==================== design 1
Figure 1. Clock nets (design 1).
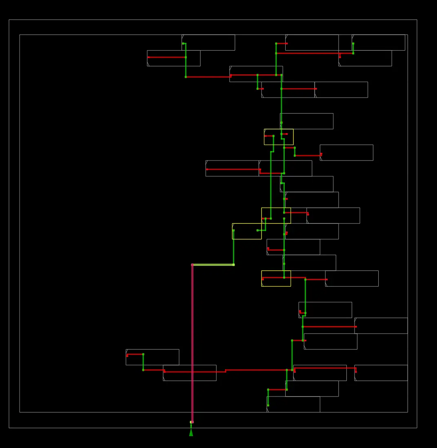

## config.mk

```make
export PLATFORM = sky130hd
export DESIGN_NAME = bnn_vote_accumulator
export DESIGN_NICKNAME = d
export VERILOG_FILES = /design/src/rtl/bnn_pkg.sv /design/src/rtl/bnn_argmax.sv /design/src/rtl/bnn_vote_accumulator.sv
export SDC_FILE = /design/constraint.sdc
export NUM_CORES = 1
export LEC_CHECK = 0
export CAP_MARGIN = 0
export CORE_MARGIN = 1.5
export CORE_UTILIZATION = 53
export DETAILED_ROUTE_END_ITERATION = 12
export HOLD_SLACK_MARGIN = 0.03
export MAX_ROUTING_LAYER = met4
export PLACE_DENSITY = 0.84
export SLEW_MARGIN = 20
export SYNTH_ARGS = -nofsm -noshare
export SYNTH_HDL_FRONTEND = slang
export SYNTH_HIERARCHICAL = 1
export SYNTH_SLANG_ARGS = --single-unit
```

## constraint.sdc

```tcl
create_clock -name clk -period 6.3 [get_ports clk]
set_clock_uncertainty 0.15 [all_clocks]
set_input_delay 0.63 -clock clk [delete_from_list [all_inputs] [get_ports clk]]
set_output_delay 0.63 -clock clk [all_outputs]
set_load 0.03 [all_outputs]
```

## src/rtl/bnn_pkg.sv

```systemverilog
// -----------------------------------------------------------------------------
// bnn_pkg
// Shared definitions for the binary neural network vote path. The neuron core
// and the vote accumulator both take their default sizing and the accumulator
// state encoding from this package so the two stay in step.
//   NUM_NEURONS : neuron output bits produced per sample
//   FRAME_LEN   : samples accumulated before a decision is made (2..15)
//   CNT_W       : vote/sample counter width, wide enough to hold FRAME_LEN
//   CLS_W       : width of a neuron index
//   state_t     : accumulator FSM states
// -----------------------------------------------------------------------------
package bnn_pkg;

  localparam int NUM_NEURONS = 4;
  localparam int FRAME_LEN   = 8;
  localparam int CNT_W       = $clog2(FRAME_LEN + 1);
  localparam int CLS_W       = (NUM_NEURONS > 1) ? $clog2(NUM_NEURONS) : 1;

  // ACCUM collects samples; HOLD presents a decision until it is consumed.
  typedef enum logic {
    ACCUM = 1'b0,
    HOLD  = 1'b1
  } state_t;

endpackage

```

## src/rtl/bnn_argmax.sv

```systemverilog
// -----------------------------------------------------------------------------
// bnn_argmax
// Purely combinational argmax over the per-neuron vote counters.
//   votes     : packed vector of NUM_NEURONS counters, each CNT_W bits
//   win_class : index of the largest counter, lowest index on equal counts
//   win_count : value of that largest counter
//   win_tie   : 1 when some other neuron holds the same count as the winner
// -----------------------------------------------------------------------------
module bnn_argmax #(
  parameter int NUM_NEURONS = bnn_pkg::NUM_NEURONS,
  parameter int CNT_W       = bnn_pkg::CNT_W,
  parameter int CLS_W       = bnn_pkg::CLS_W
) (
  input  logic [NUM_NEURONS-1:0][CNT_W-1:0] votes,
  output logic [CLS_W-1:0]                  win_class,
  output logic [CNT_W-1:0]                  win_count,
  output logic                              win_tie
);

  int         best_idx;
  logic [CNT_W-1:0] best_cnt;

  // Strict greater-than keeps the earliest index on equal counts, so the lowest
  // index wins a tie. A second sweep then flags any other neuron matching the
  // winning count; with all-zero votes every neuron matches, which reports a tie.
  always_comb begin
    best_idx = 0;
    best_cnt = votes[0];
    for (int i = 1; i < NUM_NEURONS; i++) begin
      if (votes[i] > best_cnt) begin
        best_cnt = votes[i];
        best_idx = i;
      end
    end
    win_tie = 1'b0;
    for (int i = 0; i < NUM_NEURONS; i++) begin
      if ((i != best_idx) && (votes[i] == best_cnt)) begin
        win_tie = 1'b1;
      end
    end
  end

  assign win_class = CLS_W'(best_idx);
  assign win_count = best_cnt;

endmodule

```

## src/rtl/bnn_vote_accumulator.sv

```systemverilog
// -----------------------------------------------------------------------------
// bnn_vote_accumulator
// Counts, per neuron, how many samples of a FRAME_LEN-sample frame had that
// neuron fire, then presents the most-voted neuron as a decision and holds it
// until the consumer takes it.
//   clk, reset : clock, asynchronous active-high reset
//   clear      : synchronous abort of the current frame or pending decision
//   in_valid / in_ready / in_bits    : sample input handshake
//   out_valid / out_ready            : decision output handshake
//   out_class / out_count / out_tie  : winning neuron, its votes, tie flag
// -----------------------------------------------------------------------------
module bnn_vote_accumulator #(
  parameter int NUM_NEURONS = bnn_pkg::NUM_NEURONS,
  parameter int FRAME_LEN   = bnn_pkg::FRAME_LEN,
  parameter int CNT_W       = $clog2(FRAME_LEN + 1),
  parameter int CLS_W       = (NUM_NEURONS > 1) ? $clog2(NUM_NEURONS) : 1
) (
  input  logic                   clk,
  input  logic                   reset,
  input  logic                   clear,
  input  logic                   in_valid,
  output logic                   in_ready,
  input  logic [NUM_NEURONS-1:0] in_bits,
  output logic                   out_valid,
  input  logic                   out_ready,
  output logic [CLS_W-1:0]       out_class,
  output logic [CNT_W-1:0]       out_count,
  output logic                   out_tie
);

  import bnn_pkg::*;

  state_t                           state;
  logic [NUM_NEURONS-1:0][CNT_W-1:0] votes;
  logic [NUM_NEURONS-1:0][CNT_W-1:0] votes_next;
  logic [CNT_W-1:0]                 sample_cnt;
  logic                             accept;
  logic                             last_beat;
  logic [CLS_W-1:0]                 arg_class;
  logic [CNT_W-1:0]                 arg_count;
  logic                             arg_tie;

  // Handshake flags depend on the state register alone, so out_ready never
  // reaches in_ready combinationally.
  assign in_ready  = (state == ACCUM);
  assign out_valid = (state == HOLD);

  assign accept    = in_valid && in_ready;
  assign last_beat = accept && (sample_cnt == CNT_W'(FRAME_LEN - 1));

  // Vote vector as it will stand after the current beat. The argmax looks at
  // this value so the decision registered on the last beat already includes it.
  always_comb begin
    votes_next = votes;
    for (int i = 0; i < NUM_NEURONS; i++) begin
      votes_next[i] = votes[i] + CNT_W'(in_bits[i]);
    end
  end

  bnn_argmax #(
    .NUM_NEURONS (NUM_NEURONS),
    .CNT_W       (CNT_W),
    .CLS_W       (CLS_W)
  ) u_argmax (
    .votes     (votes_next),
    .win_class (arg_class),
    .win_count (arg_count),
    .win_tie   (arg_tie)
  );

  // Frame FSM, counters and decision registers. clear outranks every other
  // event. Decision outputs are captured on the last beat and held through
  // HOLD; they read zero whenever the block is accumulating.
  always_ff @(posedge clk or posedge reset) begin
    if (reset) begin
      state      <= ACCUM;
      votes      <= '0;
      sample_cnt <= '0;
      out_class  <= '0;
      out_count  <= '0;
      out_tie    <= 1'b0;
    end else if (clear) begin
      state      <= ACCUM;
      votes      <= '0;
      sample_cnt <= '0;
      out_class  <= '0;
      out_count  <= '0;
      out_tie    <= 1'b0;
    end else begin
      case (state)
        ACCUM: begin
          if (accept) begin
            votes      <= votes_next;
            sample_cnt <= sample_cnt + CNT_W'(1);
            if (last_beat) begin
              state     <= HOLD;
              out_class <= arg_class;
              out_count <= arg_count;
              out_tie   <= arg_tie;
            end
          end
        end
        HOLD: begin
          if (out_ready) begin
            state      <= ACCUM;
            votes      <= '0;
            sample_cnt <= '0;
            out_class  <= '0;
            out_count  <= '0;
            out_tie    <= 1'b0;
          end
        end
        default: state <= ACCUM;
      endcase
    end
  end

endmodule

```

==================== design 2
## config.mk

```make
export PLATFORM = sky130hd
export DESIGN_NAME = serial_frame_ctrl
export DESIGN_NICKNAME = d
export VERILOG_FILES = /design/src/rtl/serial_frame_ctrl_pkg.sv /design/src/rtl/sipo_shift_reg.sv /design/src/rtl/serial_frame_ctrl.sv
export SDC_FILE = /design/constraint.sdc
export NUM_CORES = 1
export LEC_CHECK = 0
export CAP_MARGIN = 30
export CORE_ASPECT_RATIO = 0.9
export CORE_MARGIN = 2
export CORE_UTILIZATION = 54
export DETAILED_ROUTE_END_ITERATION = 7
export PLACE_DENSITY = 0.84
export SLEW_MARGIN = 30
export SYNTH_ARGS = -nofsm -noshare
export SYNTH_HDL_FRONTEND = slang
export SYNTH_SLANG_ARGS = --single-unit
```

## constraint.sdc

```tcl
create_clock -name CLK -period 1.8 [get_ports CLK]
set_input_delay 0.54 -clock CLK [delete_from_list [all_inputs] [get_ports CLK]]
set_output_delay 0.54 -clock CLK [all_outputs]
set_load 0.005 [all_outputs]
```

## src/rtl/serial_frame_ctrl_pkg.sv

```systemverilog
// Shared definitions for the serial frame controller: state encoding and
// the default frame width.
package serial_frame_ctrl_pkg;

  localparam int DEFAULT_WIDTH = 8;

  typedef enum logic [1:0] {
    S_IDLE  = 2'd0,
    S_SHIFT = 2'd1,
    S_STOP  = 2'd2,
    S_DONE  = 2'd3
  } state_t;

endpackage

```

## src/rtl/sipo_shift_reg.sv

```systemverilog
// Serial-in/parallel-out capture register. Each bit is its own reset flop
// with a private load enable, so the controller decides which bit position
// takes the serial input on a given edge. A synchronous clear wipes the
// whole word at the start of every frame.
module sipo_shift_reg
  import serial_frame_ctrl_pkg::*;
#(
  parameter int WIDTH = DEFAULT_WIDTH
) (
  input  logic             clk,
  input  logic             rst_n,
  input  logic             clr,
  input  logic [WIDTH-1:0] load,
  input  logic             d,
  output logic [WIDTH-1:0] q
);

  // Per-bit load of the serial input, clear wins over any load
  always_ff @(posedge clk or negedge rst_n) begin
    if (!rst_n) begin
      q <= '0;
    end else if (clr) begin
      q <= '0;
    end else begin
      for (int i = 0; i < WIDTH; i++) begin
        if (load[i]) begin
          q[i] <= d;
        end
      end
    end
  end

endmodule

```

## src/rtl/serial_frame_ctrl.sv

```systemverilog
// Serial frame controller: detects a start bit on D, captures WIDTH data
// bits LSB-first into a SIPO register, checks the stop bit and offers the
// word on a VALID/READY handshake. Flags framing errors (one-cycle FERR)
// and overruns (sticky OVR, cleared by CLR).
module serial_frame_ctrl
  import serial_frame_ctrl_pkg::*;
#(
  parameter int WIDTH = DEFAULT_WIDTH
) (
  input  logic             CLK,
  input  logic             RST_L,
  input  logic             EN,
  input  logic             D,
  input  logic             READY,
  input  logic             CLR,
  output logic [WIDTH-1:0] DOUT,
  output logic             VALID,
  output logic             FERR,
  output logic             OVR,
  output logic             BUSY
);

  localparam int CW = (WIDTH > 1) ? $clog2(WIDTH) : 1;
  localparam logic [CW-1:0] LAST_BIT = CW'(WIDTH - 1);

  state_t          state;
  logic [CW-1:0]   cnt;
  logic [WIDTH-1:0] sreg;
  logic [WIDTH-1:0] load_en;
  logic            sreg_clr;

  // Clear the capture register on the start bit and steer the serial bit
  // into position cnt while shifting; an abort edge loads nothing
  always_comb begin
    sreg_clr = (state == S_IDLE) && EN && D;
    load_en  = '0;
    if ((state == S_SHIFT) && EN) begin
      load_en = WIDTH'(1) << cnt;
    end
  end

  sipo_shift_reg #(
    .WIDTH (WIDTH)
  ) u_sreg (
    .clk   (CLK),
    .rst_n (RST_L),
    .clr   (sreg_clr),
    .load  (load_en),
    .d     (D),
    .q     (sreg)
  );

  // Frame sequencing, bit counter and registered status outputs
  always_ff @(posedge CLK or negedge RST_L) begin
    if (!RST_L) begin
      state <= S_IDLE;
      cnt   <= '0;
      DOUT  <= '0;
      VALID <= 1'b0;
      FERR  <= 1'b0;
      OVR   <= 1'b0;
      BUSY  <= 1'b0;
    end else begin
      FERR <= 1'b0;
      if (CLR) begin
        OVR <= 1'b0;
      end
      case (state)
        S_IDLE: begin
          if (EN && D) begin
            state <= S_SHIFT;
            cnt   <= '0;
            BUSY  <= 1'b1;
          end
        end
        S_SHIFT: begin
          if (!EN) begin
            state <= S_IDLE;
            cnt   <= '0;
            BUSY  <= 1'b0;
          end else if (cnt == LAST_BIT) begin
            state <= S_STOP;
            cnt   <= '0;
          end else begin
            cnt <= cnt + 1'b1;
          end
        end
        S_STOP: begin
          BUSY <= 1'b0;
          if (!EN) begin
            state <= S_IDLE;
          end else if (!D) begin
            state <= S_DONE;
            DOUT  <= sreg;
            VALID <= 1'b1;
          end else begin
            state <= S_IDLE;
            FERR  <= 1'b1;
          end
        end
        S_DONE: begin
          if (READY) begin
            state <= S_IDLE;
            VALID <= 1'b0;
          end else if (EN && D) begin
            OVR <= 1'b1;
          end
        end
        default: begin
          state <= S_IDLE;
        end
      endcase
    end
  end

endmodule

```

==================== design 3
File: src/rtl/gnr_attractor_ctrl.sv
// gnr_attractor_ctrl: sequencer for a dual-rail gene-regulatory-network node array.
// For every initial state in [state_first, state_first + state_count) it loads the
// array, runs Floyd cycle detection (slow rail s0 vs fast rail s1) until the rails
// meet, then freezes s0 and steps s1 alone to measure the attractor period.
// Each result is offered on a valid/ready handshake. All outputs are registered.
module gnr_attractor_ctrl #(
    parameter int N_NODES   = 8,
    parameter int CNT_W     = 16,
    parameter int MAX_STEPS = 1024
) (
    input  logic               clk,
    input  logic               rst,
    input  logic               start,
    input  logic               abort,
    input  logic [N_NODES-1:0] state_first,
    input  logic [N_NODES:0]   state_count,
    output logic               reset_nos,
    output logic [N_NODES-1:0] init_state,
    output logic               start_s0,
    output logic               start_s1,
    input  logic [N_NODES-1:0] s0_vec,
    input  logic [N_NODES-1:0] s1_vec,
    output logic               res_valid,
    input  logic               res_ready,
    output logic [N_NODES-1:0] res_init,
    output logic [CNT_W-1:0]   res_meet,
    output logic [CNT_W-1:0]   res_period,
    output logic               res_timeout,
    output logic               busy,
    output logic               done
);

    typedef enum logic [2:0] {
        S_IDLE   = 3'd0,
        S_LOAD   = 3'd1,
        S_STEP   = 3'd2,
        S_CHECK  = 3'd3,
        S_PSTEP  = 3'd4,
        S_PCHK   = 3'd5,
        S_REPORT = 3'd6,
        S_DONE   = 3'd7
    } state_t;

    localparam logic [CNT_W-1:0]   MAX_CNT   = CNT_W'(MAX_STEPS);
    localparam logic [CNT_W-1:0]   CNT_ZERO  = {CNT_W{1'b0}};
    localparam logic [CNT_W-1:0]   CNT_ONE   = {{(CNT_W-1){1'b0}}, 1'b1};
    localparam logic [N_NODES-1:0] NODE_ZERO = {N_NODES{1'b0}};
    localparam logic [N_NODES-1:0] NODE_ONE  = {{(N_NODES-1){1'b0}}, 1'b1};
    localparam logic [N_NODES:0]   REM_ZERO  = {(N_NODES+1){1'b0}};
    localparam logic [N_NODES:0]   REM_ONE   = {{N_NODES{1'b0}}, 1'b1};

    // State and datapath registers
    state_t               state_r;
    logic [N_NODES-1:0]   cur_r;
    logic [N_NODES:0]     rem_r;
    logic [CNT_W-1:0]     step_r;
    logic [CNT_W-1:0]     period_r;
    logic [CNT_W-1:0]     meet_r;
    logic [CNT_W-1:0]     per_r;
    logic                 tmo_r;

    // Registered output copies
    logic                 reset_nos_r;
    logic [N_NODES-1:0]   init_state_r;
    logic                 start_s0_r;
    logic                 start_s1_r;
    logic                 res_valid_r;
    logic [N_NODES-1:0]   res_init_r;
    logic                 busy_r;
    logic                 done_r;

    // Next-state values
    state_t               state_s;
    logic [N_NODES-1:0]   cur_s;
    logic [N_NODES:0]     rem_s;
    logic [CNT_W-1:0]     step_s;
    logic [CNT_W-1:0]     period_s;
    logic [CNT_W-1:0]     meet_s;
    logic [CNT_W-1:0]     per_s;
    logic                 tmo_s;

    // Next-state and datapath update; abort overrides every transition
    always_comb begin
        state_s  = state_r;
        cur_s    = cur_r;
        rem_s    = rem_r;
        step_s   = step_r;
        period_s = period_r;
        meet_s   = meet_r;
        per_s    = per_r;
        tmo_s    = tmo_r;
        if (abort) begin
            state_s = S_IDLE;
        end else begin
            case (state_r)
                S_IDLE: begin
                    if (start) begin
                        cur_s = state_first;
                        rem_s = state_count;
                        if (state_count == REM_ZERO) begin
                            state_s = S_DONE;
                        end else begin
                            state_s = S_LOAD;
                        end
                    end else begin
                        state_s = S_IDLE;
                    end
                end
                S_LOAD: begin
                    step_s   = CNT_ZERO;
                    period_s = CNT_ZERO;
                    meet_s   = CNT_ZERO;
                    per_s    = CNT_ZERO;
                    tmo_s    = 1'b0;
                    state_s  = S_STEP;
                end
                S_STEP: begin
                    // Saturate rather than wrap; CHECK stops the run at the limit
                    if (step_r != MAX_CNT) begin
                        step_s = step_r + CNT_ONE;
                    end else begin
                        step_s = step_r;
                    end
                    state_s = S_CHECK;
                end
                S_CHECK: begin
                    // Rails can only coincide meaningfully after an even step count
                    if (!step_r[0] && (s0_vec == s1_vec)) begin
                        meet_s  = step_r;
                        state_s = S_PSTEP;
                    end else if (step_r >= MAX_CNT) begin
                        tmo_s   = 1'b1;
                        per_s   = CNT_ZERO;
                        state_s = S_REPORT;
                    end else begin
                        state_s = S_STEP;
                    end
                end
                S_PSTEP: begin
                    if (period_r != MAX_CNT) begin
                        period_s = period_r + CNT_ONE;
                    end else begin
                        period_s = period_r;
                    end
                    state_s = S_PCHK;
                end
                S_PCHK: begin
                    if (s1_vec == s0_vec) begin
                        per_s   = period_r;
                        state_s = S_REPORT;
                    end else if (period_r >= MAX_CNT) begin
                        tmo_s   = 1'b1;
                        per_s   = CNT_ZERO;
                        state_s = S_REPORT;
                    end else begin
                        state_s = S_PSTEP;
                    end
                end
                S_REPORT: begin
                    if (res_ready) begin
                        cur_s = cur_r + NODE_ONE;
                        rem_s = rem_r - REM_ONE;
                        if (rem_r == REM_ONE) begin
                            state_s = S_DONE;
                        end else begin
                            state_s = S_LOAD;
                        end
                    end else begin
                        state_s = S_REPORT;
                    end
                end
                S_DONE: begin
                    state_s = S_IDLE;
                end
                default: begin
                    state_s = S_IDLE;
                end
            endcase
        end
    end

    // State/datapath registers; outputs are decoded from the next state so they
    // line up with the state they belong to
    always_ff @(posedge clk or negedge rst) begin
        if (!rst) begin
            state_r      <= S_IDLE;
            cur_r        <= NODE_ZERO;
            rem_r        <= REM_ZERO;
            step_r       <= CNT_ZERO;
            period_r     <= CNT_ZERO;
            meet_r       <= CNT_ZERO;
            per_r        <= CNT_ZERO;
            tmo_r        <= 1'b0;
            reset_nos_r  <= 1'b0;
            init_state_r <= NODE_ZERO;
            start_s0_r   <= 1'b0;
            start_s1_r   <= 1'b0;
            res_valid_r  <= 1'b0;
            res_init_r   <= NODE_ZERO;
            busy_r       <= 1'b0;
            done_r       <= 1'b0;
        end else begin
            state_r      <= state_s;
            cur_r        <= cur_s;
            rem_r        <= rem_s;
            step_r       <= step_s;
            period_r     <= period_s;
            meet_r       <= meet_s;
            per_r        <= per_s;
            tmo_r        <= tmo_s;
            reset_nos_r  <= (state_s == S_LOAD);
            init_state_r <= (state_s == S_LOAD) ? cur_s : NODE_ZERO;
            start_s0_r   <= (state_s == S_STEP);
            start_s1_r   <= (state_s == S_STEP) || (state_s == S_PSTEP);
            res_valid_r  <= (state_s == S_REPORT);
            res_init_r   <= cur_s;
            busy_r       <= (state_s != S_IDLE);
            done_r       <= (state_s == S_DONE);
        end
    end

    assign reset_nos   = reset_nos_r;
    assign init_state  = init_state_r;
    assign start_s0    = start_s0_r;
    assign start_s1    = start_s1_r;
    assign res_valid   = res_valid_r;
    assign res_init    = res_init_r;
    assign res_meet    = meet_r;
    assign res_period  = per_r;
    assign res_timeout = tmo_r;
    assign busy        = busy_r;
    assign done        = done_r;

endmodule

File: config.mk
export PLATFORM = sky130hd
export DESIGN_NAME = gnr_attractor_ctrl
export DESIGN_NICKNAME = d
export VERILOG_FILES = /design/src/rtl/gnr_attractor_ctrl.sv
export SDC_FILE = /design/constraint.sdc
export NUM_CORES = 1
export LEC_CHECK = 0
export CAP_MARGIN = 40
export CORE_UTILIZATION = 53
export DETAILED_ROUTE_END_ITERATION = 12
export PLACE_DENSITY = 0.8
export SLEW_MARGIN = 10
export SYNTH_ARGS = -nofsm -noshare
export SYNTH_HDL_FRONTEND = slang
export SYNTH_SLANG_ARGS = --single-unit
File: constraint.sdc
create_clock -name clk -period 4.7 [get_ports clk]
set_input_delay 1.175 -clock clk [delete_from_list [all_inputs] [get_ports clk]]
set_output_delay 1.175 -clock clk [all_outputs]
set_load 0.01 [all_outputs]
==================== design 4
<file path="src/rtl/fb_pkg.sv">
// Frame-buffer geometry, pixel type and writer FSM encoding shared by the
// rectangle writer and the VGA scan-out, which use the same stride and address map.
package fb_pkg;
    localparam int H_RES   = 640;
    localparam int V_RES   = 480;
    localparam int ADDR_W  = 19;
    localparam int COORD_W = 10;
    localparam int PIX_W   = 12;

    // {R[3:0], G[3:0], B[3:0]}
    typedef logic [PIX_W-1:0] rgb444_t;

    typedef enum logic [1:0] {
        ST_IDLE,
        ST_CLIP,
        ST_FILL,
        ST_DONE
    } fill_state_e;
endpackage

</file>
<file path="src/rtl/fb_clip.sv">
// Clips a fill rectangle to the screen. It produces exclusive right/bottom edges
// and flags rectangles that would produce no pixels.
module fb_clip #(
    parameter int H_RES   = fb_pkg::H_RES,
    parameter int V_RES   = fb_pkg::V_RES,
    parameter int COORD_W = fb_pkg::COORD_W
) (
    input  logic [COORD_W-1:0] x_i,
    input  logic [COORD_W-1:0] y_i,
    input  logic [COORD_W-1:0] w_i,
    input  logic [COORD_W-1:0] h_i,
    output logic [COORD_W:0]   x_end_o,
    output logic [COORD_W:0]   y_end_o,
    output logic               degen_o
);
    localparam logic [COORD_W:0] H_LIM = (COORD_W+1)'(H_RES);
    localparam logic [COORD_W:0] V_LIM = (COORD_W+1)'(V_RES);

    logic [COORD_W:0] x_sum;
    logic [COORD_W:0] y_sum;

    // One extra bit on the sums so a far-right/bottom rectangle cannot wrap.
    always_comb begin
        x_sum   = {1'b0, x_i} + {1'b0, w_i};
        y_sum   = {1'b0, y_i} + {1'b0, h_i};
        x_end_o = (x_sum > H_LIM) ? H_LIM : x_sum;
        y_end_o = (y_sum > V_LIM) ? V_LIM : y_sum;
        degen_o = (w_i == '0) || (h_i == '0) ||
                  ({1'b0, x_i} >= H_LIM) || ({1'b0, y_i} >= V_LIM);
    end
endmodule

</file>
<file path="src/rtl/fb_rect_fill.sv">
// Frame-buffer port-A writer: accepts rectangle-fill commands, clips them to the
// screen and writes one pixel per clock in raster order.
module fb_rect_fill #(
    parameter int H_RES   = fb_pkg::H_RES,
    parameter int V_RES   = fb_pkg::V_RES,
    parameter int ADDR_W  = fb_pkg::ADDR_W,
    parameter int COORD_W = fb_pkg::COORD_W
) (
    input  logic                clk,
    input  logic                rstn,
    input  logic                cmd_valid,
    output logic                cmd_ready,
    input  logic [COORD_W-1:0]  cmd_x,
    input  logic [COORD_W-1:0]  cmd_y,
    input  logic [COORD_W-1:0]  cmd_w,
    input  logic [COORD_W-1:0]  cmd_h,
    input  fb_pkg::rgb444_t     cmd_color,
    output logic                mem_wea,
    output logic [ADDR_W-1:0]   mem_addr,
    output fb_pkg::rgb444_t     mem_din,
    output logic                busy,
    output logic                done
);
    import fb_pkg::*;

    localparam logic [ADDR_W-1:0]  STRIDE = ADDR_W'(H_RES);
    localparam logic [ADDR_W-1:0]  A_ONE  = {{(ADDR_W-1){1'b0}}, 1'b1};
    localparam logic [COORD_W-1:0] C_ONE  = {{(COORD_W-1){1'b0}}, 1'b1};
    localparam logic [COORD_W:0]   E_ONE  = {{COORD_W{1'b0}}, 1'b1};

    fill_state_e        state_q, state_d;
    logic [COORD_W-1:0] x_q, y_q, w_q, h_q;
    rgb444_t            color_q;
    logic [COORD_W:0]   x_end_q, y_end_q, x_end_c, y_end_c;
    logic               degen_c;
    logic [COORD_W-1:0] cx_q, cx_d, cy_q, cy_d;
    logic [ADDR_W-1:0]  row_base_q, row_base_d, addr_d;
    rgb444_t            din_d;
    logic               ready_d, busy_d, done_d, wea_d;
    logic               accept, col_last, row_last;

    assign accept   = cmd_valid && cmd_ready;
    assign col_last = (({1'b0, cx_q} + E_ONE) == x_end_q);
    assign row_last = (({1'b0, cy_q} + E_ONE) == y_end_q);

    fb_clip #(
        .H_RES   (H_RES),
        .V_RES   (V_RES),
        .COORD_W (COORD_W)
    ) u_clip (
        .x_i     (x_q),
        .y_i     (y_q),
        .w_i     (w_q),
        .h_i     (h_q),
        .x_end_o (x_end_c),
        .y_end_o (y_end_c),
        .degen_o (degen_c)
    );

    always_ff @(posedge clk or negedge rstn) begin
        if (!rstn) state_q <= ST_IDLE;
        else       state_q <= state_d;
    end

    always_comb begin
        state_d = state_q;
        case (state_q)
            ST_IDLE: if (accept) state_d = ST_CLIP;
            ST_CLIP: state_d = degen_c ? ST_DONE : ST_FILL;
            ST_FILL: if (col_last && row_last) state_d = ST_DONE;
            ST_DONE: state_d = ST_IDLE;
            default: state_d = ST_IDLE;
        endcase
    end

    // Control outputs are registered from the next state so they line up with it.
    always_comb begin
        ready_d = (state_d == ST_IDLE);
        busy_d  = (state_d != ST_IDLE);
        done_d  = (state_d == ST_DONE);
        wea_d   = (state_d == ST_FILL);
    end

    // The address is held on the last pixel and on degenerate commands so it never leaves the frame.
    always_comb begin
        cx_d       = cx_q;
        cy_d       = cy_q;
        row_base_d = row_base_q;
        addr_d     = mem_addr;
        din_d      = mem_din;
        case (state_q)
            ST_CLIP: begin
                din_d = color_q;
                if (!degen_c) begin
                    cx_d       = x_q;
                    cy_d       = y_q;
                    row_base_d = ADDR_W'(y_q) * STRIDE;
                    addr_d     = row_base_d + ADDR_W'(x_q);
                end
            end
            ST_FILL: begin
                if (!col_last) begin
                    cx_d   = cx_q + C_ONE;
                    addr_d = mem_addr + A_ONE;
                end else if (!row_last) begin
                    cx_d       = x_q;
                    cy_d       = cy_q + C_ONE;
                    row_base_d = row_base_q + STRIDE;
                    addr_d     = row_base_d + ADDR_W'(x_q);
                end
            end
            default: ;
        endcase
    end

    always_ff @(posedge clk) begin
        if (accept) begin
            x_q     <= cmd_x;
            y_q     <= cmd_y;
            w_q     <= cmd_w;
            h_q     <= cmd_h;
            color_q <= cmd_color;
        end
        if (state_q == ST_CLIP) begin
            x_end_q <= x_end_c;
            y_end_q <= y_end_c;
        end
        cx_q       <= cx_d;
        cy_q       <= cy_d;
        row_base_q <= row_base_d;
    end

    always_ff @(posedge clk or negedge rstn) begin
        if (!rstn) begin
            cmd_ready <= 1'b1;
            busy      <= 1'b0;
            done      <= 1'b0;
            mem_wea   <= 1'b0;
            mem_addr  <= '0;
            mem_din   <= '0;
        end else begin
            cmd_ready <= ready_d;
            busy      <= busy_d;
            done      <= done_d;
            mem_wea   <= wea_d;
            mem_addr  <= addr_d;
            mem_din   <= din_d;
        end
    end
endmodule

</file>
<file path="config.mk">
export PLATFORM = sky130hd
export DESIGN_NAME = fb_rect_fill
export DESIGN_NICKNAME = d
export VERILOG_FILES = /design/src/rtl/fb_pkg.sv /design/src/rtl/fb_clip.sv /design/src/rtl/fb_rect_fill.sv
export SDC_FILE = /design/constraint.sdc
export NUM_CORES = 1
export LEC_CHECK = 0
export ABC_AREA = 1
export CAP_MARGIN = 10
export CORE_MARGIN = 8
export CORE_UTILIZATION = 43
export CTS_CLUSTER_DIAMETER = 150
export DETAILED_ROUTE_END_ITERATION = 10
export GPL_TIMING_DRIVEN = 0
export PLACE_DENSITY = 0.7
export SETUP_SLACK_MARGIN = 0.05
export SLEW_MARGIN = 20
export SYNTH_ARGS = -nofsm -noshare
export SYNTH_HDL_FRONTEND = slang
export SYNTH_HIERARCHICAL = 1
export SYNTH_SLANG_ARGS = --single-unit
export TNS_END_PERCENT = 10
</file>
<file path="constraint.sdc">
create_clock -name clk -period 3.8 [get_ports clk]
set_input_delay 0.76 -clock clk [delete_from_list [all_inputs] [get_ports clk]]
set_output_delay 0.76 -clock clk [all_outputs]
set_load 0.005 [all_outputs]
</file>
Figure 2. Floorplan with the power grid (design 4).
Pins as bars on the die edge.
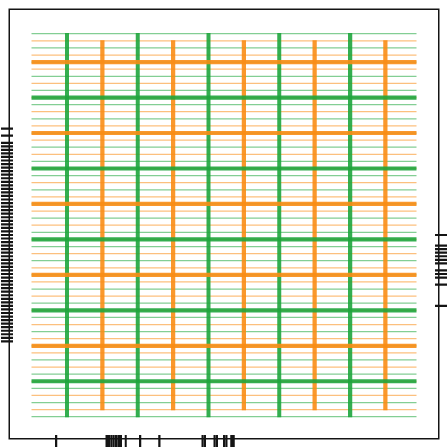
legend:
  green:
    net: VSS
  orange:
    net: VDD
met1 rails: 55
met5 straps: 10
signal pins: 90
rows: 54

Figure 3. A small window of the routed layout (design 4).
Window x 16 to 66, y 98 to 148 µm. Cells in grey, sequential cells in the stronger grey; small squares are vias.
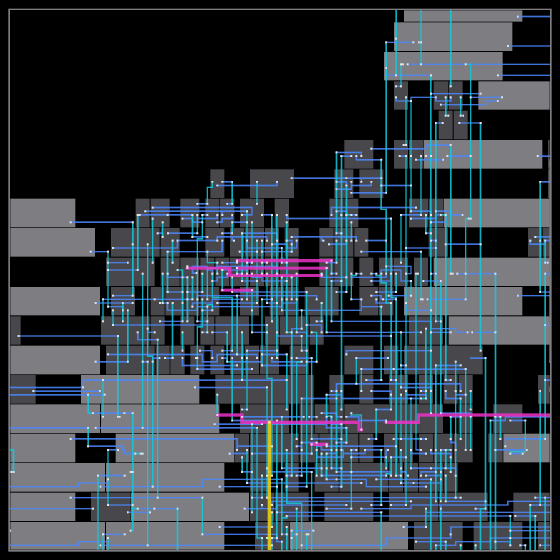
legend:
  magenta:
    layer: M3
  yellow:
    layer: M4
  blue:
    layer: M1
  cyan:
    layer: M2
cells with their middle in the window: 152
netlist names of flops here include: `h_q` (10), `y_end_q` (8), `y_q` (6)
sequential cells in the window: 24
most frequent: nand2_1 (37), edfxtp_1 (24), inv_1 (17)

==> deck_impl_summary.md, design 4 <==
Physical Implementation Snapshot

Power and ir drop
  – Cell-internal power: 5.01 mW
  – Total power: 8.95 mW

Floorplan
  – Number of tap instances: 280
  – Core footprint: 21700 µm²
  – Row Count: 54

Layout
  – # clk buffers: 19
  – Final Util: 52.0%

Setup path
  – Critical path capture point type: flip-flop
  – CP Launch Point: y_q[1]$_DFFE_PP_
  – Crit path top cell by count: nand2_1

Logic synthesis
  – Post-synthesis cell type with the largest instance count: nand2_1
  – Commonest cells in the netlist: nand2_1, inv_1, edfxtp_1
  – Syn Std Cell Area: 9440 µm²

Status
  – Status: finished clean

Routing
  – Routed wl met3: 1.78 mm

Final timing
  – Final Critical Period: 3170 ps
==> design 4: cell families (layout without fill, tap and decap cells) <==
family          after synthesis  after routing  share of synthesized area (%)
mux                          12             12                           1.43
flops                       143            143                           43.6
buf+inv                     171            295                           7.46
xor+xnor                     31             31                           2.88
simple gates                658            658                           30.6
compound gates              105            105                           6.47
fa+ha+maj                    54             54                           7.56
other cells                   1              3                         0.0397
==> design 4: power groups by stage <==
stage | Combinational (mW) | Clock, mW | Sequential, mW
floorplan | 3.08 | 0 | 2.83
global placement | 4.31 | 0 | 2.96
detailed placement | 4.45 | 0 | 2.94
CTS | 4.47 | 1.57 | 2.93
global route | 5.05 | 1.64 | 3.01
finish | 4.48 | 1.54 | 2.93
==> design 4: flip-flops by register name, indices dropped and copies added (netlist names), 2 cells and up <==
| signal | cells |
|---|---|
| x_q | 10 |
| cx_q | 10 |
| h_q | 10 |
| w_q | 10 |
| y_q | 10 |
| mem_addr | 19 |
| cy_q | 10 |
| mem_din | 12 |
| row_base_q | 12 |
| x_end_q | 11 |
| y_end_q | 11 |
| state_q | 2 |
| color_q | 12 |
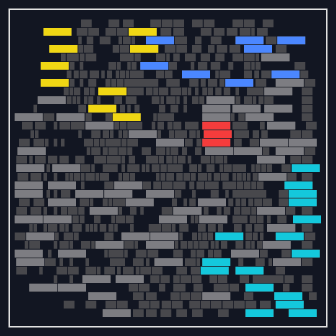
Figure 4: design 3, where the registers sit.
Other sequential cells in the stronger grey, the rest of the logic in the fainter grey.
legend:
  red:
    signal: `state_r`
    flops: 3
  cyan:
    signal: `res_meet`
    flops: 16
  yellow:
    signal: `rem_r`
    flops: 9
  blue:
    signal: `res_init`
    flops: 8
not coloured: 63

==> deck_impl_summary.md, design 3 <==
Physical Implementation Snapshot

Logic synthesis
  – Unique cell types: 60
  – Syn nets: 578
  – # Cells Yosys: 533
  – Compound Share, Synth: 14.7%
  – Registers, synthesis: 99
  – Post-synthesis cell type with the largest instance count: dfrtp_1

Routing
  – Wire length per cell: 16.0 µm
  – DRC viols: 0
  – DR vias: 4450
  – Routed wl met3: 530 µm
  – Metal2 WL: 6.08 mm
  – Antenna viol nets, final: 0

Setup path
  – Slowest CP cell: a21oi_1
  – Worst Path Class, Setup: primary input to flip-flop
  – Crit path max fanout: 11
  – Critical path capture point type: flip-flop
  – Delay of the slowest critical-path stage: 730 ps

Power and ir drop
  – Logic gate share of total power: 33.7%
  – Cell-internal power: 1.75 mW
  – Clk pwr share: 22.3%
  – Combinational gate power: 0.927 mW

GRT
  – GRT Overall Usage: 25.2%
  – GR Layer Usage met3: 3.61%
  – Vias in the first global route: 4290
  – GR Overflow Total: 0

Clocking
  – Root buffer cell: clkbuf_8
  – Clk buf depth: 2
  – Post_cts resized: 0

Layout
  – Area growth syn-to-layout: 24.8%
  – Finished Cell Area: 6450 µm²
  – Final net count: 665
  – Layout cells sized above 1: 6.72%

Floorplan
  – Die Width: 101 µm
  – Core footprint: 9330 µm²

Final timing
  – Slew Limit Fails: 0
  – Actual slew at the worst max-slew pin: 873 ps
  – Final number of setup-violating endpoints: 0
  – Worst rel slew slack: 41.2%

Status
  – Status: finished clean

Worst hold path
  – Hold EP: res_meet[0]$_DFFE_PN0P_
[design 3: flip-flops by register name (all words and copies together) (netlist names)]
signal,flops
state_r,3
init_state,8
res_timeout,1
res_init,8
step_r,16
res_period,16
res_meet,16
period_r,16
reset_nos,1
start_s1,1
res_valid,1
rem_r,9
busy,1
done,1
start_s0,1
[design 3: through the flow]
step	setup slack, ps	std cells	util, %	hold slack [ps]	power, mW
floorplan	1840	533	-	487	1.78
global placement	1160	735	66.3	468	2.09
detailed placement	1070	738	66.8	470	2.14
CTS	1370	754	69.2	499	2.75
global route	1220	754	69.2	508	2.92
finish	1340	754	69.2	494	2.75
[design 3: placed cells by master, fill, tap and decap left out, drive strengths merged, types with 13 or more instances in the layout]
cell,Yosys,layout
a21oi,21,21
a22o,15,15
clkdlybuf4s50,0,91
dfrtp,99,99
inv,33,34
mux2i,17,17
nand2,47,47
nand3,13,13
nor2,47,47
nor3,19,19
nor4,14,14
o21ai,25,25
xnor2,15,15
xor2,14,14
[design 3: layout make-up]
cell class,count,area (µm²)
fillers,743,2870
inverters,33,124
clock buffers,10,138
clock inverters,6,86.3
repair buffers,101,1010
well taps,129,161
flip-flops and latches,99,2480
multi-input cells,376,2450
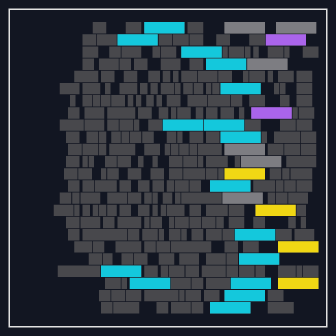
Figure 5: design 1, where the registers sit.
Other sequential cells in the stronger grey, the rest of the logic in the fainter grey.
legend:
  purple:
    signal: `out_class`
    flops: 2
  yellow:
    signal: `sample_cnt`
    flops: 4
  cyan:
    signal: `votes`
    flops: 16
not coloured: 6

## Picture notes: Figure 1
flop count: 28
# clk buffers: 4
worst-skew pair later-pin latency: 270 ps
TritonCTS Buffers: 3

==> deck_impl_summary.md, design 1 <==
Physical Implementation Snapshot

Layout
  – Commonest Layout Cell: buf_4
  – Biggest registers after layout: votes (16), out_count (4), sample_cnt (4)
  – Final non-clock buffer share: 14.5%
  – # diodes: 0
  – ClkCell Share: 1.83%
  – Non-clock buffers: 52

Final timing
  – Final Critical Period: 6150 ps
  – Worst hold slack: 374 ps
  – Period utilization: 97.6%

Logic synthesis
  – Registers, synthesis: 28
  – Post-synth top flop: dfrtp_1
  – YS warnings: 6
  – Max-area cell share: 28.9%

Floorplan
  – Number of tap instances: 52
  – Core footprint: 4380 µm²

Power and ir drop
  – Pleak: 1.36 nW
  – Net Sw Frac: 38.4%
  – Top power group: combinational logic

Setup path
  – Crit path max fanout: 10

Clocking
  – # hold bufs at CTS: 0
  – Root buffer cell: clkbuf_8
  – Worst-path clk slew: 90 ps

GRT
  – GR Overflow Total: 0
  – Largest net degree at the start of global routing: 29

Status
  – Status: finished clean

Placed design
  – Placed cell area: 2730 µm²

Routing
  – Antenna viol nets, final: 0
[design 1: per-layer routing]
layer  up-vias  track usage, %  wire, µm
met2        73            40.3      3080
li1        993               -         -
met3        16           0.855       258
met5         -               -         0
met1      1042            32.5      2690
met4         0            6.92       147
[design 1: kinds of logic (layout without fill, tap and decap cells)]
kind of cell    count (synthesis)  in the layout  share of synthesized area, %
xor+xnor                       25             25                          9.04
buf+inv                        29             70                          6.77
mux                            16             16                          7.02
simple gates                   63             63                          14.3
compound gates                 69             69                          23.7
flops                          28             28                          28.9
fa+ha+maj                      20             20                          10.3
[design 1: worst max-delay path, cell delays in order]
cell and delay [ps]:
clkdlybuf4s50_1 460, ha_2 190, nand3_2 120, xnor2_2 240
inv_2 90, ha_4 270, and4_2 260, a21oi_4 220
mux2i_1 310, ha_1 340, and2_1 210, a22oi_2 210
buf_4 160, a41oi_4 130, a21oi_2 160, ha_1 250
nor2b_1 130, o21ai_0 130, nand2b_1 100, a21oi_2 150
a41o_1 160, buf_6 150, nor2_1 60, or3_1 390
a221oi_2 260, a211o_1 140, nand2_1 60, mux2i_1 180
Figure 6. Floorplan with the power grid (design 2).
Pins as bars on the die edge.
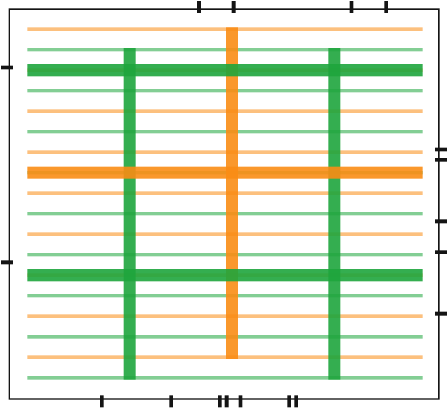
legend:
  orange:
    net: VDD
  green:
    net: VSS
met1 rails: 18
rows: 17
signal pins: 18

==> deck_impl_summary.md, design 2 <==
Physical Implementation Snapshot

Logic synthesis
  – Largest area contributor in the netlist: dfrtp_1
  – Compound Share, Synth: 10.5%
  – Post-synthesis cell type with the largest instance count: dfrtp_1
  – Max-area cell share: 46.2%
  – Syn nets: 131
  – Top logic cell family in the synthesized netlist: multiplexers
  – Registers, synthesis: 25
  – FFs w/ async S/R, synth: 100%
  – XOR/XNOR Area Share: 0%
  – # Cells Yosys: 113

Worst hold path
  – Hold path depth: 1
  – HP Start: OVR$_DFF_PN0_

Power and ir drop
  – Pleak: 0.998 nW

Routing
  – Metal2 WL: 1.33 mm
  – Highest routed layer: met4
  – DRT met1 WL: 1.15 mm

Placed design
  – Detailed Place HPWL: 1.95 mm

Layout
  – Dominant kind of cell: combinational gates
  – Seq. cell area: 626 µm²
  – Fill cell count: 176
  – Final non-clock buffer share: 18.6%

Setup path
  – Startpoint Class: flip-flop
  – Crit path max fanout: 2
  – CP Capture Point: DOUT[0]
  – Internal reg-to-reg setup slack: 200 ps

Final timing
  – Final Critical Period: 1750 ps
  – F_max: 572 MHz
  – Final number of setup-violating endpoints: 0

Status
  – Status: finished clean

GRT
  – Antenna violations before repair: 0
## design 2: layout by cell type (no fill, tap or decap), types with 4 or more instances in the layout
cell type / netlist / final
nand4_1: 4 / 4
buf_4: 1 / 14
nand2_1: 5 / 5
inv_1: 8 / 8
dlymetal6s2s_1: 0 / 7
dfrtp_1: 25 / 25
mux2_4: 8 / 8
mux2i_1: 9 / 9
nor2_1: 6 / 6
clkdlybuf4s50_1: 0 / 9
ha_1: 12 / 11
## design 2: power by group
part / switching [mW] / internal (mW) / total, mW
Combinational: 0.452 / 0.488 / 0.940
Clock: 0.183 / 0.0855 / 0.268
Sequential: 0.0994 / 0.704 / 0.803
## design 2: registers in the layout (all words and copies together), names as in the netlist
signal    count
FERR          1
BUSY          1
OVR           1
DOUT          8
VALID         1
u_sreg.q      8
cnt           3
state         2
## design 2: what timing repair did
| item | CTS | global route |
|---|---|---|
| gates resized | 1 | 8 |
| hold endpoints to repair | 0 | 0 |
| hold buffers | 0 | 0 |
| buffers inserted | 0 | 6 |
| endpoints found under the setup margin | 1 | 11 |

==================== design 5
**src/rtl/atm_pkg.sv**
```systemverilog
// Shared types and key codes for the ATM keypad entry stage.
// Keypad FSM states, control key encodings and the decimal-shift helper.
package atm_pkg;

    typedef enum logic [1:0] {
        KP_IDLE,
        KP_ENTRY,
        KP_PRESENT
    } kp_state_t;

    localparam logic [3:0] KEY_CLEAR  = 4'hA;
    localparam logic [3:0] KEY_BACK   = 4'hB;
    localparam logic [3:0] KEY_ENTER  = 4'hC;
    localparam logic [3:0] KEY_CANCEL = 4'hD;

    // bin*10 + d using shifts; a 4-digit entry never exceeds 9999
    function automatic logic [15:0] mul10_add(
        input logic [15:0] b,
        input logic [3:0]  d
    );
        return (b << 3) + (b << 1) + {12'd0, d};
    endfunction

endpackage

```
**src/rtl/atm_entry_timer.sv**
```systemverilog
// Inactivity counter for keypad entry.
// Counts enabled cycles; expire pulses when CYCLES-1 is reached without a clear.
module atm_entry_timer #(
    parameter int CYCLES = 1000
) (
    input  logic clk,
    input  logic rst,
    input  logic clr,
    input  logic en,
    output logic expire
);

    localparam int CW = $clog2(CYCLES);

    logic [CW-1:0] cnt;

    assign expire = en && !clr && (cnt == CW'(CYCLES - 1));

    always_ff @(posedge clk) begin
        if (rst || clr || expire) begin
            cnt <= '0;
        end else if (en) begin
            cnt <= cnt + CW'(1);
        end
    end

endmodule

```
**src/rtl/atm_keypad_entry.sv**
```systemverilog
// Keypad entry stage: accumulates PIN (BCD) or amount (binary) digits
// and presents the validated result over a valid/ready handshake.
module atm_keypad_entry
    import atm_pkg::*;
#(
    parameter int MAX_DIGITS     = 4,
    parameter int TIMEOUT_CYCLES = 1000
) (
    input  logic        clk,
    input  logic        rst,
    input  logic        entry_en,
    input  logic        mode_amount,
    input  logic        key_valid,
    input  logic [3:0]  key_code,
    input  logic        out_ready,
    output logic        out_valid,
    output logic [15:0] pin_bcd,
    output logic [15:0] amount_bin,
    output logic        out_is_amount,
    output logic        cancel_pulse,
    output logic        timeout_flag,
    output logic        entry_error,
    output logic [2:0]  digit_count
);

    kp_state_t   state, state_d;
    logic        mode_q;
    logic [15:0] bcd, bin;
    logic [2:0]  count;
    logic        cancel_d, tmo_d, err_d;
    logic        expire, is_digit, enter_ok;

    atm_entry_timer #(.CYCLES(TIMEOUT_CYCLES)) u_timer (
        .clk    (clk),
        .rst    (rst),
        .clr    ((state != KP_ENTRY) || key_valid),
        .en     (state == KP_ENTRY),
        .expire (expire)
    );

    assign is_digit = (key_code <= 4'd9);
    assign enter_ok = mode_q ? (bin != 16'd0)
                             : (count == 3'(MAX_DIGITS));

    always_comb begin
        state_d  = state;
        cancel_d = 1'b0;
        tmo_d    = 1'b0;
        err_d    = 1'b0;
        unique case (state)
            KP_IDLE: begin
                if (entry_en) state_d = KP_ENTRY;
            end
            KP_ENTRY: begin
                if (!entry_en) begin
                    state_d = KP_IDLE;
                end else if (key_valid) begin
                    unique case (1'b1)
                        (key_code == KEY_CANCEL): begin
                            cancel_d = 1'b1;
                            state_d  = KP_IDLE;
                        end
                        (key_code == KEY_ENTER): begin
                            if (enter_ok) state_d = KP_PRESENT;
                            else          err_d   = 1'b1;
                        end
                        default: ;
                    endcase
                end else if (expire) begin
                    cancel_d = 1'b1;
                    tmo_d    = 1'b1;
                    state_d  = KP_IDLE;
                end
            end
            KP_PRESENT: begin
                if (!entry_en || out_ready) state_d = KP_IDLE;
            end
            default: state_d = KP_IDLE;
        endcase
    end

    always_ff @(posedge clk) begin
        if (rst) state <= KP_IDLE;
        else     state <= state_d;
    end

    always_ff @(posedge clk) begin
        if (rst) begin
            mode_q       <= 1'b0;
            bcd          <= '0;
            bin          <= '0;
            count        <= '0;
            cancel_pulse <= 1'b0;
            timeout_flag <= 1'b0;
            entry_error  <= 1'b0;
        end else begin
            cancel_pulse <= cancel_d;
            timeout_flag <= tmo_d;
            entry_error  <= err_d;
            if (state == KP_IDLE && entry_en) mode_q <= mode_amount;
            if (state_d == KP_IDLE) begin
                bcd   <= '0;
                bin   <= '0;
                count <= '0;
            end else if (state == KP_ENTRY && key_valid) begin
                unique case (1'b1)
                    is_digit: begin
                        if (count < 3'(MAX_DIGITS)) begin
                            bcd   <= {bcd[11:0], key_code};
                            bin   <= mul10_add(bin, key_code);
                            count <= count + 3'd1;
                        end
                    end
                    (key_code == KEY_BACK): begin
                        if (count != 3'd0) begin
                            bcd   <= {4'h0, bcd[15:4]};
                            bin   <= bin / 16'd10;
                            count <= count - 3'd1;
                        end
                    end
                    (key_code == KEY_CLEAR): begin
                        bcd   <= '0;
                        bin   <= '0;
                        count <= '0;
                    end
                    default: ;
                endcase
            end
        end
    end

    assign out_valid     = (state == KP_PRESENT);
    assign pin_bcd       = (out_valid && !mode_q) ? bcd : 16'd0;
    assign amount_bin    = (out_valid && mode_q)  ? bin : 16'd0;
    assign out_is_amount = out_valid && mode_q;
    assign digit_count   = count;

endmodule

```
**config.mk**
```make
export PLATFORM = sky130hd
export DESIGN_NAME = atm_keypad_entry
export DESIGN_NICKNAME = d
export VERILOG_FILES = /design/src/rtl/atm_pkg.sv /design/src/rtl/atm_entry_timer.sv /design/src/rtl/atm_keypad_entry.sv
export SDC_FILE = /design/constraint.sdc
export NUM_CORES = 1
export LEC_CHECK = 0
export CAP_MARGIN = 20
export CORE_ASPECT_RATIO = 1.75
export CORE_MARGIN = 3
export CORE_UTILIZATION = 45
export DETAILED_ROUTE_END_ITERATION = 12
export PLACE_DENSITY = 0.62
export SYNTH_ARGS = -nofsm -noshare
export SYNTH_HDL_FRONTEND = slang
export SYNTH_HIERARCHICAL = 1
export SYNTH_SLANG_ARGS = --single-unit
```
**constraint.sdc**
```tcl
create_clock -name clk -period 5.3 [get_ports clk]
set_clock_uncertainty 0.05 [all_clocks]
set_input_delay 1.06 -clock clk [delete_from_list [all_inputs] [get_ports clk]]
set_output_delay 1.06 -clock clk [all_outputs]
set_load 0.01 [all_outputs]
```
==================== design 6
File: config.mk
export PLATFORM = sky130hd
export DESIGN_NAME = io_pin_arbiter
export DESIGN_NICKNAME = d
export VERILOG_FILES = /design/src/rtl/io_pin_arbiter.sv
export SDC_FILE = /design/constraint.sdc
export NUM_CORES = 1
export LEC_CHECK = 0
export CORE_MARGIN = 1.5
export CORE_UTILIZATION = 30
export DETAILED_ROUTE_END_ITERATION = 10
export SYNTH_ARGS = -nofsm -noshare
export SYNTH_HDL_FRONTEND = slang
export SYNTH_SLANG_ARGS = --single-unit
File: constraint.sdc
create_clock -name clk -period 1.8 [get_ports clk]
set_input_delay 0.18 -clock clk [delete_from_list [all_inputs] [get_ports clk]]
set_output_delay 0.18 -clock clk [all_outputs]
set_load 0.05 [all_outputs]
File: src/rtl/io_pin_arbiter.sv
// Two-requester arbiter sharing one bidirectional pin: turnaround, timed drive/sample, one-cycle ack.
// Optional IO_ARB_ROUND_ROBIN_EN selects round-robin over fixed priority for simultaneous requests.
module io_pin_arbiter #(
  parameter int HOLD_CYCLES  = 2,
  parameter int SAMPLE_DELAY = 1,
  parameter int TURN_CYCLES  = 1
) (
  input  logic       clk,
  input  logic       rst,
  input  logic [1:0] req,
  input  logic [1:0] req_wr,
  input  logic [1:0] req_wdata,
  output logic [1:0] ack,
  output logic       rdata,
  output logic       busy,
  output logic       io_en,
  output logic       io_dir,
  output logic       io_dout,
  input  logic       io_din
);

  typedef enum logic [2:0] {IDLE, TURN, WRITE, READ, DONE} state_t;

  localparam logic [3:0] TURN_LOAD   = 4'(TURN_CYCLES - 1);
  localparam logic [3:0] HOLD_LOAD   = 4'(HOLD_CYCLES - 1);
  localparam logic [3:0] SAMPLE_LOAD = 4'(SAMPLE_DELAY - 1);

  state_t     state_reg, state_next;
  logic [3:0] cnt_reg, cnt_next;
  logic       id_reg, wr_reg, wdata_reg, last_dir_reg, rdata_reg;
  logic       winner, win_op;

`ifdef IO_ARB_ROUND_ROBIN_EN
  logic ptr_reg;

  always_comb winner = (req == 2'b11) ? ptr_reg : ~req[0];

  always_ff @(posedge clk or posedge rst) begin
    if (rst)
      ptr_reg <= 1'b0;
    else if (state_reg == IDLE && |req)
      ptr_reg <= ~winner;
  end
`else
  always_comb winner = ~req[0];
`endif

  assign win_op = req_wr[winner];

  always_comb begin
    state_next = state_reg;
    cnt_next   = cnt_reg;
    unique case (state_reg)
      IDLE: begin
        if (|req) begin
          if (win_op != last_dir_reg) begin
            state_next = TURN;
            cnt_next   = TURN_LOAD;
          end else if (win_op) begin
            state_next = WRITE;
            cnt_next   = HOLD_LOAD;
          end else begin
            state_next = READ;
            cnt_next   = SAMPLE_LOAD;
          end
        end
      end
      TURN: begin
        if (cnt_reg == 4'd0) begin
          state_next = wr_reg ? WRITE : READ;
          cnt_next   = wr_reg ? HOLD_LOAD : SAMPLE_LOAD;
        end else begin
          cnt_next = cnt_reg - 4'd1;
        end
      end
      WRITE, READ: begin
        if (cnt_reg == 4'd0)
          state_next = DONE;
        else
          cnt_next = cnt_reg - 4'd1;
      end
      DONE:    state_next = IDLE;
      default: state_next = IDLE;
    endcase
  end

  always_ff @(posedge clk or posedge rst) begin
    if (rst) begin
      state_reg    <= IDLE;
      cnt_reg      <= 4'd0;
      id_reg       <= 1'b0;
      wr_reg       <= 1'b0;
      wdata_reg    <= 1'b0;
      last_dir_reg <= 1'b0;
      rdata_reg    <= 1'b0;
    end else begin
      state_reg <= state_next;
      cnt_reg   <= cnt_next;
      if (state_reg == IDLE && |req) begin
        id_reg    <= winner;
        wr_reg    <= win_op;
        wdata_reg <= req_wdata[winner];
      end
      if (state_next == WRITE && state_reg != WRITE)
        last_dir_reg <= 1'b1;
      else if (state_next == READ && state_reg != READ)
        last_dir_reg <= 1'b0;
      // Pin is captured on the edge that closes the final READ cycle.
      if (state_reg == READ && cnt_reg == 4'd0)
        rdata_reg <= io_din;
    end
  end

  // last_dir already reflects WRITE/READ while in them, so io_dir only needs forcing low in TURN.
  assign busy    = (state_reg != IDLE);
  assign io_en   = busy;
  assign io_dir  = (state_reg != TURN) && last_dir_reg;
  assign io_dout = (state_reg == WRITE) && wdata_reg;
  assign ack     = (state_reg == DONE) ? (id_reg ? 2'b10 : 2'b01) : 2'b00;
  assign rdata   = rdata_reg;

endmodule

==================== design 7
$ cat src/rtl/iter_divider_if.sv
// Handshake/data bundle between the EX stage and the iterative divider.
interface iter_divider_if #(
  parameter int unsigned WIDTH = 32
);
  logic                 div_en;
  logic                 flush;
  logic                 signed_div;
  logic [WIDTH-1:0]     op1;
  logic [WIDTH-1:0]     op2;
  logic                 busy;
  logic                 done;
  logic [2*WIDTH-1:0]   result_div;

  modport master (
    output div_en, flush, signed_div, op1, op2,
    input  busy, done, result_div
  );

  modport slave (
    input  div_en, flush, signed_div, op1, op2,
    output busy, done, result_div
  );
endinterface

$ cat src/rtl/iter_divider.sv
// Multi-cycle radix-2 restoring divider, RISC-V DIV/DIVU/REM/REMU semantics.
// result_div = {remainder, quotient}. Signed support is built only when
// DIVIDER_SIGNED_EN is defined; otherwise signed_div is ignored.
module iter_divider #(
  parameter int unsigned WIDTH = 32
) (
  input  logic         clk,
  input  logic         rst,
  iter_divider_if.slave dif
);

  localparam int unsigned CW = (WIDTH > 1) ? $clog2(WIDTH) : 1;
  localparam logic [CW-1:0] LAST = CW'(WIDTH - 1);

  typedef enum logic [1:0] {IDLE, CALC, FIN} state_t;

  state_t               state, state_nxt;
  logic [WIDTH-1:0]     rem_q, quo_q, dvs_q;
  logic [CW-1:0]        cnt_q;
  logic [2*WIDTH-1:0]   res_q, res_nxt;
  logic                 res_load;

  logic                 start, div_zero, ovf;
  logic [WIDTH-1:0]     a_mag, b_mag;
  logic [WIDTH:0]       trial;
  logic [WIDTH-1:0]     rem_step, quo_step, rem_fin, quo_fin;

`ifdef DIVIDER_SIGNED_EN
  logic                 a_neg, b_neg;
  logic                 neg_q_q, neg_r_q;
`endif

  // Operand conditioning: magnitudes and shortcut detection at start
  always_comb begin
    start    = dif.div_en && !dif.flush && (state == IDLE || state == FIN);
    div_zero = (dif.op2 == '0);
`ifdef DIVIDER_SIGNED_EN
    a_neg = dif.signed_div && dif.op1[WIDTH-1];
    b_neg = dif.signed_div && dif.op2[WIDTH-1];
    a_mag = a_neg ? (~dif.op1 + 1'b1) : dif.op1;
    b_mag = b_neg ? (~dif.op2 + 1'b1) : dif.op2;
    ovf   = dif.signed_div && (dif.op1 == {1'b1, {(WIDTH-1){1'b0}}}) &&
            (dif.op2 == '1);
`else
    a_mag = dif.op1;
    b_mag = dif.op2;
    ovf   = 1'b0;
`endif
  end

  // One restoring step, plus sign correction of the final step's outcome
  always_comb begin
    trial    = {rem_q, quo_q[WIDTH-1]} - {1'b0, dvs_q};
    rem_step = trial[WIDTH] ? {rem_q[WIDTH-2:0], quo_q[WIDTH-1]} : trial[WIDTH-1:0];
    quo_step = {quo_q[WIDTH-2:0], ~trial[WIDTH]};
`ifdef DIVIDER_SIGNED_EN
    quo_fin  = neg_q_q ? (~quo_step + 1'b1) : quo_step;
    rem_fin  = neg_r_q ? (~rem_step + 1'b1) : rem_step;
`else
    quo_fin  = quo_step;
    rem_fin  = rem_step;
`endif
  end

  // Next-state and result-load decision; flush overrides everything
  always_comb begin
    state_nxt = state;
    res_load  = 1'b0;
    res_nxt   = res_q;
    case (state)
      IDLE, FIN: begin
        if (start) begin
          if (div_zero) begin
            state_nxt = FIN;
            res_load  = 1'b1;
            res_nxt   = {dif.op1, {WIDTH{1'b1}}};
          end else if (ovf) begin
            state_nxt = FIN;
            res_load  = 1'b1;
            res_nxt   = {{WIDTH{1'b0}}, dif.op1};
          end else begin
            state_nxt = CALC;
          end
        end else begin
          state_nxt = IDLE;
        end
      end
      CALC: begin
        if (cnt_q == LAST) begin
          state_nxt = FIN;
          res_load  = 1'b1;
          res_nxt   = {rem_fin, quo_fin};
        end
      end
      default: state_nxt = IDLE;
    endcase
    if (dif.flush) begin
      state_nxt = IDLE;
      res_load  = 1'b0;
    end
  end

  // State register
  always_ff @(posedge clk) begin
    if (rst) state <= IDLE;
    else     state <= state_nxt;
  end

  // Result register: written only on entry to FIN
  always_ff @(posedge clk) begin
    if (rst)           res_q <= '0;
    else if (res_load) res_q <= res_nxt;
  end

  // Iteration datapath: latch operands on start, shift/subtract in CALC
  always_ff @(posedge clk) begin
    if (rst) begin
      rem_q <= '0;
      quo_q <= '0;
      dvs_q <= '0;
      cnt_q <= '0;
`ifdef DIVIDER_SIGNED_EN
      neg_q_q <= 1'b0;
      neg_r_q <= 1'b0;
`endif
    end else if (start) begin
      rem_q <= '0;
      quo_q <= a_mag;
      dvs_q <= b_mag;
      cnt_q <= '0;
`ifdef DIVIDER_SIGNED_EN
      neg_q_q <= a_neg ^ b_neg;
      neg_r_q <= a_neg;
`endif
    end else if (state == CALC) begin
      rem_q <= rem_step;
      quo_q <= quo_step;
      cnt_q <= cnt_q + 1'b1;
    end
  end

  assign dif.busy       = (state == CALC);
  assign dif.done       = (state == FIN);
  assign dif.result_div = res_q;

endmodule

$ cat src/flat_wrapper.sv
// flat-port wrapper written by rule: the top's interface ports become plain ports
module iter_divider_flat 
#(
  parameter int unsigned WIDTH = 32
)
  (clk, rst, dif_div_en, dif_flush, dif_signed_div, dif_op1, dif_op2, dif_busy, dif_done, dif_result_div);
  iter_divider_if #(.WIDTH(WIDTH)) dif_i ();
  input  logic clk;
  input  logic rst;
  input wire logic [$bits(dif_i.div_en)-1:0] dif_div_en;
  input wire logic [$bits(dif_i.flush)-1:0] dif_flush;
  input wire logic [$bits(dif_i.signed_div)-1:0] dif_signed_div;
  input wire logic [$bits(dif_i.op1)-1:0] dif_op1;
  input wire logic [$bits(dif_i.op2)-1:0] dif_op2;
  output wire logic [$bits(dif_i.busy)-1:0] dif_busy;
  output wire logic [$bits(dif_i.done)-1:0] dif_done;
  output wire logic [$bits(dif_i.result_div)-1:0] dif_result_div;
  assign dif_i.div_en = dif_div_en;
  assign dif_i.flush = dif_flush;
  assign dif_i.signed_div = dif_signed_div;
  assign dif_i.op1 = dif_op1;
  assign dif_i.op2 = dif_op2;
  assign dif_busy = dif_i.busy;
  assign dif_done = dif_i.done;
  assign dif_result_div = dif_i.result_div;
  iter_divider #(.WIDTH(WIDTH)) u_core (.clk(clk), .rst(rst), .dif(dif_i));
endmodule
$ cat config.mk
export PLATFORM = sky130hd
export DESIGN_NAME = iter_divider_flat
export DESIGN_NICKNAME = d
export VERILOG_FILES = /design/src/rtl/iter_divider_if.sv /design/src/rtl/iter_divider.sv /design/src/flat_wrapper.sv
export SDC_FILE = /design/constraint.sdc
export NUM_CORES = 1
export LEC_CHECK = 0
export ABC_AREA = 1
export CAP_MARGIN = 20
export CELL_PAD_IN_SITES_DETAIL_PLACEMENT = 0
export CELL_PAD_IN_SITES_GLOBAL_PLACEMENT = 2
export CORE_MARGIN = 1.5
export CORE_UTILIZATION = 33
export CTS_CLUSTER_DIAMETER = 200
export CTS_CLUSTER_SIZE = 20
export DETAILED_ROUTE_END_ITERATION = 10
export PLACE_DENSITY_LB_ADDON = 0.1
export SYNTH_ARGS = -nofsm -noshare
export SYNTH_HDL_FRONTEND = slang
export SYNTH_SLANG_ARGS = --single-unit
export TNS_END_PERCENT = 5
$ cat constraint.sdc
create_clock -name clk -period 3.3 [get_ports clk]
set_input_delay 0.66 -clock clk [delete_from_list [all_inputs] [get_ports clk]]
set_output_delay 0.66 -clock clk [all_outputs]
set_load 0.01 [all_outputs]
==================== design 8
<file path="config.mk">
export PLATFORM = sky130hd
export DESIGN_NAME = spi_master_arbiter
export DESIGN_NICKNAME = d
export VERILOG_FILES = /design/src/rtl/spi_pkg.sv /design/src/rtl/spi_rr_arbiter.sv /design/src/rtl/spi_master_arbiter.sv
export SDC_FILE = /design/constraint.sdc
export NUM_CORES = 1
export LEC_CHECK = 0
export ABC_AREA = 1
export ABC_CLOCK_PERIOD_IN_PS = 3000
export CORE_ASPECT_RATIO = 1.75
export CORE_UTILIZATION = 44
export CTS_CLUSTER_DIAMETER = 200
export DETAILED_ROUTE_END_ITERATION = 16
export PLACE_DENSITY = 0.73
export REMOVE_ABC_BUFFERS = 1
export SYNTH_ARGS = -nofsm -noshare
export SYNTH_HDL_FRONTEND = slang
export SYNTH_SLANG_ARGS = --single-unit
export TNS_END_PERCENT = 1
</file>
<file path="constraint.sdc">
create_clock -name clk_i -period 3 [get_ports clk_i]
set_input_delay 0.6 -clock clk_i [delete_from_list [all_inputs] [get_ports clk_i]]
set_output_delay 0.6 -clock clk_i [all_outputs]
set_load 0.01 [all_outputs]
</file>
<file path="src/rtl/spi_pkg.sv">
// Shared definitions for the SPI master arbiter: FSM state encoding, slave count and word width.
package spi_pkg;

    localparam int unsigned NumSlaves = 4;
    localparam int unsigned WordWidth = 8;
    localparam int unsigned SelWidth  = $clog2(NumSlaves);
    localparam int unsigned BitWidth  = $clog2(WordWidth);

    typedef enum logic [2:0] {
        StIdle,
        StSetup,
        StSclkHi,
        StSclkLo,
        StGap
    } spi_state_e;

    // Active-low one-cold chip-select pattern for a slave index.
    function automatic logic [NumSlaves-1:0] cs_decode(input logic [SelWidth-1:0] sel);
        logic [NumSlaves-1:0] cs;
        cs      = '1;
        cs[sel] = 1'b0;
        return cs;
    endfunction

endpackage

</file>
<file path="src/rtl/spi_rr_arbiter.sv">
// Two-requester grant logic with a last-granted pointer; requester 0 wins ties after reset.
// Define SPI_ARB_FIXED_PRIO_EN to make requester 0 always win simultaneous requests.
module spi_rr_arbiter (
    input  logic clk_i,
    input  logic rst_i,
    input  logic en_i,
    input  logic req0_i,
    input  logic req1_i,
    output logic gnt0_o,
    output logic gnt1_o
);

`ifdef SPI_ARB_FIXED_PRIO_EN

    always_comb begin
        gnt0_o = en_i && req0_i;
        gnt1_o = en_i && req1_i && !req0_i;
    end

`else

    logic last_q;
    logic last_d;

    always_comb begin
        gnt0_o = 1'b0;
        gnt1_o = 1'b0;
        if (en_i) begin
            if (req0_i && req1_i) begin
                gnt0_o = last_q;
                gnt1_o = !last_q;
            end else begin
                gnt0_o = req0_i;
                gnt1_o = req1_i;
            end
        end
    end

    always_comb begin
        last_d = last_q;
        if (gnt0_o) begin
            last_d = 1'b0;
        end else if (gnt1_o) begin
            last_d = 1'b1;
        end
    end

    // Pointer resets to 1 so requester 0 is preferred first.
    always_ff @(posedge clk_i or posedge rst_i) begin
        if (rst_i) begin
            last_q <= 1'b1;
        end else begin
            last_q <= last_d;
        end
    end

`endif

endmodule

</file>
<file path="src/rtl/spi_master_arbiter.sv">
// Two-requester SPI master (CPOL=0, CPHA=0, LSB-first) sharing one bus over four chip selects.
// Define SPI_ARB_FIXED_PRIO_EN for fixed priority to requester 0 instead of round-robin.
module spi_master_arbiter
    import spi_pkg::*;
#(
    parameter int unsigned CLK_DIV = 2
) (
    input  logic                 clk_i,
    input  logic                 rst_i,
    input  logic                 req0_i,
    input  logic                 req1_i,
    input  logic [SelWidth-1:0]  sel0_bi,
    input  logic [SelWidth-1:0]  sel1_bi,
    input  logic [WordWidth-1:0] wdata0_bi,
    input  logic [WordWidth-1:0] wdata1_bi,
    output logic                 gnt0_o,
    output logic                 gnt1_o,
    output logic                 done0_o,
    output logic                 done1_o,
    output logic [WordWidth-1:0] rdata_bo,
    output logic                 busy_o,
    output logic                 spi_sclk_o,
    output logic                 spi_mosi_o,
    input  logic                 spi_miso_i,
    output logic [NumSlaves-1:0] spi_cs_bo
);

    localparam logic [7:0]          DivLast = 8'(CLK_DIV - 1);
    localparam logic [BitWidth-1:0] BitLast = BitWidth'(WordWidth - 1);

    spi_state_e            state_q;
    logic [7:0]            div_q;
    logic [BitWidth-1:0]   bit_q;
    logic                  owner_q;
    logic [WordWidth-1:0]  tx_q;
    logic [WordWidth-1:0]  rx_q;
    logic [WordWidth-1:0]  rdata_q;
    logic                  sclk_q;
    logic                  mosi_q;
    logic [NumSlaves-1:0]  cs_q;
    logic                  done0_q;
    logic                  done1_q;

    logic                  arb_en;
    logic                  gnt0;
    logic                  gnt1;
    logic [SelWidth-1:0]   sel_win;
    logic [WordWidth-1:0]  wdata_win;
    logic                  div_last;

    // Gating on rst_i keeps grants low for the whole reset interval.
    assign arb_en = (state_q == StIdle) && !rst_i;

    spi_rr_arbiter u_arb (
        .clk_i  (clk_i),
        .rst_i  (rst_i),
        .en_i   (arb_en),
        .req0_i (req0_i),
        .req1_i (req1_i),
        .gnt0_o (gnt0),
        .gnt1_o (gnt1)
    );

    assign sel_win   = gnt1 ? sel1_bi : sel0_bi;
    assign wdata_win = gnt1 ? wdata1_bi : wdata0_bi;
    assign div_last  = (div_q == DivLast);

    always_ff @(posedge clk_i or posedge rst_i) begin
        if (rst_i) begin
            state_q <= StIdle;
            div_q   <= '0;
            bit_q   <= '0;
            owner_q <= 1'b0;
            tx_q    <= '0;
            rx_q    <= '0;
            rdata_q <= '0;
            sclk_q  <= 1'b0;
            mosi_q  <= 1'b0;
            cs_q    <= '1;
            done0_q <= 1'b0;
            done1_q <= 1'b0;
        end else begin
            done0_q <= 1'b0;
            done1_q <= 1'b0;
            if (state_q == StIdle) begin
                div_q <= '0;
                if (gnt0 || gnt1) begin
                    owner_q <= gnt1;
                    tx_q    <= wdata_win;
                    cs_q    <= cs_decode(sel_win);
                    sclk_q  <= 1'b0;
                    mosi_q  <= wdata_win[0];
                    bit_q   <= '0;
                    state_q <= StSetup;
                end
            end else if (!div_last) begin
                div_q <= div_q + 8'd1;
            end else begin
                div_q <= '0;
                unique case (state_q)
                    StSetup: begin
                        state_q <= StSclkHi;
                        sclk_q  <= 1'b1;
                        rx_q    <= {spi_miso_i, rx_q[WordWidth-1:1]};
                    end
                    StSclkHi: begin
                        state_q <= StSclkLo;
                        sclk_q  <= 1'b0;
                        tx_q    <= {1'b0, tx_q[WordWidth-1:1]};
                        mosi_q  <= tx_q[1];
                    end
                    StSclkLo: begin
                        // CS stays low through the last low phase so the slave finishes its shift.
                        if (bit_q == BitLast) begin
                            state_q <= StGap;
                            cs_q    <= '1;
                            mosi_q  <= 1'b0;
                            rdata_q <= rx_q;
                            done0_q <= !owner_q;
                            done1_q <= owner_q;
                        end else begin
                            bit_q   <= bit_q + 1'b1;
                            state_q <= StSclkHi;
                            sclk_q  <= 1'b1;
                            rx_q    <= {spi_miso_i, rx_q[WordWidth-1:1]};
                        end
                    end
                    StGap: begin
                        state_q <= StIdle;
                    end
                    default: begin
                        state_q <= StIdle;
                    end
                endcase
            end
        end
    end

    assign gnt0_o     = gnt0;
    assign gnt1_o     = gnt1;
    assign done0_o    = done0_q;
    assign done1_o    = done1_q;
    assign rdata_bo   = rdata_q;
    assign busy_o     = (state_q != StIdle);
    assign spi_sclk_o = sclk_q;
    assign spi_mosi_o = mosi_q;
    assign spi_cs_bo  = cs_q;

    cs_one_cold: assert property (@(posedge clk_i) disable iff (rst_i)
        $countones(~spi_cs_bo) <= 1);
    gnt_exclusive: assert property (@(posedge clk_i) disable iff (rst_i)
        !(gnt0_o && gnt1_o));
    done_exclusive: assert property (@(posedge clk_i) disable iff (rst_i)
        !(done0_o && done1_o));

endmodule

</file>
Figure 7. Floorplan with the power grid (design 5).
Pins as bars on the die edge.
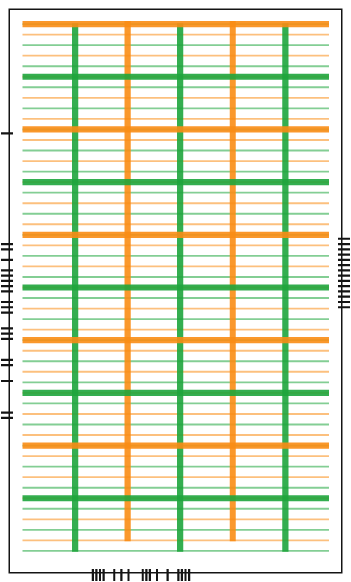
legend:
  orange:
    net: VDD
  green:
    net: VSS
met4 straps: 5
met5 straps: 10

Figure 8. Where the registers sit (design 5).
Other sequential cells in the stronger grey, the rest of the logic in the fainter grey.
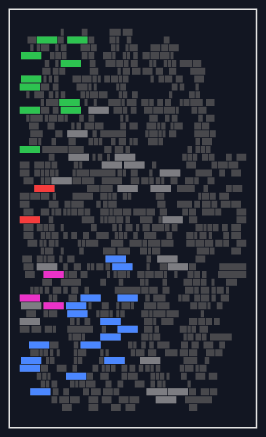
legend:
  blue:
    signal: `bcd`
    flops: 16
  red:
    signal: `state`
    flops: 2
  green:
    signal: `u_timer/cnt`
    flops: 10
    where: north-west
  magenta:
    signal: `digit_count`
    flops: 3

==> deck_impl_summary.md, design 5 <==
Physical Implementation Snapshot

Clocking
  – TritonCTS Buffers: 5
  – # hold bufs at CTS: 0
  – Setup repair bufs after CTS: 0

Status
  – Status: finished clean

Routing
  – Initial DRC Count: 264
  – DRC viols: 0
  – Highest routed layer: met4
  – Routed WL: 13.9 mm

Power and ir drop
  – Pleak: 2.09 nW
  – Cell-internal power: 0.613 mW
  – Total power: 0.845 mW
  – Switching power: 0.232 mW
  – Net Sw Frac: 27.4%

Layout
  – ClkCell Share: 2.51%
  – Seq. cell area: 1020 µm²
  – Biggest registers after layout: bcd (16), bin (16), u_timer/cnt (10)
  – Combinational fraction of the cell area: 64.3%

Setup path
  – Startpoint Class: flip-flop
  – Crit-path leading delay family: simple AND/OR/NAND/NOR gates
  – Worst endpoint required time: 5440 ps
  – Internal reg-to-reg setup slack: 410 ps

Final timing
  – Final number of setup-violating endpoints: 0
  – Worst rel slew slack: 28.7%
  – Accumulated negative setup slack: 0 ps
  – Final Critical Period: 4890 ps
  – Period utilization: 92.2%
  – Actual slew at the worst max-slew pin: 1070 ps
  – Worst hold slack: 417 ps

GRT
  – Global route hottest layer: met2
  – GR Layer Usage met3: 2.27%
  – Met2 GRT Util: 42.4%

Placed design
  – Placed cell area: 5490 µm²
  – Final Wtd Congestion: 0.864

Floorplan
  – Fp util: 46.2%

Worst hold path
  – HP Class: flip-flop to flip-flop

Logic synthesis
  – Registers, synthesis: 51
==> design 5: stage by stage <==
step / worst slack, ps / instances / util (%)
final: 411 / 804 / 52.4
after CTS: 417 / 804 / 52.4
after detailed placement: 372 / 796 / 51.1
after global placement: 414 / 796 / 51.1
after floorplan: 1250 / 653 / -
after global routing: 167 / 804 / 52.4
==> design 5: how the worst min path moves through the flow <==
| stage | startpoint | slack (ps) | to |
|---|---|---|---|
| 2_1_floorplan | bcd[12]$_SDFFE_PP0P_ | 390 | bcd[12]$_SDFFE_PP0P_ |
| 3_3_place_gp | bcd[15]$_SDFFE_PP0P_ | 410 | bcd[15]$_SDFFE_PP0P_ |
| 3_5_place_dp | bcd[13]$_SDFFE_PP0P_ | 410 | bcd[13]$_SDFFE_PP0P_ |
| 4_1_cts | bcd[13]$_SDFFE_PP0P_ | 420 | bcd[13]$_SDFFE_PP0P_ |
| 5_1_grt | bcd[15]$_SDFFE_PP0P_ | 440 | bcd[15]$_SDFFE_PP0P_ |
| 6_report | bcd[0]$_SDFFE_PP0P_ | 420 | bcd[0]$_SDFFE_PP0P_ |
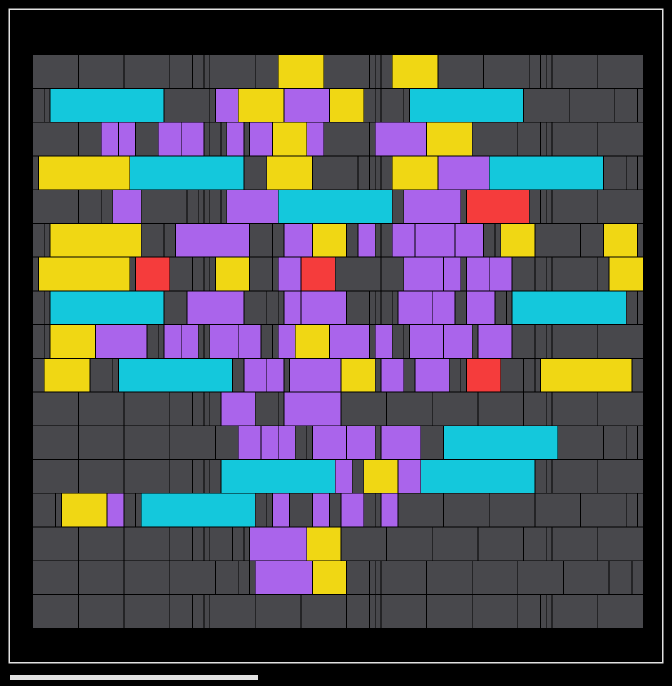
Figure 9: design 6, placement by cell class.
The bar under the picture is 20 µm long. Fill, decap, tap and diode cells in grey.
legend:
  yellow:
    class: remaining buffers and delay cells
    cells: 25
  cyan:
    class: sequential cells
    cells: 12
  red:
    class: clock drivers and dummy loads
    cells: 4
  purple:
    class: remaining logic cells
    cells: 64

==> deck_impl_summary.md, design 6 <==
Physical Implementation Snapshot

Layout
  – Final net count: 118
  – Flop share of the area: 28.4%
  – # clk buffers: 4
  – Non-clock inverters: 5

GRT
  – Met2 GRT Util: 21.3%
  – GR Layer Usage met3: 6.29%
  – Largest net degree at the start of global routing: 13
  – Global route hottest layer: met2

Logic synthesis
  – Unique cell types: 33
  – Post-synthesis cell type with the largest instance count: dfrtp_1
  – Cells after synthesis: 80
  – FFs w/ async S/R, synth: 100%
  – Post-synth top flop: dfrtp_1
  – Syn Std Cell Area: 737 µm²

Setup path
  – CP Launch Point: state_reg[2]$_DFF_PP0_
  – Worst r2r src: cnt_reg[0]$_DFFE_PP0P_
  – CP Capture Point: io_dout
  – Delay of the slowest critical-path stage: 420 ps

Placed design
  – Port Buf Inserts: 15

Routing
  – Highest routed layer: met4
  – Initial DRC Count: 27
  – DRC viols: 0

Floorplan
  – Fp util: 32.4%

Final timing
  – Final Critical Period: 1720 ps
  – F_max: 583 MHz
  – Clock skew: 6.36 ps
  – Period utilization: 95.4%
  – RSZ-0062 raised after global routing: false

Power and ir drop
  – Power Density: 2010 nW/µm²

Status
  – Status: finished clean

Flow run
  – Tool warnings: 27

Clocking
  – Root buffer cell: clkbuf_4
==> design 6: metrics by stage <==
step	util, %	instance area, µm²	power [mW]	instances
2_1_floorplan	-	742	1.40	80
3_3_place_gp	44.3	1010	1.84	128
3_5_place_dp	44.3	1010	1.87	128
4_1_cts	45.9	1040	2.10	132
5_1_grt	46.5	1060	2.29	133
6_report	46.5	1060	2.12	133
==> design 6: logic make-up (layout without fill, tap and decap cells) <==
logic type,Yosys count,in the layout,synth area share (%)
and+or+nand+nor,31,31,23.9
AOI/OAI and AO/OA,21,21,18.8
DFF,12,12,40.7
buffers and inverters,9,34,5.43
muxes,4,4,5.94
adders and majority gates,3,3,5.09
==> design 6: critical path, delay by kind of cell, from the launching register on <==
family        cells  cell delay [ps]
flops             1              420
simple gates      2              470
buf+inv           2              350
==> design 6: repair_timing <==
item,CTS,global route
setup buffers,0,1
gates resized,0,2
endpoints found under the setup margin,0,3
hold buffers,0,0
==> design 6: report_power, final <==
| part | internal (mW) | total, mW | switching (mW) |
|---|---|---|---|
| clock network | 0.123 | 0.221 | 0.0981 |
| registers | 0.399 | 0.553 | 0.154 |
| logic | 0.616 | 1.35 | 0.732 |
| total | 1.14 | 2.12 | 0.985 |
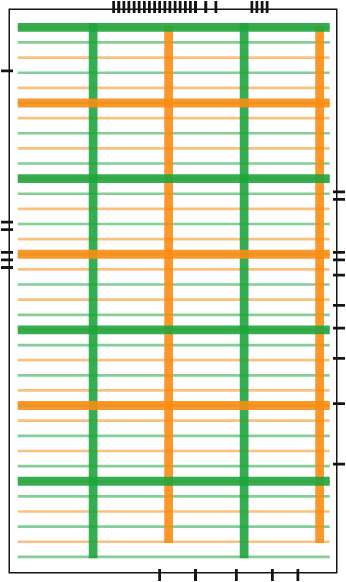
Figure 10: design 8, floorplan with the power grid.
Pins as bars on the die edge.
legend:
  orange:
    net: VDD
  green:
    net: VSS
met4 straps: 4
met1 rails: 36
met5 straps: 7
rows: 35

==> deck_impl_summary.md, design 8 <==
Physical Implementation Snapshot

Status
  – Status: finished clean

Logic synthesis
  – Yosys adder share: 2.03%
  – Syn Std Cell Area: 2470 µm²
  – Flip-flops with a built-in enable: 0
  – FFs w/ async S/R, synth: 100%
  – Top logic cell family in the synthesized netlist: simple AND/OR/NAND/NOR gates
  – # Cells Yosys: 312
  – Commonest cells in the netlist: nand2_1, dfrtp_1, inv_1
  – Mean post-synth cell area: 7.90 µm²
  – XOR/XNOR Area Share: 0.710%
  – Cells after synthesis: 312

Placed design
  – Placed cell area: 2960 µm²
  – Final Wtd Congestion: 0.867

Final timing
  – Worst rel slew slack: 61.8%
  – Final Hold Vio Count: 0
  – Final worst-path setup slack: 316 ps
  – Worst hold slack: 436 ps
  – F_max: 373 MHz
  – Clock skew: 4.33 ps
  – Final number of setup-violating endpoints: 0

GRT
  – Antenna violations before repair: 0
  – Global-route wire length before repair: 8.36 mm
  – Largest net degree at the start of global routing: 48

Power and ir drop
  – Net Sw Frac: 38.1%
  – Cell-internal power: 1.53 mW
  – Seq. pwr: 1.02 mW
  – Top power group: registers

Floorplan
  – Chip area: 5920 µm²
  – Fp util: 46.2%

Layout
  – Final net count: 387
  – Cell Count, Final, Fillers Out: 433
  – Finished Cell Area: 3070 µm²

Worst hold path
  – HP Class: flip-flop to flip-flop
  – Hold path depth: 1

Routing
  – Initial DRC Count: 71
  – DRC viols: 0

Clocking
  – # hold bufs at CTS: 0
  – Num Clock Sinks: 47
  – Setup repair bufs after CTS: 0
  – Worst-skew pair later-pin latency: 300 ps

Setup path
  – Worst endpoint required time: 2400 ps
  – Crit path max fanout: 3

Flow run
  – Tool warnings: 26
  – Number of max-cap violations: 0
-- design 8: area by class of cell --
| cell class | instances | area (µm²) |
|---|---|---|
| Multi-Input combinational cell | 212 | 1060 |
| Sequential cell | 47 | 1180 |
| Fill cell | 501 | 2270 |
| Inverter | 47 | 179 |
| Timing Repair Buffer | 45 | 445 |
| Tap cell | 74 | 92.6 |
| Clock inverter | 2 | 35.0 |
| Clock buffer | 6 | 82.6 |
-- design 8: worst max-delay path by stage --
stage             end  slack [ps]  cells after the start
4_1_cts        gnt0_o         320                      6
6_report       gnt0_o         320                      6
3_5_place_dp   gnt0_o         320                      6
2_1_floorplan  gnt1_o         290                      3
5_1_grt        gnt0_o         260                      6
3_3_place_gp   gnt0_o         340                      6
-- design 8: routing by layer --
metal,vias to the layer above,wire (µm),global-route usage (%)
li1,1054,-,-
met1,941,2020,20.3
met2,37,2580,32.1
met3,15,125,4.11
met4,0,187,11.0
met5,-,0,0
-- design 8: critical path, stage by stage --
cell and delay (ps):
clkdlybuf4s50_1 470, inv_1 40, o21ai_0 260, nand2_1 90, inv_1 90, clkdlybuf4s50_1 530
Figure 11. Where the registers sit (design 7).
Other sequential cells in the stronger grey, the rest of the logic in the fainter grey.
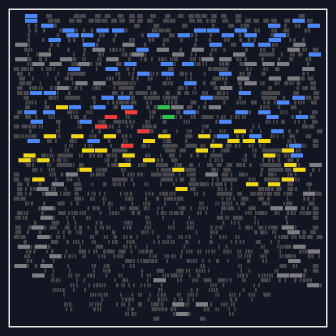
legend:
  red:
    signal: `u_core.cnt_q`
    flops: 5
  green:
    signal: `u_core.state`
    flops: 2
  yellow:
    signal: `u_core.rem_q`
    flops: 32
    where: a band across the middle
  blue:
    signal: `u_core.dif.result_div`
    flops: 64

==> deck_impl_summary.md, design 7 <==
Physical Implementation Snapshot

Power and ir drop
  – Power Density: 399 nW/µm²
  – Cell-internal power: 3.55 mW
  – Clk pwr share: 42.9%
  – Seq pwr share: 41.8%
  – Net Sw Frac: 28.9%

Final timing
  – Worst hold slack: 458 ps
  – Accumulated negative setup slack: 0 ps
  – Clock skew: 11.2 ps
  – F_max: 365 MHz

Status
  – Status: finished clean

Logic synthesis
  – Largest area contributor in the netlist: dfxtp_1
  – Unique cell types: 40
  – Top area cell types: dfxtp_1, nand2_1, inv_1
  – Top logic cell family in the synthesized netlist: simple AND/OR/NAND/NOR gates
  – Commonest cells in the netlist: nand2_1, inv_1, a21oi_1

GRT
  – GR Layer Usage met3: 2.54%
  – Vias in the first global route: 8977
  – Largest net degree at the start of global routing: 67
  – Global route hottest layer: met2
  – GR Overflow Total: 0

Routing
  – DRT met1 WL: 15.8 mm
  – Metal2 WL: 15.6 mm

Clocking
  – # hold bufs at CTS: 0
  – Worst-path clk slew: 70 ps
  – Post_cts resized: 0

Layout
  – Final net count: 1772

Floorplan
  – Die Width: 179 µm
==> design 7: power by group through the flow <==
stage / Sequential [mW] / Clock (mW) / Combinational, mW
floorplan: 2.13 / 0 / 0.490
finish: 2.09 / 2.14 / 0.762
global placement: 2.13 / 0 / 0.773
detailed placement: 2.13 / 0 / 0.771
CTS: 2.09 / 2.19 / 0.775
global route: 2.09 / 2.27 / 0.862
==> design 7: final cells by class <==
| cell class | instances | share of cell area (%) |
|---|---|---|
| Timing Repair Buffer | 153 | 12.1 |
| Clock inverter | 12 | 1.34 |
| Sequential cell | 167 | 26.7 |
| Tap cell | 396 | 3.96 |
| Clock buffer | 20 | 3.57 |
| Inverter | 264 | 7.93 |
| Multi-Input combinational cell | 1065 | 44.4 |
==> design 7: metrics by stage <==
stage / utilization, % / cell area [µm²]
finish: 41.0 / 12500
global route: 41.0 / 12500
CTS: 41.0 / 12500
detailed placement: 39.0 / 11900
global placement: 39.0 / 11900
floorplan: - / 10200
==> design 7: critical path, cell delays in order <==
cell             delay, ps
clkdlybuf4s50_1        490
nor2_1                 310
nand4_1                130
nand3b_1               280
nor2_1                 300
nand2_1                130
nand2_2                100
buf_4                  360
a21oi_1                120
nor3_1                 190

==> screenshots <==
Gate-type map.
panel A
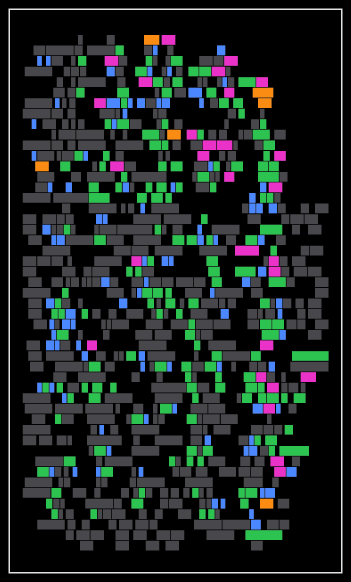
panel B
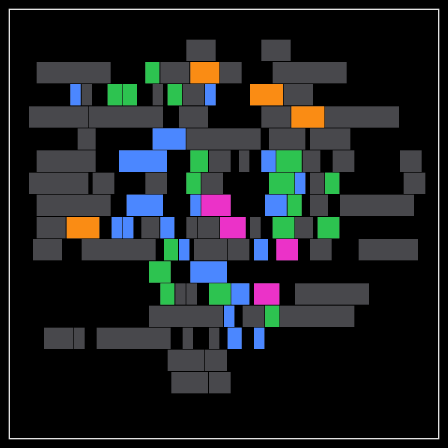
panel C
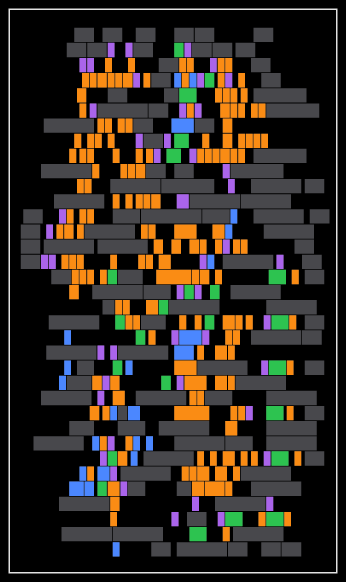
panel D
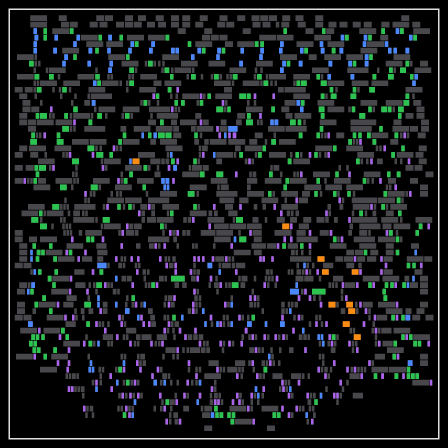
Panel C comes from design 8.
Panel A comes from design 5.
Panel D comes from design 7.
Panel B comes from design 6.
- most cells: panel D


==================== design 9
Figure 12. Where the registers sit (design 9).
Other sequential cells in the stronger grey, the rest of the logic in the fainter grey.
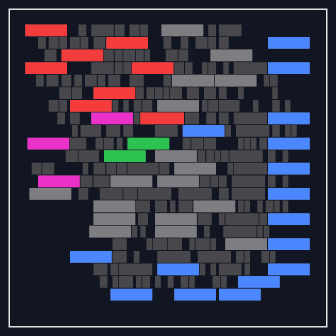

## config.mk

```make
export PLATFORM = sky130hd
export DESIGN_NAME = shift_add_mult
export DESIGN_NICKNAME = d
export VERILOG_FILES = /design/src/rtl/shift_add_mult_pkg.sv /design/src/rtl/shift_add_mult_addern.sv /design/src/rtl/shift_add_mult.sv
export SDC_FILE = /design/constraint.sdc
export NUM_CORES = 1
export LEC_CHECK = 0
export CAP_MARGIN = 20
export CORE_MARGIN = 3
export CORE_UTILIZATION = 63
export DETAILED_ROUTE_END_ITERATION = 12
export DONT_BUFFER_PORTS = 1
export PLACE_DENSITY = 0.85
export SETUP_SLACK_MARGIN = 0.15
export SYNTH_ARGS = -nofsm -noshare
export SYNTH_HDL_FRONTEND = slang
export SYNTH_SLANG_ARGS = --single-unit
```

## constraint.sdc

```tcl
create_clock -name Clock -period 7.4 [get_ports Clock]
set_input_delay 1.11 -clock Clock [delete_from_list [all_inputs] [get_ports Clock]]
set_output_delay 1.11 -clock Clock [all_outputs]
set_load 0.02 [all_outputs]
```

## src/rtl/shift_add_mult_pkg.sv

```systemverilog
// shift_add_mult_pkg: shared multiplier/divider constants (2-bit FSM state encodings)
package shift_add_mult_pkg;
    localparam logic [1:0] S1 = 2'b00;
    localparam logic [1:0] S2 = 2'b01;
    localparam logic [1:0] S3 = 2'b10;
endpackage

```

## src/rtl/shift_add_mult_addern.sv

```systemverilog
// addern: n-bit ripple-carry adder
//   carryin  in   1   carry into bit 0
//   X, Y     in   n   addends
//   S        out  n   sum
//   carryout out  1   carry out of bit n-1
module addern #(
    parameter int n = 16
) (
    input  logic         carryin,
    input  logic [n-1:0] X,
    input  logic [n-1:0] Y,
    output logic [n-1:0] S,
    output logic         carryout
);
    logic [n:0] c;
    assign c[0] = carryin;
    genvar i;
    for (i = 0; i < n; i++) begin : g_fa
        assign S[i]   = X[i] ^ Y[i] ^ c[i];
        assign c[i+1] = (X[i] & Y[i]) | (c[i] & (X[i] ^ Y[i]));
    end
    assign carryout = c[n];
endmodule

```

## src/rtl/shift_add_mult.sv

```systemverilog
// shift_add_mult: sequential unsigned n x n -> 2n shift-and-add multiplier
//   Clock   in   1    rising-edge clock
//   Resetn  in   1    asynchronous active-low reset
//   Start   in   1    request, accepted only when idle
//   DataA   in   n    multiplicand
//   DataB   in   n    multiplier
//   P       out  2n   product (valid while Done=1)
//   Done    out  1    product valid
module shift_add_mult
    import shift_add_mult_pkg::*;
#(
    parameter int n = 8
) (
    input  logic           Clock,
    input  logic           Resetn,
    input  logic           Start,
    input  logic [n-1:0]   DataA,
    input  logic [n-1:0]   DataB,
    output logic [2*n-1:0] P,
    output logic           Done
);
    localparam int CW = $clog2(n);
    localparam logic [CW-1:0] LAST = CW'(n - 1);

    logic [1:0]     state, next;
    logic [2*n-1:0] A, sum;
    logic [n-1:0]   B;
    logic [CW-1:0]  count;

    // Adding zero when B[0]=0 equals holding P, and keeps carryout at 0 outside S2 too.
    addern #(.n(2 * n)) u_add (
        .carryin  (1'b0),
        .X        (P),
        .Y        (B[0] ? A : '0),
        .S        (sum),
        .carryout ()
    );

    always_ff @(posedge Clock or negedge Resetn)
        if (!Resetn) state <= S1;
        else         state <= next;

    // S3 exits only once Done is already high, so Done is seen for at least one cycle.
    always_comb
        next = (state == S1) ? (Start ? S2 : S1) :
               (state == S2) ? ((count == '0) ? S3 : S2) :
               (state == S3) ? ((Done && !Start) ? S1 : S3) : S1;

    always_ff @(posedge Clock or negedge Resetn)
        if (!Resetn) begin
            A     <= '0;
            B     <= '0;
            count <= '0;
            P     <= '0;
            Done  <= 1'b0;
        end else begin
            Done <= (state == S3) && !(Done && !Start);
            if (state == S1 && Start) begin
                A     <= {{n{1'b0}}, DataA};
                B     <= DataB;
                P     <= '0;
                count <= LAST;
            end else if (state == S2) begin
                P <= sum;
                A <= A << 1;
                B <= B >> 1;
                if (count != '0) count <= count - 1'b1;
            end
        end
endmodule
```

==================== design 10
<file path="src/rtl/imem_port_if.sv">
// imem_port_if
//   Bundles the fetch port, the loader/debug port and the program-memory port
//   of the instruction-memory arbiter.
//   Fetch  : f_req, f_addr -> f_gnt, f_rvalid, f_rdata
//   Loader : l_req, l_we, l_lock, l_addr, l_wdata -> l_gnt, l_rvalid, l_rdata
//   Core   : cpu_stall (high while the loader owns the memory exclusively)
//   Memory : mem_we, mem_addr, mem_di -> memory; mem_dout <- memory (1-cycle latency)
//   Modports: slave = arbiter side, master = requesters/memory side.
interface imem_port_if #(
  parameter int ADDR_W = 6,
  parameter int DATA_W = 20
);
  logic              f_req;
  logic [ADDR_W-1:0] f_addr;
  logic              f_gnt;
  logic              f_rvalid;
  logic [DATA_W-1:0] f_rdata;

  logic              l_req;
  logic              l_we;
  logic              l_lock;
  logic [ADDR_W-1:0] l_addr;
  logic [DATA_W-1:0] l_wdata;
  logic              l_gnt;
  logic              l_rvalid;
  logic [DATA_W-1:0] l_rdata;

  logic              cpu_stall;

  logic              mem_we;
  logic [ADDR_W-1:0] mem_addr;
  logic [DATA_W-1:0] mem_di;
  logic [DATA_W-1:0] mem_dout;

  modport slave (
    input  f_req, f_addr, l_req, l_we, l_lock, l_addr, l_wdata, mem_dout,
    output f_gnt, f_rvalid, f_rdata, l_gnt, l_rvalid, l_rdata, cpu_stall,
           mem_we, mem_addr, mem_di
  );

  modport master (
    output f_req, f_addr, l_req, l_we, l_lock, l_addr, l_wdata, mem_dout,
    input  f_gnt, f_rvalid, f_rdata, l_gnt, l_rvalid, l_rdata, cpu_stall,
           mem_we, mem_addr, mem_di
  );
endinterface

</file>
<file path="src/rtl/imem_port_arbiter.sv">
// imem_port_arbiter
//   Shares the single-port program memory between the CPU fetch unit and the
//   program loader/debug port. Fetch wins by default; the loader is forced ahead
//   after MAX_WAIT denied cycles, or takes exclusive ownership with l_lock, which
//   stalls the CPU until the lock is dropped. Read data is routed back using a
//   registered owner tag, one cycle after the grant.
//   Ports:
//     clk, rst  : clock, synchronous active-high reset
//     bus.slave : fetch, loader, cpu_stall and memory signals (see imem_port_if)
module imem_port_arbiter #(
  parameter int ADDR_W   = 6,
  parameter int DATA_W   = 20,
  parameter int MAX_WAIT = 4
) (
  input  logic        clk,
  input  logic        rst,
  imem_port_if.slave  bus
);

  localparam int WCNT_W = $clog2(MAX_WAIT + 1);

  typedef enum logic {ARB, LOCKED} state_t;

  state_t              state;
  logic                stall_q;
  logic [WCNT_W-1:0]   wait_cnt;
  logic                f_vld_p1;
  logic                l_vld_p1;

  logic                starved;
  logic                f_gnt_c;
  logic                l_gnt_c;

  // Grants are withheld while reset is asserted so the memory sees no access.
  always_comb begin
    starved = (wait_cnt == WCNT_W'(MAX_WAIT));
    f_gnt_c = 1'b0;
    l_gnt_c = 1'b0;
    if (!rst) begin
      if (state == LOCKED) begin
        l_gnt_c = bus.l_req;
      end else begin
        l_gnt_c = bus.l_req & (~bus.f_req | starved);
        f_gnt_c = bus.f_req & ~l_gnt_c;
      end
    end
  end

  assign bus.f_gnt    = f_gnt_c;
  assign bus.l_gnt    = l_gnt_c;
  assign bus.mem_we   = l_gnt_c & bus.l_we;
  assign bus.mem_addr = l_gnt_c ? bus.l_addr : bus.f_addr;
  assign bus.mem_di   = bus.l_wdata;

  // Stage p0 -> p1: memory access issued, owner tag registered.
  always_ff @(posedge clk) begin
    if (rst) begin
      state    <= ARB;
      stall_q  <= 1'b0;
      wait_cnt <= '0;
      f_vld_p1 <= 1'b0;
      l_vld_p1 <= 1'b0;
    end else begin
      f_vld_p1 <= f_gnt_c;
      l_vld_p1 <= l_gnt_c & ~bus.l_we;

      if (bus.l_req && !l_gnt_c) begin
        if (!starved) wait_cnt <= wait_cnt + 1'b1;
      end else begin
        wait_cnt <= '0;
      end

      case (state)
        ARB: begin
          if (l_gnt_c && bus.l_lock) begin
            state   <= LOCKED;
            stall_q <= 1'b1;
          end
        end
        LOCKED: begin
          if (!bus.l_lock) begin
            state   <= ARB;
            stall_q <= 1'b0;
          end
        end
        default: begin
          state   <= ARB;
          stall_q <= 1'b0;
        end
      endcase
    end
  end

  // Stage p1: read data returns from memory. A reset in this cycle cancels
  // any tagged return so no stale data is presented during reset.
  assign bus.f_rvalid  = f_vld_p1 & ~rst;
  assign bus.l_rvalid  = l_vld_p1 & ~rst;
  assign bus.f_rdata   = bus.mem_dout;
  assign bus.l_rdata   = bus.mem_dout;
  assign bus.cpu_stall = stall_q & ~rst;

endmodule
</file>
<file path="src/flat_wrapper.sv">
// flat-port wrapper written by rule: the top's interface ports become plain ports
module imem_port_arbiter_flat 
#(
  parameter int ADDR_W   = 6,
  parameter int DATA_W   = 20,
  parameter int MAX_WAIT = 4
)
  (clk, rst, bus_f_req, bus_f_addr, bus_l_req, bus_l_we, bus_l_lock, bus_l_addr, bus_l_wdata, bus_mem_dout, bus_f_gnt, bus_f_rvalid, bus_f_rdata, bus_l_gnt, bus_l_rvalid, bus_l_rdata, bus_cpu_stall, bus_mem_we, bus_mem_addr, bus_mem_di);
  imem_port_if #(.ADDR_W(ADDR_W), .DATA_W(DATA_W)) bus_i ();
  input  logic clk;
  input  logic rst;
  input wire logic [$bits(bus_i.f_req)-1:0] bus_f_req;
  input wire logic [$bits(bus_i.f_addr)-1:0] bus_f_addr;
  input wire logic [$bits(bus_i.l_req)-1:0] bus_l_req;
  input wire logic [$bits(bus_i.l_we)-1:0] bus_l_we;
  input wire logic [$bits(bus_i.l_lock)-1:0] bus_l_lock;
  input wire logic [$bits(bus_i.l_addr)-1:0] bus_l_addr;
  input wire logic [$bits(bus_i.l_wdata)-1:0] bus_l_wdata;
  input wire logic [$bits(bus_i.mem_dout)-1:0] bus_mem_dout;
  output wire logic [$bits(bus_i.f_gnt)-1:0] bus_f_gnt;
  output wire logic [$bits(bus_i.f_rvalid)-1:0] bus_f_rvalid;
  output wire logic [$bits(bus_i.f_rdata)-1:0] bus_f_rdata;
  output wire logic [$bits(bus_i.l_gnt)-1:0] bus_l_gnt;
  output wire logic [$bits(bus_i.l_rvalid)-1:0] bus_l_rvalid;
  output wire logic [$bits(bus_i.l_rdata)-1:0] bus_l_rdata;
  output wire logic [$bits(bus_i.cpu_stall)-1:0] bus_cpu_stall;
  output wire logic [$bits(bus_i.mem_we)-1:0] bus_mem_we;
  output wire logic [$bits(bus_i.mem_addr)-1:0] bus_mem_addr;
  output wire logic [$bits(bus_i.mem_di)-1:0] bus_mem_di;
  assign bus_i.f_req = bus_f_req;
  assign bus_i.f_addr = bus_f_addr;
  assign bus_i.l_req = bus_l_req;
  assign bus_i.l_we = bus_l_we;
  assign bus_i.l_lock = bus_l_lock;
  assign bus_i.l_addr = bus_l_addr;
  assign bus_i.l_wdata = bus_l_wdata;
  assign bus_i.mem_dout = bus_mem_dout;
  assign bus_f_gnt = bus_i.f_gnt;
  assign bus_f_rvalid = bus_i.f_rvalid;
  assign bus_f_rdata = bus_i.f_rdata;
  assign bus_l_gnt = bus_i.l_gnt;
  assign bus_l_rvalid = bus_i.l_rvalid;
  assign bus_l_rdata = bus_i.l_rdata;
  assign bus_cpu_stall = bus_i.cpu_stall;
  assign bus_mem_we = bus_i.mem_we;
  assign bus_mem_addr = bus_i.mem_addr;
  assign bus_mem_di = bus_i.mem_di;
  imem_port_arbiter #(.ADDR_W(ADDR_W), .DATA_W(DATA_W), .MAX_WAIT(MAX_WAIT)) u_core (.clk(clk), .rst(rst), .bus(bus_i));
endmodule
</file>
<file path="config.mk">
export PLATFORM = sky130hd
export DESIGN_NAME = imem_port_arbiter_flat
export DESIGN_NICKNAME = d
export VERILOG_FILES = /design/src/rtl/imem_port_if.sv /design/src/rtl/imem_port_arbiter.sv /design/src/flat_wrapper.sv
export SDC_FILE = /design/constraint.sdc
export NUM_CORES = 1
export LEC_CHECK = 0
export ABC_CLOCK_PERIOD_IN_PS = 2600
export CORE_UTILIZATION = 24
export CTS_BUF_LIST = sky130_fd_sc_hd__clkbuf_4
export DETAILED_ROUTE_END_ITERATION = 10
export PLACE_DENSITY = 0.94
export SYNTH_ARGS = -nofsm -noshare
export SYNTH_HDL_FRONTEND = slang
export SYNTH_SLANG_ARGS = --single-unit
</file>
<file path="constraint.sdc">
create_clock -name clk -period 2.6 [get_ports clk]
set_input_delay 0.52 -clock clk [delete_from_list [all_inputs] [get_ports clk]]
set_output_delay 0.52 -clock clk [all_outputs]
set_load 0.005 [all_outputs]
</file>
==================== design 11
==> src/rtl/uvmt_cv32e40s_sat_counter.sv <==
// ----------------------------------------------------------------------------
// uvmt_cv32e40s_sat_counter
// Saturating up-counter: holds at all-ones instead of wrapping.
//   clk_i  : clock
//   rst_ni : asynchronous active-low reset, clears the count
//   inc_i  : increment request for this cycle
//   cnt_o  : registered count
// ----------------------------------------------------------------------------
module uvmt_cv32e40s_sat_counter #(
    parameter int W = 8
) (
    input  logic         clk_i,
    input  logic         rst_ni,
    input  logic         inc_i,
    output logic [W-1:0] cnt_o
);

    function automatic logic [W-1:0] sat_inc(input logic [W-1:0] v);
        return (&v) ? v : v + W'(1);
    endfunction

    always_ff @(posedge clk_i or negedge rst_ni) begin
        if (!rst_ni) begin
            cnt_o <= '0;
        end else if (inc_i) begin
            cnt_o <= sat_inc(cnt_o);
        end
    end

endmodule

==> config.mk <==
export PLATFORM = sky130hd
export DESIGN_NAME = uvmt_cv32e40s_sat_counter
export DESIGN_NICKNAME = d
export VERILOG_FILES = /design/src/rtl/uvmt_cv32e40s_sat_counter.sv
export SDC_FILE = /design/constraint.sdc
export NUM_CORES = 1
export LEC_CHECK = 0
export CAP_MARGIN = 20
export CORE_AREA = 2 2 39 41
export DETAILED_ROUTE_END_ITERATION = 12
export DIE_AREA = 0 0 41 43
export HOLD_SLACK_MARGIN = 0.08
export PLACE_DENSITY_LB_ADDON = 0.2
export SYNTH_ARGS = -nofsm -noshare
export SYNTH_HDL_FRONTEND = slang
export SYNTH_SLANG_ARGS = --single-unit
==> constraint.sdc <==
create_clock -name clk_i -period 1.5 [get_ports clk_i]
set_input_delay 0.3 -clock clk_i [delete_from_list [all_inputs] [get_ports clk_i]]
set_output_delay 0.3 -clock clk_i [all_outputs]
set_load 0.05 [all_outputs]
Figure 13. Placement by cell class (design 9).
The bar under the picture is 20 µm long. Fill, decap, tap and diode cells in grey.
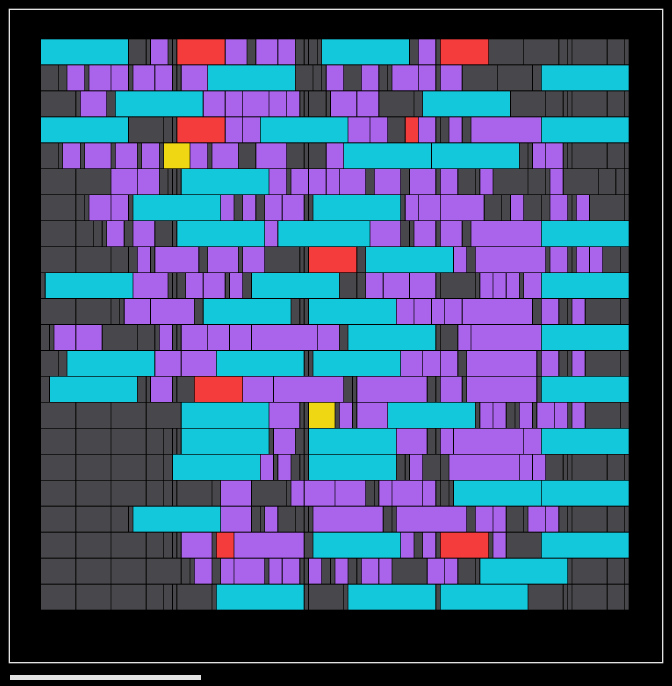
legend:
  yellow:
    class: remaining buffers and delay cells
    cells: 2
  purple:
    class: remaining logic cells
    cells: 176
  cyan:
    class: sequential cells
    cells: 46
  red:
    class: clock drivers and dummy loads
    cells: 8

Figure 14. Clock nets (design 9).
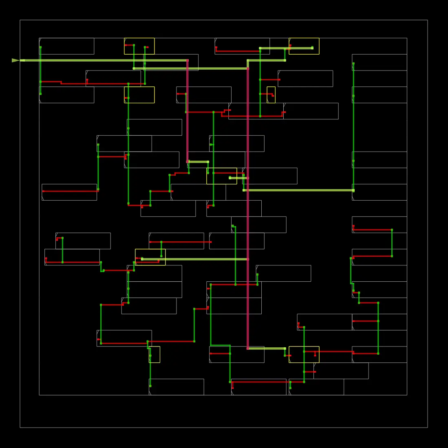
# clk buffers: 7
Num Clock Sinks: 46

Notes on Figure 12 above:
legend:
  green:
    signal: `state`
    flops: 2
  red:
    signal: `B`
    flops: 8
  blue:
    signal: `P`
    flops: 16
  magenta:
    signal: `count`
    flops: 3
not coloured: 17

==> deck_impl_summary.md, design 9 <==
Physical Implementation Snapshot

Clocking
  – CTS HTree Levels: 2

Final timing
  – Period utilization: 91.9%
  – Final Critical Period: 6800 ps
  – Worst rel slew slack: 44.7%
  – Clock skew: 10.6 ps

Power and ir drop
  – Switching power: 0.396 mW
  – Seq pwr share: 51.2%

Status
  – Status: finished clean

Placed design
  – Inst Count DP: 271
  – Placed cell area: 2420 µm²

Setup path
  – Worst path cell trace: and2_1 > ha_1 > inv_1 > fa_1 > fa_1 > fa_1 > fa_1 > fa_1 > fa_1 > fa_1 > fa_1 > fa_1 > fa_1 > fa_1 > fa_1 > inv_1 > fa_1 > inv_1 > fa_1 > xor2_1 > xnor2_1 > o21ai_1

Logic synthesis
  – Syn Std Cell Area: 2450 µm²
  – Synth Seq Share: 47.1%
  – Registers, synthesis: 46

Layout
  – Final Util: 68.3%

Flow run
  – Tool warnings: 27
## design 9: cell type report
class / count / area [µm²]
Clock buffer: 7 / 86.3
Clock inverter: 1 / 5.00
Fill cell: 280 / 1170
Inverter: 19 / 71.3
Multi-Input combinational cell: 157 / 1130
Sequential cell: 46 / 1150
Tap cell: 48 / 60.1
Timing Repair Buffer: 2 / 15.0
## design 9: state kept, by name (all words and copies together), names as in the netlist
name / cells
Done: 1
state: 2
B: 8
A: 16
count: 3
P: 16
## design 9: synthesized netlist by cell type, drive strengths merged
cell | n | share of area, %
a22oi | 15 | 4.6
nand2b | 5 | 1.3
inv | 19 | 2.9
a22o | 10 | 3.6
and3b | 1 | 0.36
a21oi | 16 | 3.3
and2 | 2 | 0.51
dfrtp | 46 | 47
a32oi | 1 | 0.36
buf | 12 | 3.3
o21bai | 2 | 1.1
fa | 14 | 11
xnor2 | 1 | 0.36
a31oi | 1 | 0.26
nand2 | 31 | 4.8
o21ai | 31 | 6.3
nor3b | 1 | 0.31
nor2 | 2 | 0.31
nor2b | 18 | 4.6
mux2i | 2 | 0.82
xor2 | 1 | 0.36
clkbuf | 4 | 0.61
ha | 3 | 1.5
Figure 15. Local utilization (design 11).
The bar under the picture is 10 µm long. The die is cut into 8 by 9 equal tiles; dark blue is low, red is high, 0 to 100% covered.
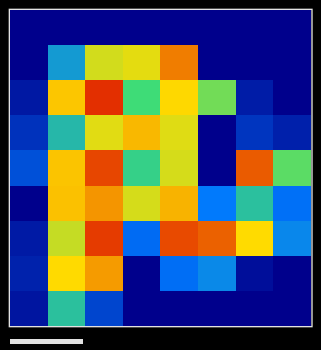
fullest tile: 95%
emptiest ninth of the die: north-east
nearly empty tiles: 32%

Figure 16. Gate-type map (design 11).
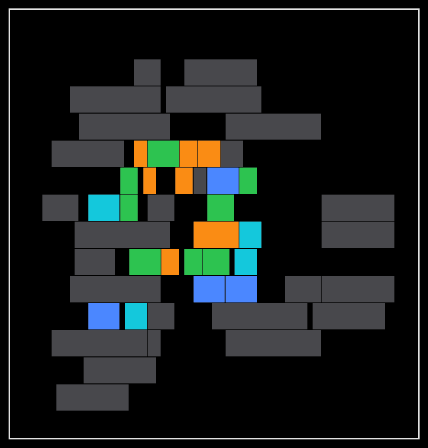
legend:
  orange:
    family: nand cells
    cells: 7
    where: centre
  cyan:
    family: and/or cells
    cells: 4
    where: centre
  blue:
    family: xor and xnor cells
    cells: 4
  green:
    family: aoi and oai cells
    cells: 8
    where: centre

==> deck_impl_summary.md, design 11 <==
Physical Implementation Snapshot

Final timing
  – F_max: 733 MHz
  – Accumulated negative setup slack: 0 ps
  – Clock skew: 8.48 ps
  – Slew Limit Fails: 0
  – Worst rel slew slack: 74.6%
  – Final worst-path setup slack: 136 ps

GRT
  – Largest net degree at the start of global routing: 9
  – GR Overflow Total: 0

Layout
  – Max reg flops: 8
  – Cell Count, Final, Fillers Out: 65
  – Layout cells sized above 1: 40.8%
  – Final net count: 54
  – Most frequent cells in the layout: buf_12, dfrtp_2, xnor2_1
  – Fill cell count: 125

Logic synthesis
  – XOR/XNOR Area Share: 8.97%
  – AND/OR/NAND/NOR Cells, Area Fraction: 19.2%
  – Yosys adder share: 3.21%
  – Mux share: 2.88%
  – Mean post-synth cell area: 11.2 µm²
  – Syn Std Cell Area: 390 µm²
  – Post-synth top flop: dfrtp_1
  – Unique cell types: 18

Setup path
  – Delay of the slowest critical-path stage: 440 ps
  – CP Depth: 4
  – Worst path cell trace: ha_4 > nand3_1 > o21ai_2 > mux2_1
  – Slowest CP cell: dfrtp_2
  – Crit-path leading delay family: flip-flops
  – Critical path buffer and inverter count: 0
  – CP Capture Point: cnt_o[1]$_DFFE_PN0P_

Power and ir drop
  – Cell-internal power: 0.907 mW
  – Seq pwr share: 31.9%
  – Power Density: 2590 nW/µm²
  – Seq. pwr: 0.526 mW
  – Clk pwr share: 10.8%

Routing
  – Via/cell ratio: 4.98
  – DR vias: 324

Clocking
  – TritonCTS Buffers: 3
  – Worst-path clk slew: 60 ps
  – Setup repair bufs after CTS: 0

Placed design
  – Placed cell area: 611 µm²
  – Pre-CTS setup slack: -4.07 ps
  – Final Wtd Congestion: 0.842

Floorplan
  – Core footprint: 1380 µm²
  – Die Width: 41 µm

Status
  – Status: finished clean
## design 11: routing by layer
| metal | wire length, µm | vias to the layer above | track usage, % | part of all wire [%] |
|---|---|---|---|---|
| met1 | 358 | 153 | 14.9 | 45 |
| met5 | 0 | - | 0 | 0 |
| met4 | 17 | 0 | 10.7 | 2.1 |
| met2 | 358 | 11 | 16.9 | 45 |
| met3 | 68 | 4 | 5.76 | 8.5 |
| li1 | - | 156 | - | - |
## design 11: cell usage after synthesis (2+ instances only)
library cell,number,area [µm²]
dfrtp_1,8,200
and3_1,2,12.5
o211ai_1,2,15.0
xnor2_1,4,35.0
nand2_1,2,7.51
a21oi_1,3,15.0
nand3_1,3,15.0
## design 11: stage by stage
step           utilization [%]  power [mW]
2_1_floorplan                -       0.972
3_3_place_gp              44.1        1.46
3_5_place_dp              44.1        1.48
4_1_cts                   46.0        1.67
5_1_grt                   46.0        1.76
6_report                  46.0        1.65
## design 11: final cells by class
type / count / area, µm² / share of cell area [%]
clock buffers: 4 / 26.3 / 4.13
flip-flops and latches: 8 / 208 / 32.6
inverters: 1 / 3.75 / 0.589
repair buffers: 10 / 180 / 28.3
well taps: 16 / 20.0 / 3.14
multi-input cells: 26 / 199 / 31.2
Figure 17. Clock nets (design 10).
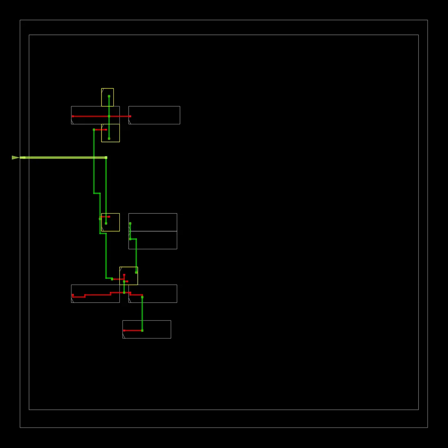
clock skew: 7.59 ps
# clk buffers: 3
flop count: 7
TritonCTS Buffers: 3
worst-skew pair later-pin latency: 250 ps

==> deck_impl_summary.md, design 10 <==
Physical Implementation Snapshot

Status
  – Status: finished clean

Layout
  – Final Util: 26.7%
  – Most frequent cells in the layout: clkdlybuf4s50_1, buf_4, dlymetal6s2s_1, dfxtp_1

GRT
  – Largest net degree at the start of global routing: 9
  – GRT Overall Usage: 6.35%

Setup path
  – Crit Reg-Reg Endpoint: u_core.l_vld_p1$_SDFF_PP0_
  – CP Depth: 7
  – Worst endpoint required time: 2080 ps
  – Worst path cell trace: clkdlybuf4s50_1 > nor2b_4 > o21ai_4 > buf_12 > buf_4 > inv_1 > clkdlybuf4s50_1
  – CP Capture Point: bus_l_gnt
  – Crit path max fanout: 8
  – Critical path buffer and inverter count: 5
  – R2R cell count: 7

Logic synthesis
  – XOR/XNOR Area Share: 0%
  – Mean post-synth cell area: 8.26 µm²
  – Yosys Chip Area: 867 µm²
  – Top area cell types: buf_4, dfxtp_1, mux2_2
  – Synth Seq Share: 16.2%
  – Yosys adder share: 2.89%
  – AND/OR/NAND/NOR Cells, Area Fraction: 12.7%
  – Cells after synthesis: 105

Routing
  – Antenna viol nets, final: 0
  – Via/cell ratio: 3.84
  – Initial DRT Pass Iterations: 4

Power and ir drop
  – Worst VDD drop: 0.000218 V

Clocking
  – Root buffer cell: clkbuf_4
  – Num Clock Sinks: 7

Final timing
  – Final worst-path setup slack: 24.8 ps

Floorplan
  – # IOs: 130
  – Die Width: 62.1 µm
==> design 10: sequential cells by signal, summed over array words and instances (netlist names) <==
name             count
u_core.wait_cnt      3
u_core.f_vld_p1      1
u_core.l_vld_p1      1
u_core.stall_q       1
u_core.state         1
==> design 10: power breakdown <==
group	internal [mW]	switching, mW	leakage, nW
Clock	0.0563	0.0422	0.0177
Sequential	0.111	0.00144	0.0575
Combinational	0.0618	0.0260	0.343
==> design 10: layer usage <==
| layer | GRT usage [%] | wire (µm) | share of wire, % | up-vias |
|---|---|---|---|---|
| met5 | 0 | 0 | 0 | - |
| met4 | 7.27 | 63 | 4.5 | 0 |
| met3 | 2.21 | 177 | 13 | 17 |
| met2 | 10.9 | 662 | 47 | 46 |
| met1 | 5.36 | 493 | 35 | 213 |
| li1 | - | - | - | 235 |
==> design 10: area by class of cell <==
| type | instances | area (µm²) |
|---|---|---|
| Sequential cell | 7 | 141 |
| Inverter | 5 | 18.8 |
| Clock inverter | 1 | 5.00 |
| Clock buffer | 3 | 22.5 |
| Multi-Input combinational cell | 33 | 275 |
| Fill cell | 354 | 2490 |
| Timing Repair Buffer | 38 | 383 |
| Tap cell | 46 | 57.6 |

==================== design 12
Figure 18. A small window of the routed layout (design 12).
Window x 0 to 50, y 50 to 100 µm. Cells in grey, sequential cells in the stronger grey; small squares are vias.
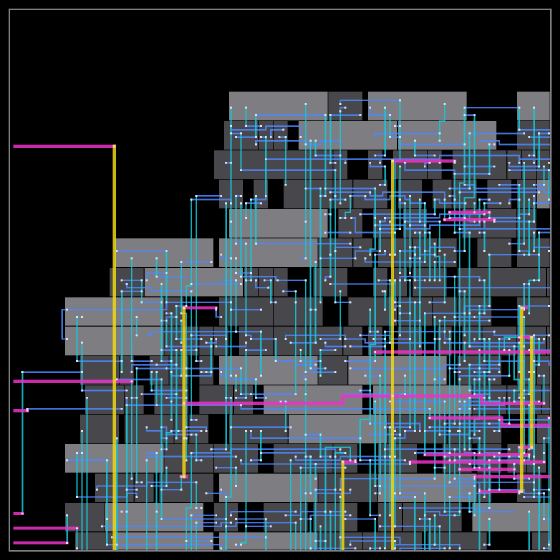
Figure 19. Where the registers sit (design 12).
Other sequential cells in the stronger grey, the rest of the logic in the fainter grey.
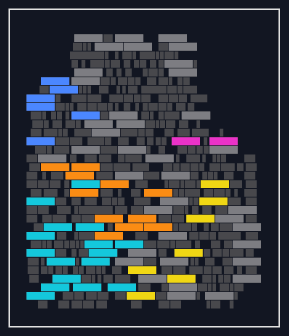
===== config.mk =====
export PLATFORM = sky130hd
export DESIGN_NAME = pulse_sched
export DESIGN_NICKNAME = d
export VERILOG_FILES = /design/src/rtl/radar_pkg.sv /design/src/rtl/us_tick_gen.sv /design/src/rtl/pulse_sched.sv
export SDC_FILE = /design/constraint.sdc
export NUM_CORES = 1
export LEC_CHECK = 0
export CAP_MARGIN = 20
export CORE_ASPECT_RATIO = 1.2
export CORE_MARGIN = 5
export CORE_UTILIZATION = 60
export CTS_CLUSTER_DIAMETER = 100
export CTS_CLUSTER_SIZE = 10
export DETAILED_ROUTE_END_ITERATION = 10
export PLACE_DENSITY = 0.9
export SLEW_MARGIN = 20
export SYNTH_ARGS = -nofsm -noshare
export SYNTH_HDL_FRONTEND = slang
export SYNTH_SLANG_ARGS = --single-unit

===== constraint.sdc =====
create_clock -name clk -period 5.7 [get_ports clk]
set_input_delay 0.57 -clock clk [delete_from_list [all_inputs] [get_ports clk]]
set_output_delay 0.57 -clock clk [all_outputs]
set_load 0.05 [all_outputs]

===== src/rtl/radar_pkg.sv =====
// radar_pkg: shared state encodings, field widths and clock-rate default for the radar pulse blocks
package radar_pkg;

    typedef enum logic [1:0] {
        S_IDLE  = 2'd0,
        S_ON    = 2'd1,
        S_OFF   = 2'd2,
        S_GUARD = 2'd3
    } state_t;

    localparam int CLK_PER_US_DEF = 50;
    localparam int T_W            = 11;
    localparam int Z_W            = 7;
    localparam int PCNT_W         = 16;

endpackage


===== src/rtl/us_tick_gen.sv =====
// us_tick_gen: 1 us tick prescaler counting 0..CLK_PER_US-1
//   clk, reset_n : clock, async active-low reset
//   clr          : synchronous clear, restarts the microsecond
//   tick         : high on the last clk cycle of each microsecond
module us_tick_gen
    import radar_pkg::*;
#(
    parameter int CLK_PER_US = CLK_PER_US_DEF
) (
    input  logic clk,
    input  logic reset_n,
    input  logic clr,
    output logic tick
);
    localparam int PW = $clog2(CLK_PER_US + 1);

    logic [PW-1:0] cnt;

    assign tick = cnt == PW'(CLK_PER_US - 1);

    always_ff @(posedge clk or negedge reset_n)
        if (!reset_n) cnt <= '0;
        else          cnt <= (clr || tick) ? '0 : cnt + 1'b1;

endmodule


===== src/rtl/pulse_sched.sv =====
// pulse_sched: schedules DDS pulse windows of T us repeating every Z*T us (optional guard: PULSE_SCHED_GUARD_EN)
//   clk, reset_n        : clock, async active-low reset
//   run                 : level enable for scheduling
//   cfg_valid, T, Z     : config strobe, pulse width (us), duty divisor
//   dds_en              : high during the pulse window
//   chirp_start         : one-cycle pulse on the first cycle of each window
//   cfg_ack             : one-cycle pulse in the cycle pending config is applied
//   pulse_cnt           : wrapping count of issued pulses
//   state_o             : 0 IDLE, 1 ON, 2 OFF, 3 GUARD
module pulse_sched
    import radar_pkg::*;
#(
    parameter int CLK_PER_US = CLK_PER_US_DEF,
    parameter int GUARD_US   = 2
) (
    input  logic              clk,
    input  logic              reset_n,
    input  logic              run,
    input  logic              cfg_valid,
    input  logic [T_W-1:0]    T,
    input  logic [Z_W-1:0]    Z,
    output logic              dds_en,
    output logic              chirp_start,
    output logic              cfg_ack,
    output logic [PCNT_W-1:0] pulse_cnt,
    output logic [1:0]        state_o
);
    state_t          state, nxt;
    logic [T_W-1:0]  t_a, t_p, new_t, nt, us_cnt;
    logic [Z_W-1:0]  z_a, z_p, new_z, nz, seg_cnt;
    logic            pend, tick, seg_end, off_end, period_end, apply, nvalid, start;

    us_tick_gen #(.CLK_PER_US(CLK_PER_US)) u_tick (
        .clk     (clk),
        .reset_n (reset_n),
        .clr     (start),
        .tick    (tick)
    );

    // a segment is T_a microseconds; OFF is Z_a-1 such segments
    assign seg_end = tick && us_cnt == t_a - 1'b1;
    assign off_end = seg_end && seg_cnt == z_a - Z_W'(2);

`ifdef PULSE_SCHED_GUARD_EN
    localparam int     GW       = $clog2(GUARD_US + 1);
    localparam state_t AFTER_ON = S_GUARD;

    logic [GW-1:0] g_cnt;
    logic          g_end, off_done;

    // OFF time keeps running underneath GUARD; off_done remembers it expired first
    assign g_end      = state == S_GUARD && tick && g_cnt == GW'(GUARD_US - 1);
    assign period_end = (state == S_OFF && off_end) ||
                        (g_end && (off_done || off_end || z_a == Z_W'(1)));

    always_ff @(posedge clk or negedge reset_n)
        if (!reset_n) begin
            g_cnt    <= '0;
            off_done <= 1'b0;
        end else begin
            g_cnt    <= (state == S_GUARD) ? g_cnt + GW'(tick) : '0;
            off_done <= state == S_GUARD && (off_done || off_end);
        end
`else
    localparam state_t AFTER_ON = S_OFF;

    assign period_end = (state == S_ON && seg_end && z_a == Z_W'(1)) || (state == S_OFF && off_end);
`endif

    // a strobe in the apply cycle itself wins over the older pending pair
    assign apply  = reset_n && (pend || cfg_valid) && (state == S_IDLE || period_end);
    assign new_t  = cfg_valid ? T : t_p;
    assign new_z  = cfg_valid ? Z : z_p;
    assign nt     = apply ? new_t : t_a;
    assign nz     = apply ? new_z : z_a;
    assign nvalid = |nt && |nz;
    assign start  = nxt == S_ON && (state != S_ON || period_end);

    always_comb begin
        nxt = state;
        if (!run)                                 nxt = S_IDLE;
        else if (state == S_IDLE || period_end)   nxt = nvalid ? S_ON : S_IDLE;
        else if (state == S_ON && seg_end)        nxt = AFTER_ON;
`ifdef PULSE_SCHED_GUARD_EN
        else if (g_end)                           nxt = S_OFF;
`endif
    end

    always_ff @(posedge clk or negedge reset_n)
        if (!reset_n) begin
            state       <= S_IDLE;
            chirp_start <= 1'b0;
            pulse_cnt   <= '0;
            pend        <= 1'b0;
            t_a         <= '0;
            z_a         <= '0;
            t_p         <= '0;
            z_p         <= '0;
            us_cnt      <= '0;
            seg_cnt     <= '0;
        end else begin
            state       <= nxt;
            chirp_start <= start;
            pulse_cnt   <= pulse_cnt + PCNT_W'(start);
            pend        <= !apply && (pend || cfg_valid);
            if (apply) begin
                t_a <= new_t;
                z_a <= new_z;
            end
            if (cfg_valid) begin
                t_p <= T;
                z_p <= Z;
            end
            us_cnt      <= (start || nxt == S_IDLE || seg_end) ? '0 : us_cnt + T_W'(tick);
            seg_cnt     <= (start || nxt == S_IDLE || state == S_ON) ? '0 : seg_cnt + Z_W'(seg_end);
        end

    assign dds_en  = state == S_ON;
    assign cfg_ack = apply;
    assign state_o = state;

endmodule


==> deck_impl_summary.md <==
Physical Implementation Snapshot

Status
  – Status: finished clean

Clocking
  – TritonCTS Buffers: 9
  – Worst-skew pair later-pin latency: 370 ps

Power and ir drop
  – Seq. pwr: 0.797 mW
  – Logic gate share of total power: 30.3%
  – Clock Power: 0.466 mW
  – Seq pwr share: 44.0%
  – Cell-internal power: 1.17 mW
  – Top power group: registers

Setup path
  – Delay of the slowest critical-path stage: 720 ps
  – Crit-path leading delay family: simple AND/OR/NAND/NOR gates
  – Crit path max fanout: 9
  – Startpoint Class: flip-flop
  – Worst r2r src: t_a[0]$_DFF_PN0_

Logic synthesis
  – FFs w/ async S/R, synth: 100%
  – Cells after synthesis: 359
  – Mux share: 10.7%
  – Synth Seq Share: 49.4%
  – AND/OR/NAND/NOR Cells, Area Fraction: 16.9%
  – Flip-flops with a built-in enable: 0

Worst hold path
  – HP Class: primary input to asynchronous set/reset pin

Layout
  – Final net count: 441
  – Combinational fraction of the cell area: 40.7%
  – Fill cell count: 423
  – Cell Count, Final, Fillers Out: 498
  – Non-clock buffers: 45
  – Seq. cell area: 2000 µm²
  – # diodes: 0
  – Final Util: 73.7%

GRT
  – Vias in the first global route: 3034
  – Global-route wire length before repair: 14.6 mm
  – Largest net degree at the start of global routing: 82

Routing
  – Antenna viol nets, final: 0
  – Initial DRT Pass Iterations: 4

Final timing
  – Clock skew: 10.2 ps

Flow run
  – Tool warnings: 28

Placed design
  – Final Wtd Congestion: 0.943

Floorplan
  – Chip area: 8510 µm²
About Figure 18:
legend:
  yellow:
    layer: M4
  blue:
    layer: M1
  cyan:
    layer: M2
  magenta:
    layer: M3
netlist names of flops here include: `t_a` (7), `u_tick.cnt` (6), `us_cnt` (6)
most frequent: dfrtp_1 (22), nor2_1 (14), nand3_1 (11)
cells with their middle in the window: 139
sequential cells in the window: 22

About Figure 19:
legend:
  yellow:
    signal: `z_a`
    flops: 7
  blue:
    signal: `u_tick.cnt`
    flops: 6
  magenta:
    signal: `state_o`
    flops: 2
  cyan:
    signal: `pulse_cnt`
    flops: 16
    where: south-west
  orange:
    signal: `t_p`
    flops: 11
not coloured: 38

## metal layers
metal  up-vias  part of all wire, %  global-route usage (%)
met5         -                    0                       0
met4         0                  3.1                    9.99
met3        27                  5.3                    6.24
met2        93                   51                    36.9
met1      1450                   41                    26.3
li1       1363                    -                       -
## final timing paths
kind / end / slack [ps] / depth (start not counted)
setup / recovery: pulse_cnt[15]$_DFF_PN0_ / 1360 / 13
hold / removal: seg_cnt[1]$_DFF_PN0_ / 260 / 2
setup reg to reg: pulse_cnt[15]$_DFF_PN0_ / 1360 / 13
hold reg to reg: pulse_cnt[8]$_DFF_PN0_ / 500 / 1
max in group asynchronous: t_a[10]$_DFF_PN0_ / 4840 / 3
min in group clk: pulse_cnt[8]$_DFF_PN0_ / 500 / 1
## state kept, by name, summed over array words and instances, names as in the netlist
name         count
pulse_cnt       16
t_a             11
t_p             11
us_cnt          11
seg_cnt          7
z_a              7
z_p              7
u_tick.cnt       6
state_o          2
chirp_start      1
pend             1


==> screenshots <==
Placement by cell class.
Plate I
The bar under the picture is 20 µm long. Fill, decap, tap and diode cells in grey.
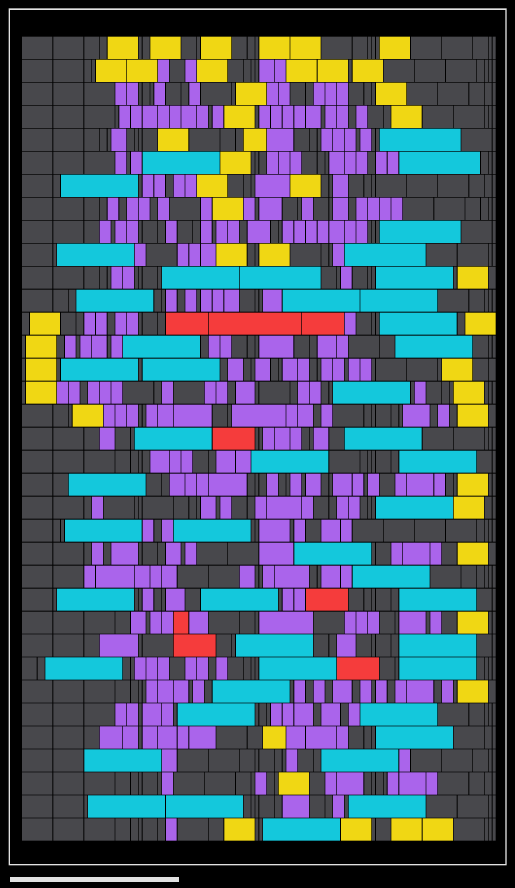
Plate II
The bar under the picture is 20 µm long. Fill, decap, tap and diode cells in grey.
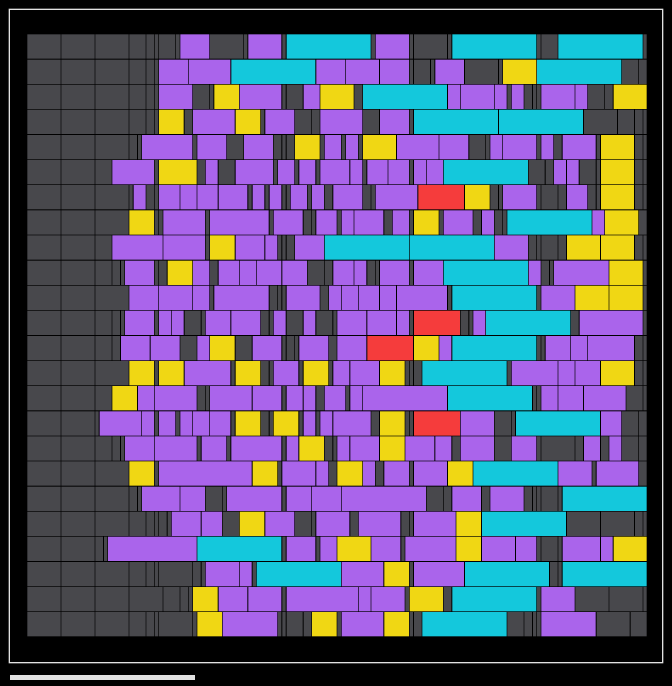
Plate III
The bar under the picture is 20 µm long. Fill, decap, tap and diode cells in grey.
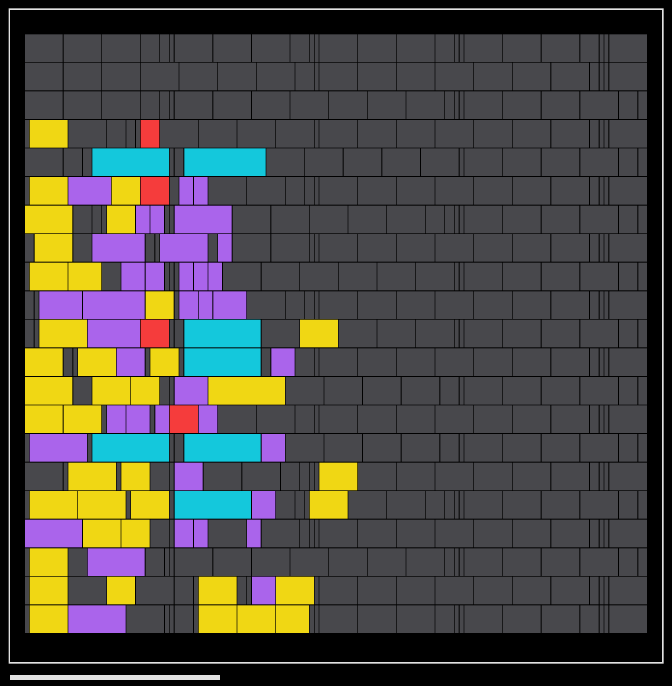
Plate IV
The bar under the picture is 10 µm long. Fill, decap, tap and diode cells in grey.
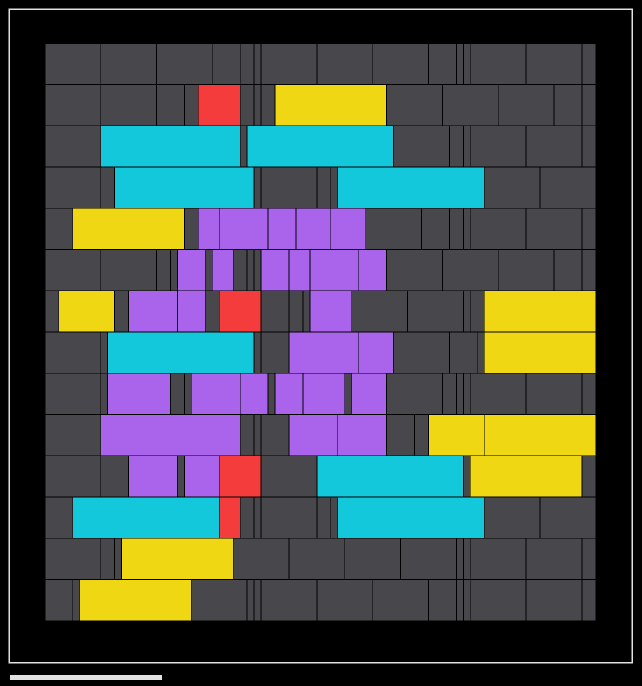
Plate V
The bar under the picture is 20 µm long. Fill, decap, tap and diode cells in grey.
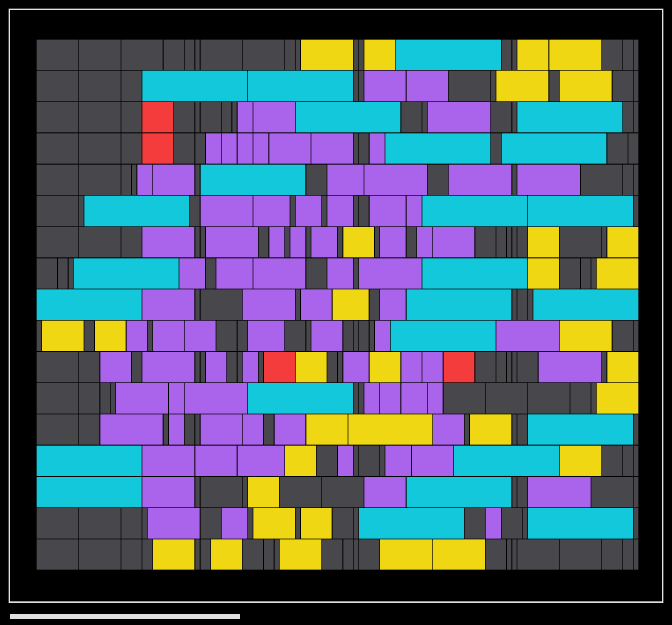
design 8: Plate I
design 10: Plate III
design 11: Plate IV
design 1: Plate II
design 2: Plate V
Of these, largest die: Plate I
Of these, fewest cells: Plate IV

Key to Plate III:
legend:
  purple:
    class: remaining logic cells
    cells: 38
  cyan:
    class: sequential cells
    cells: 7
  yellow:
    class: remaining buffers and delay cells
    cells: 38
  red:
    class: clock drivers and dummy loads
    cells: 4


==> layout pictures side by side <==
Floorplan with the power grid.
Pins as bars on the die edge.
(a)
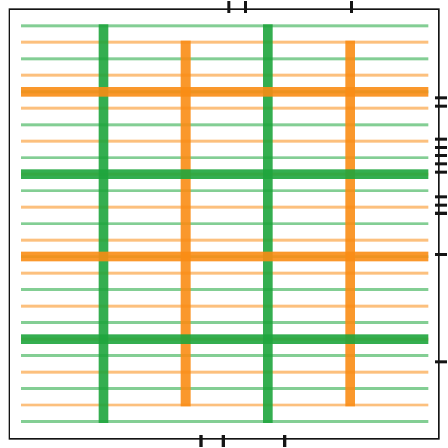
(b)
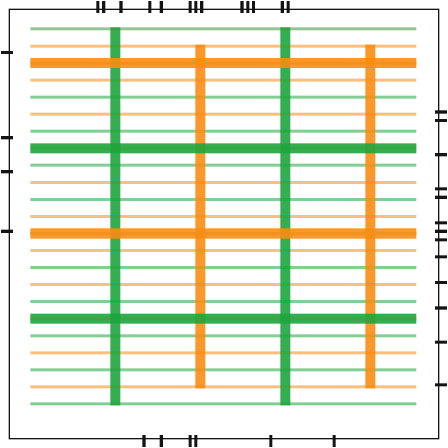
(c)
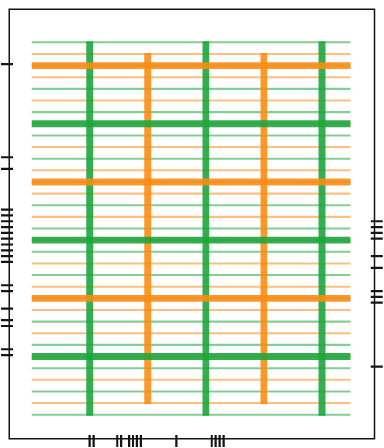
(d)
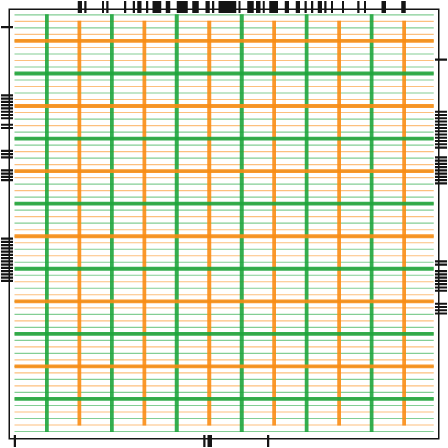
(e)
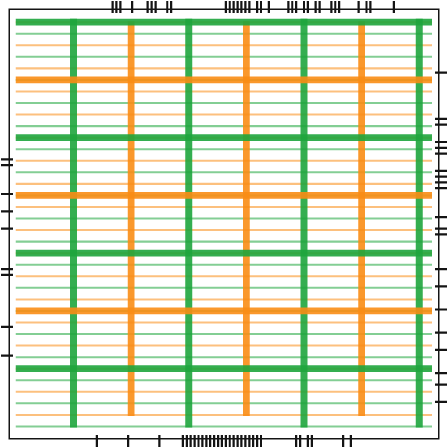
(f)
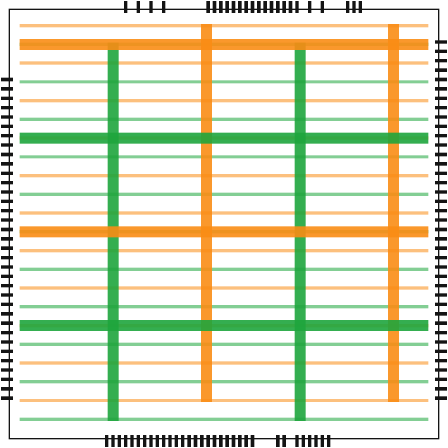
| picture | from |
|---|---|
| (e) | design 3 |
| (a) | design 1 |
| (c) | design 12 |
| (d) | design 7 |
| (b) | design 9 |
| (f) | design 10 |

Power and IR drop assume default switching activity.
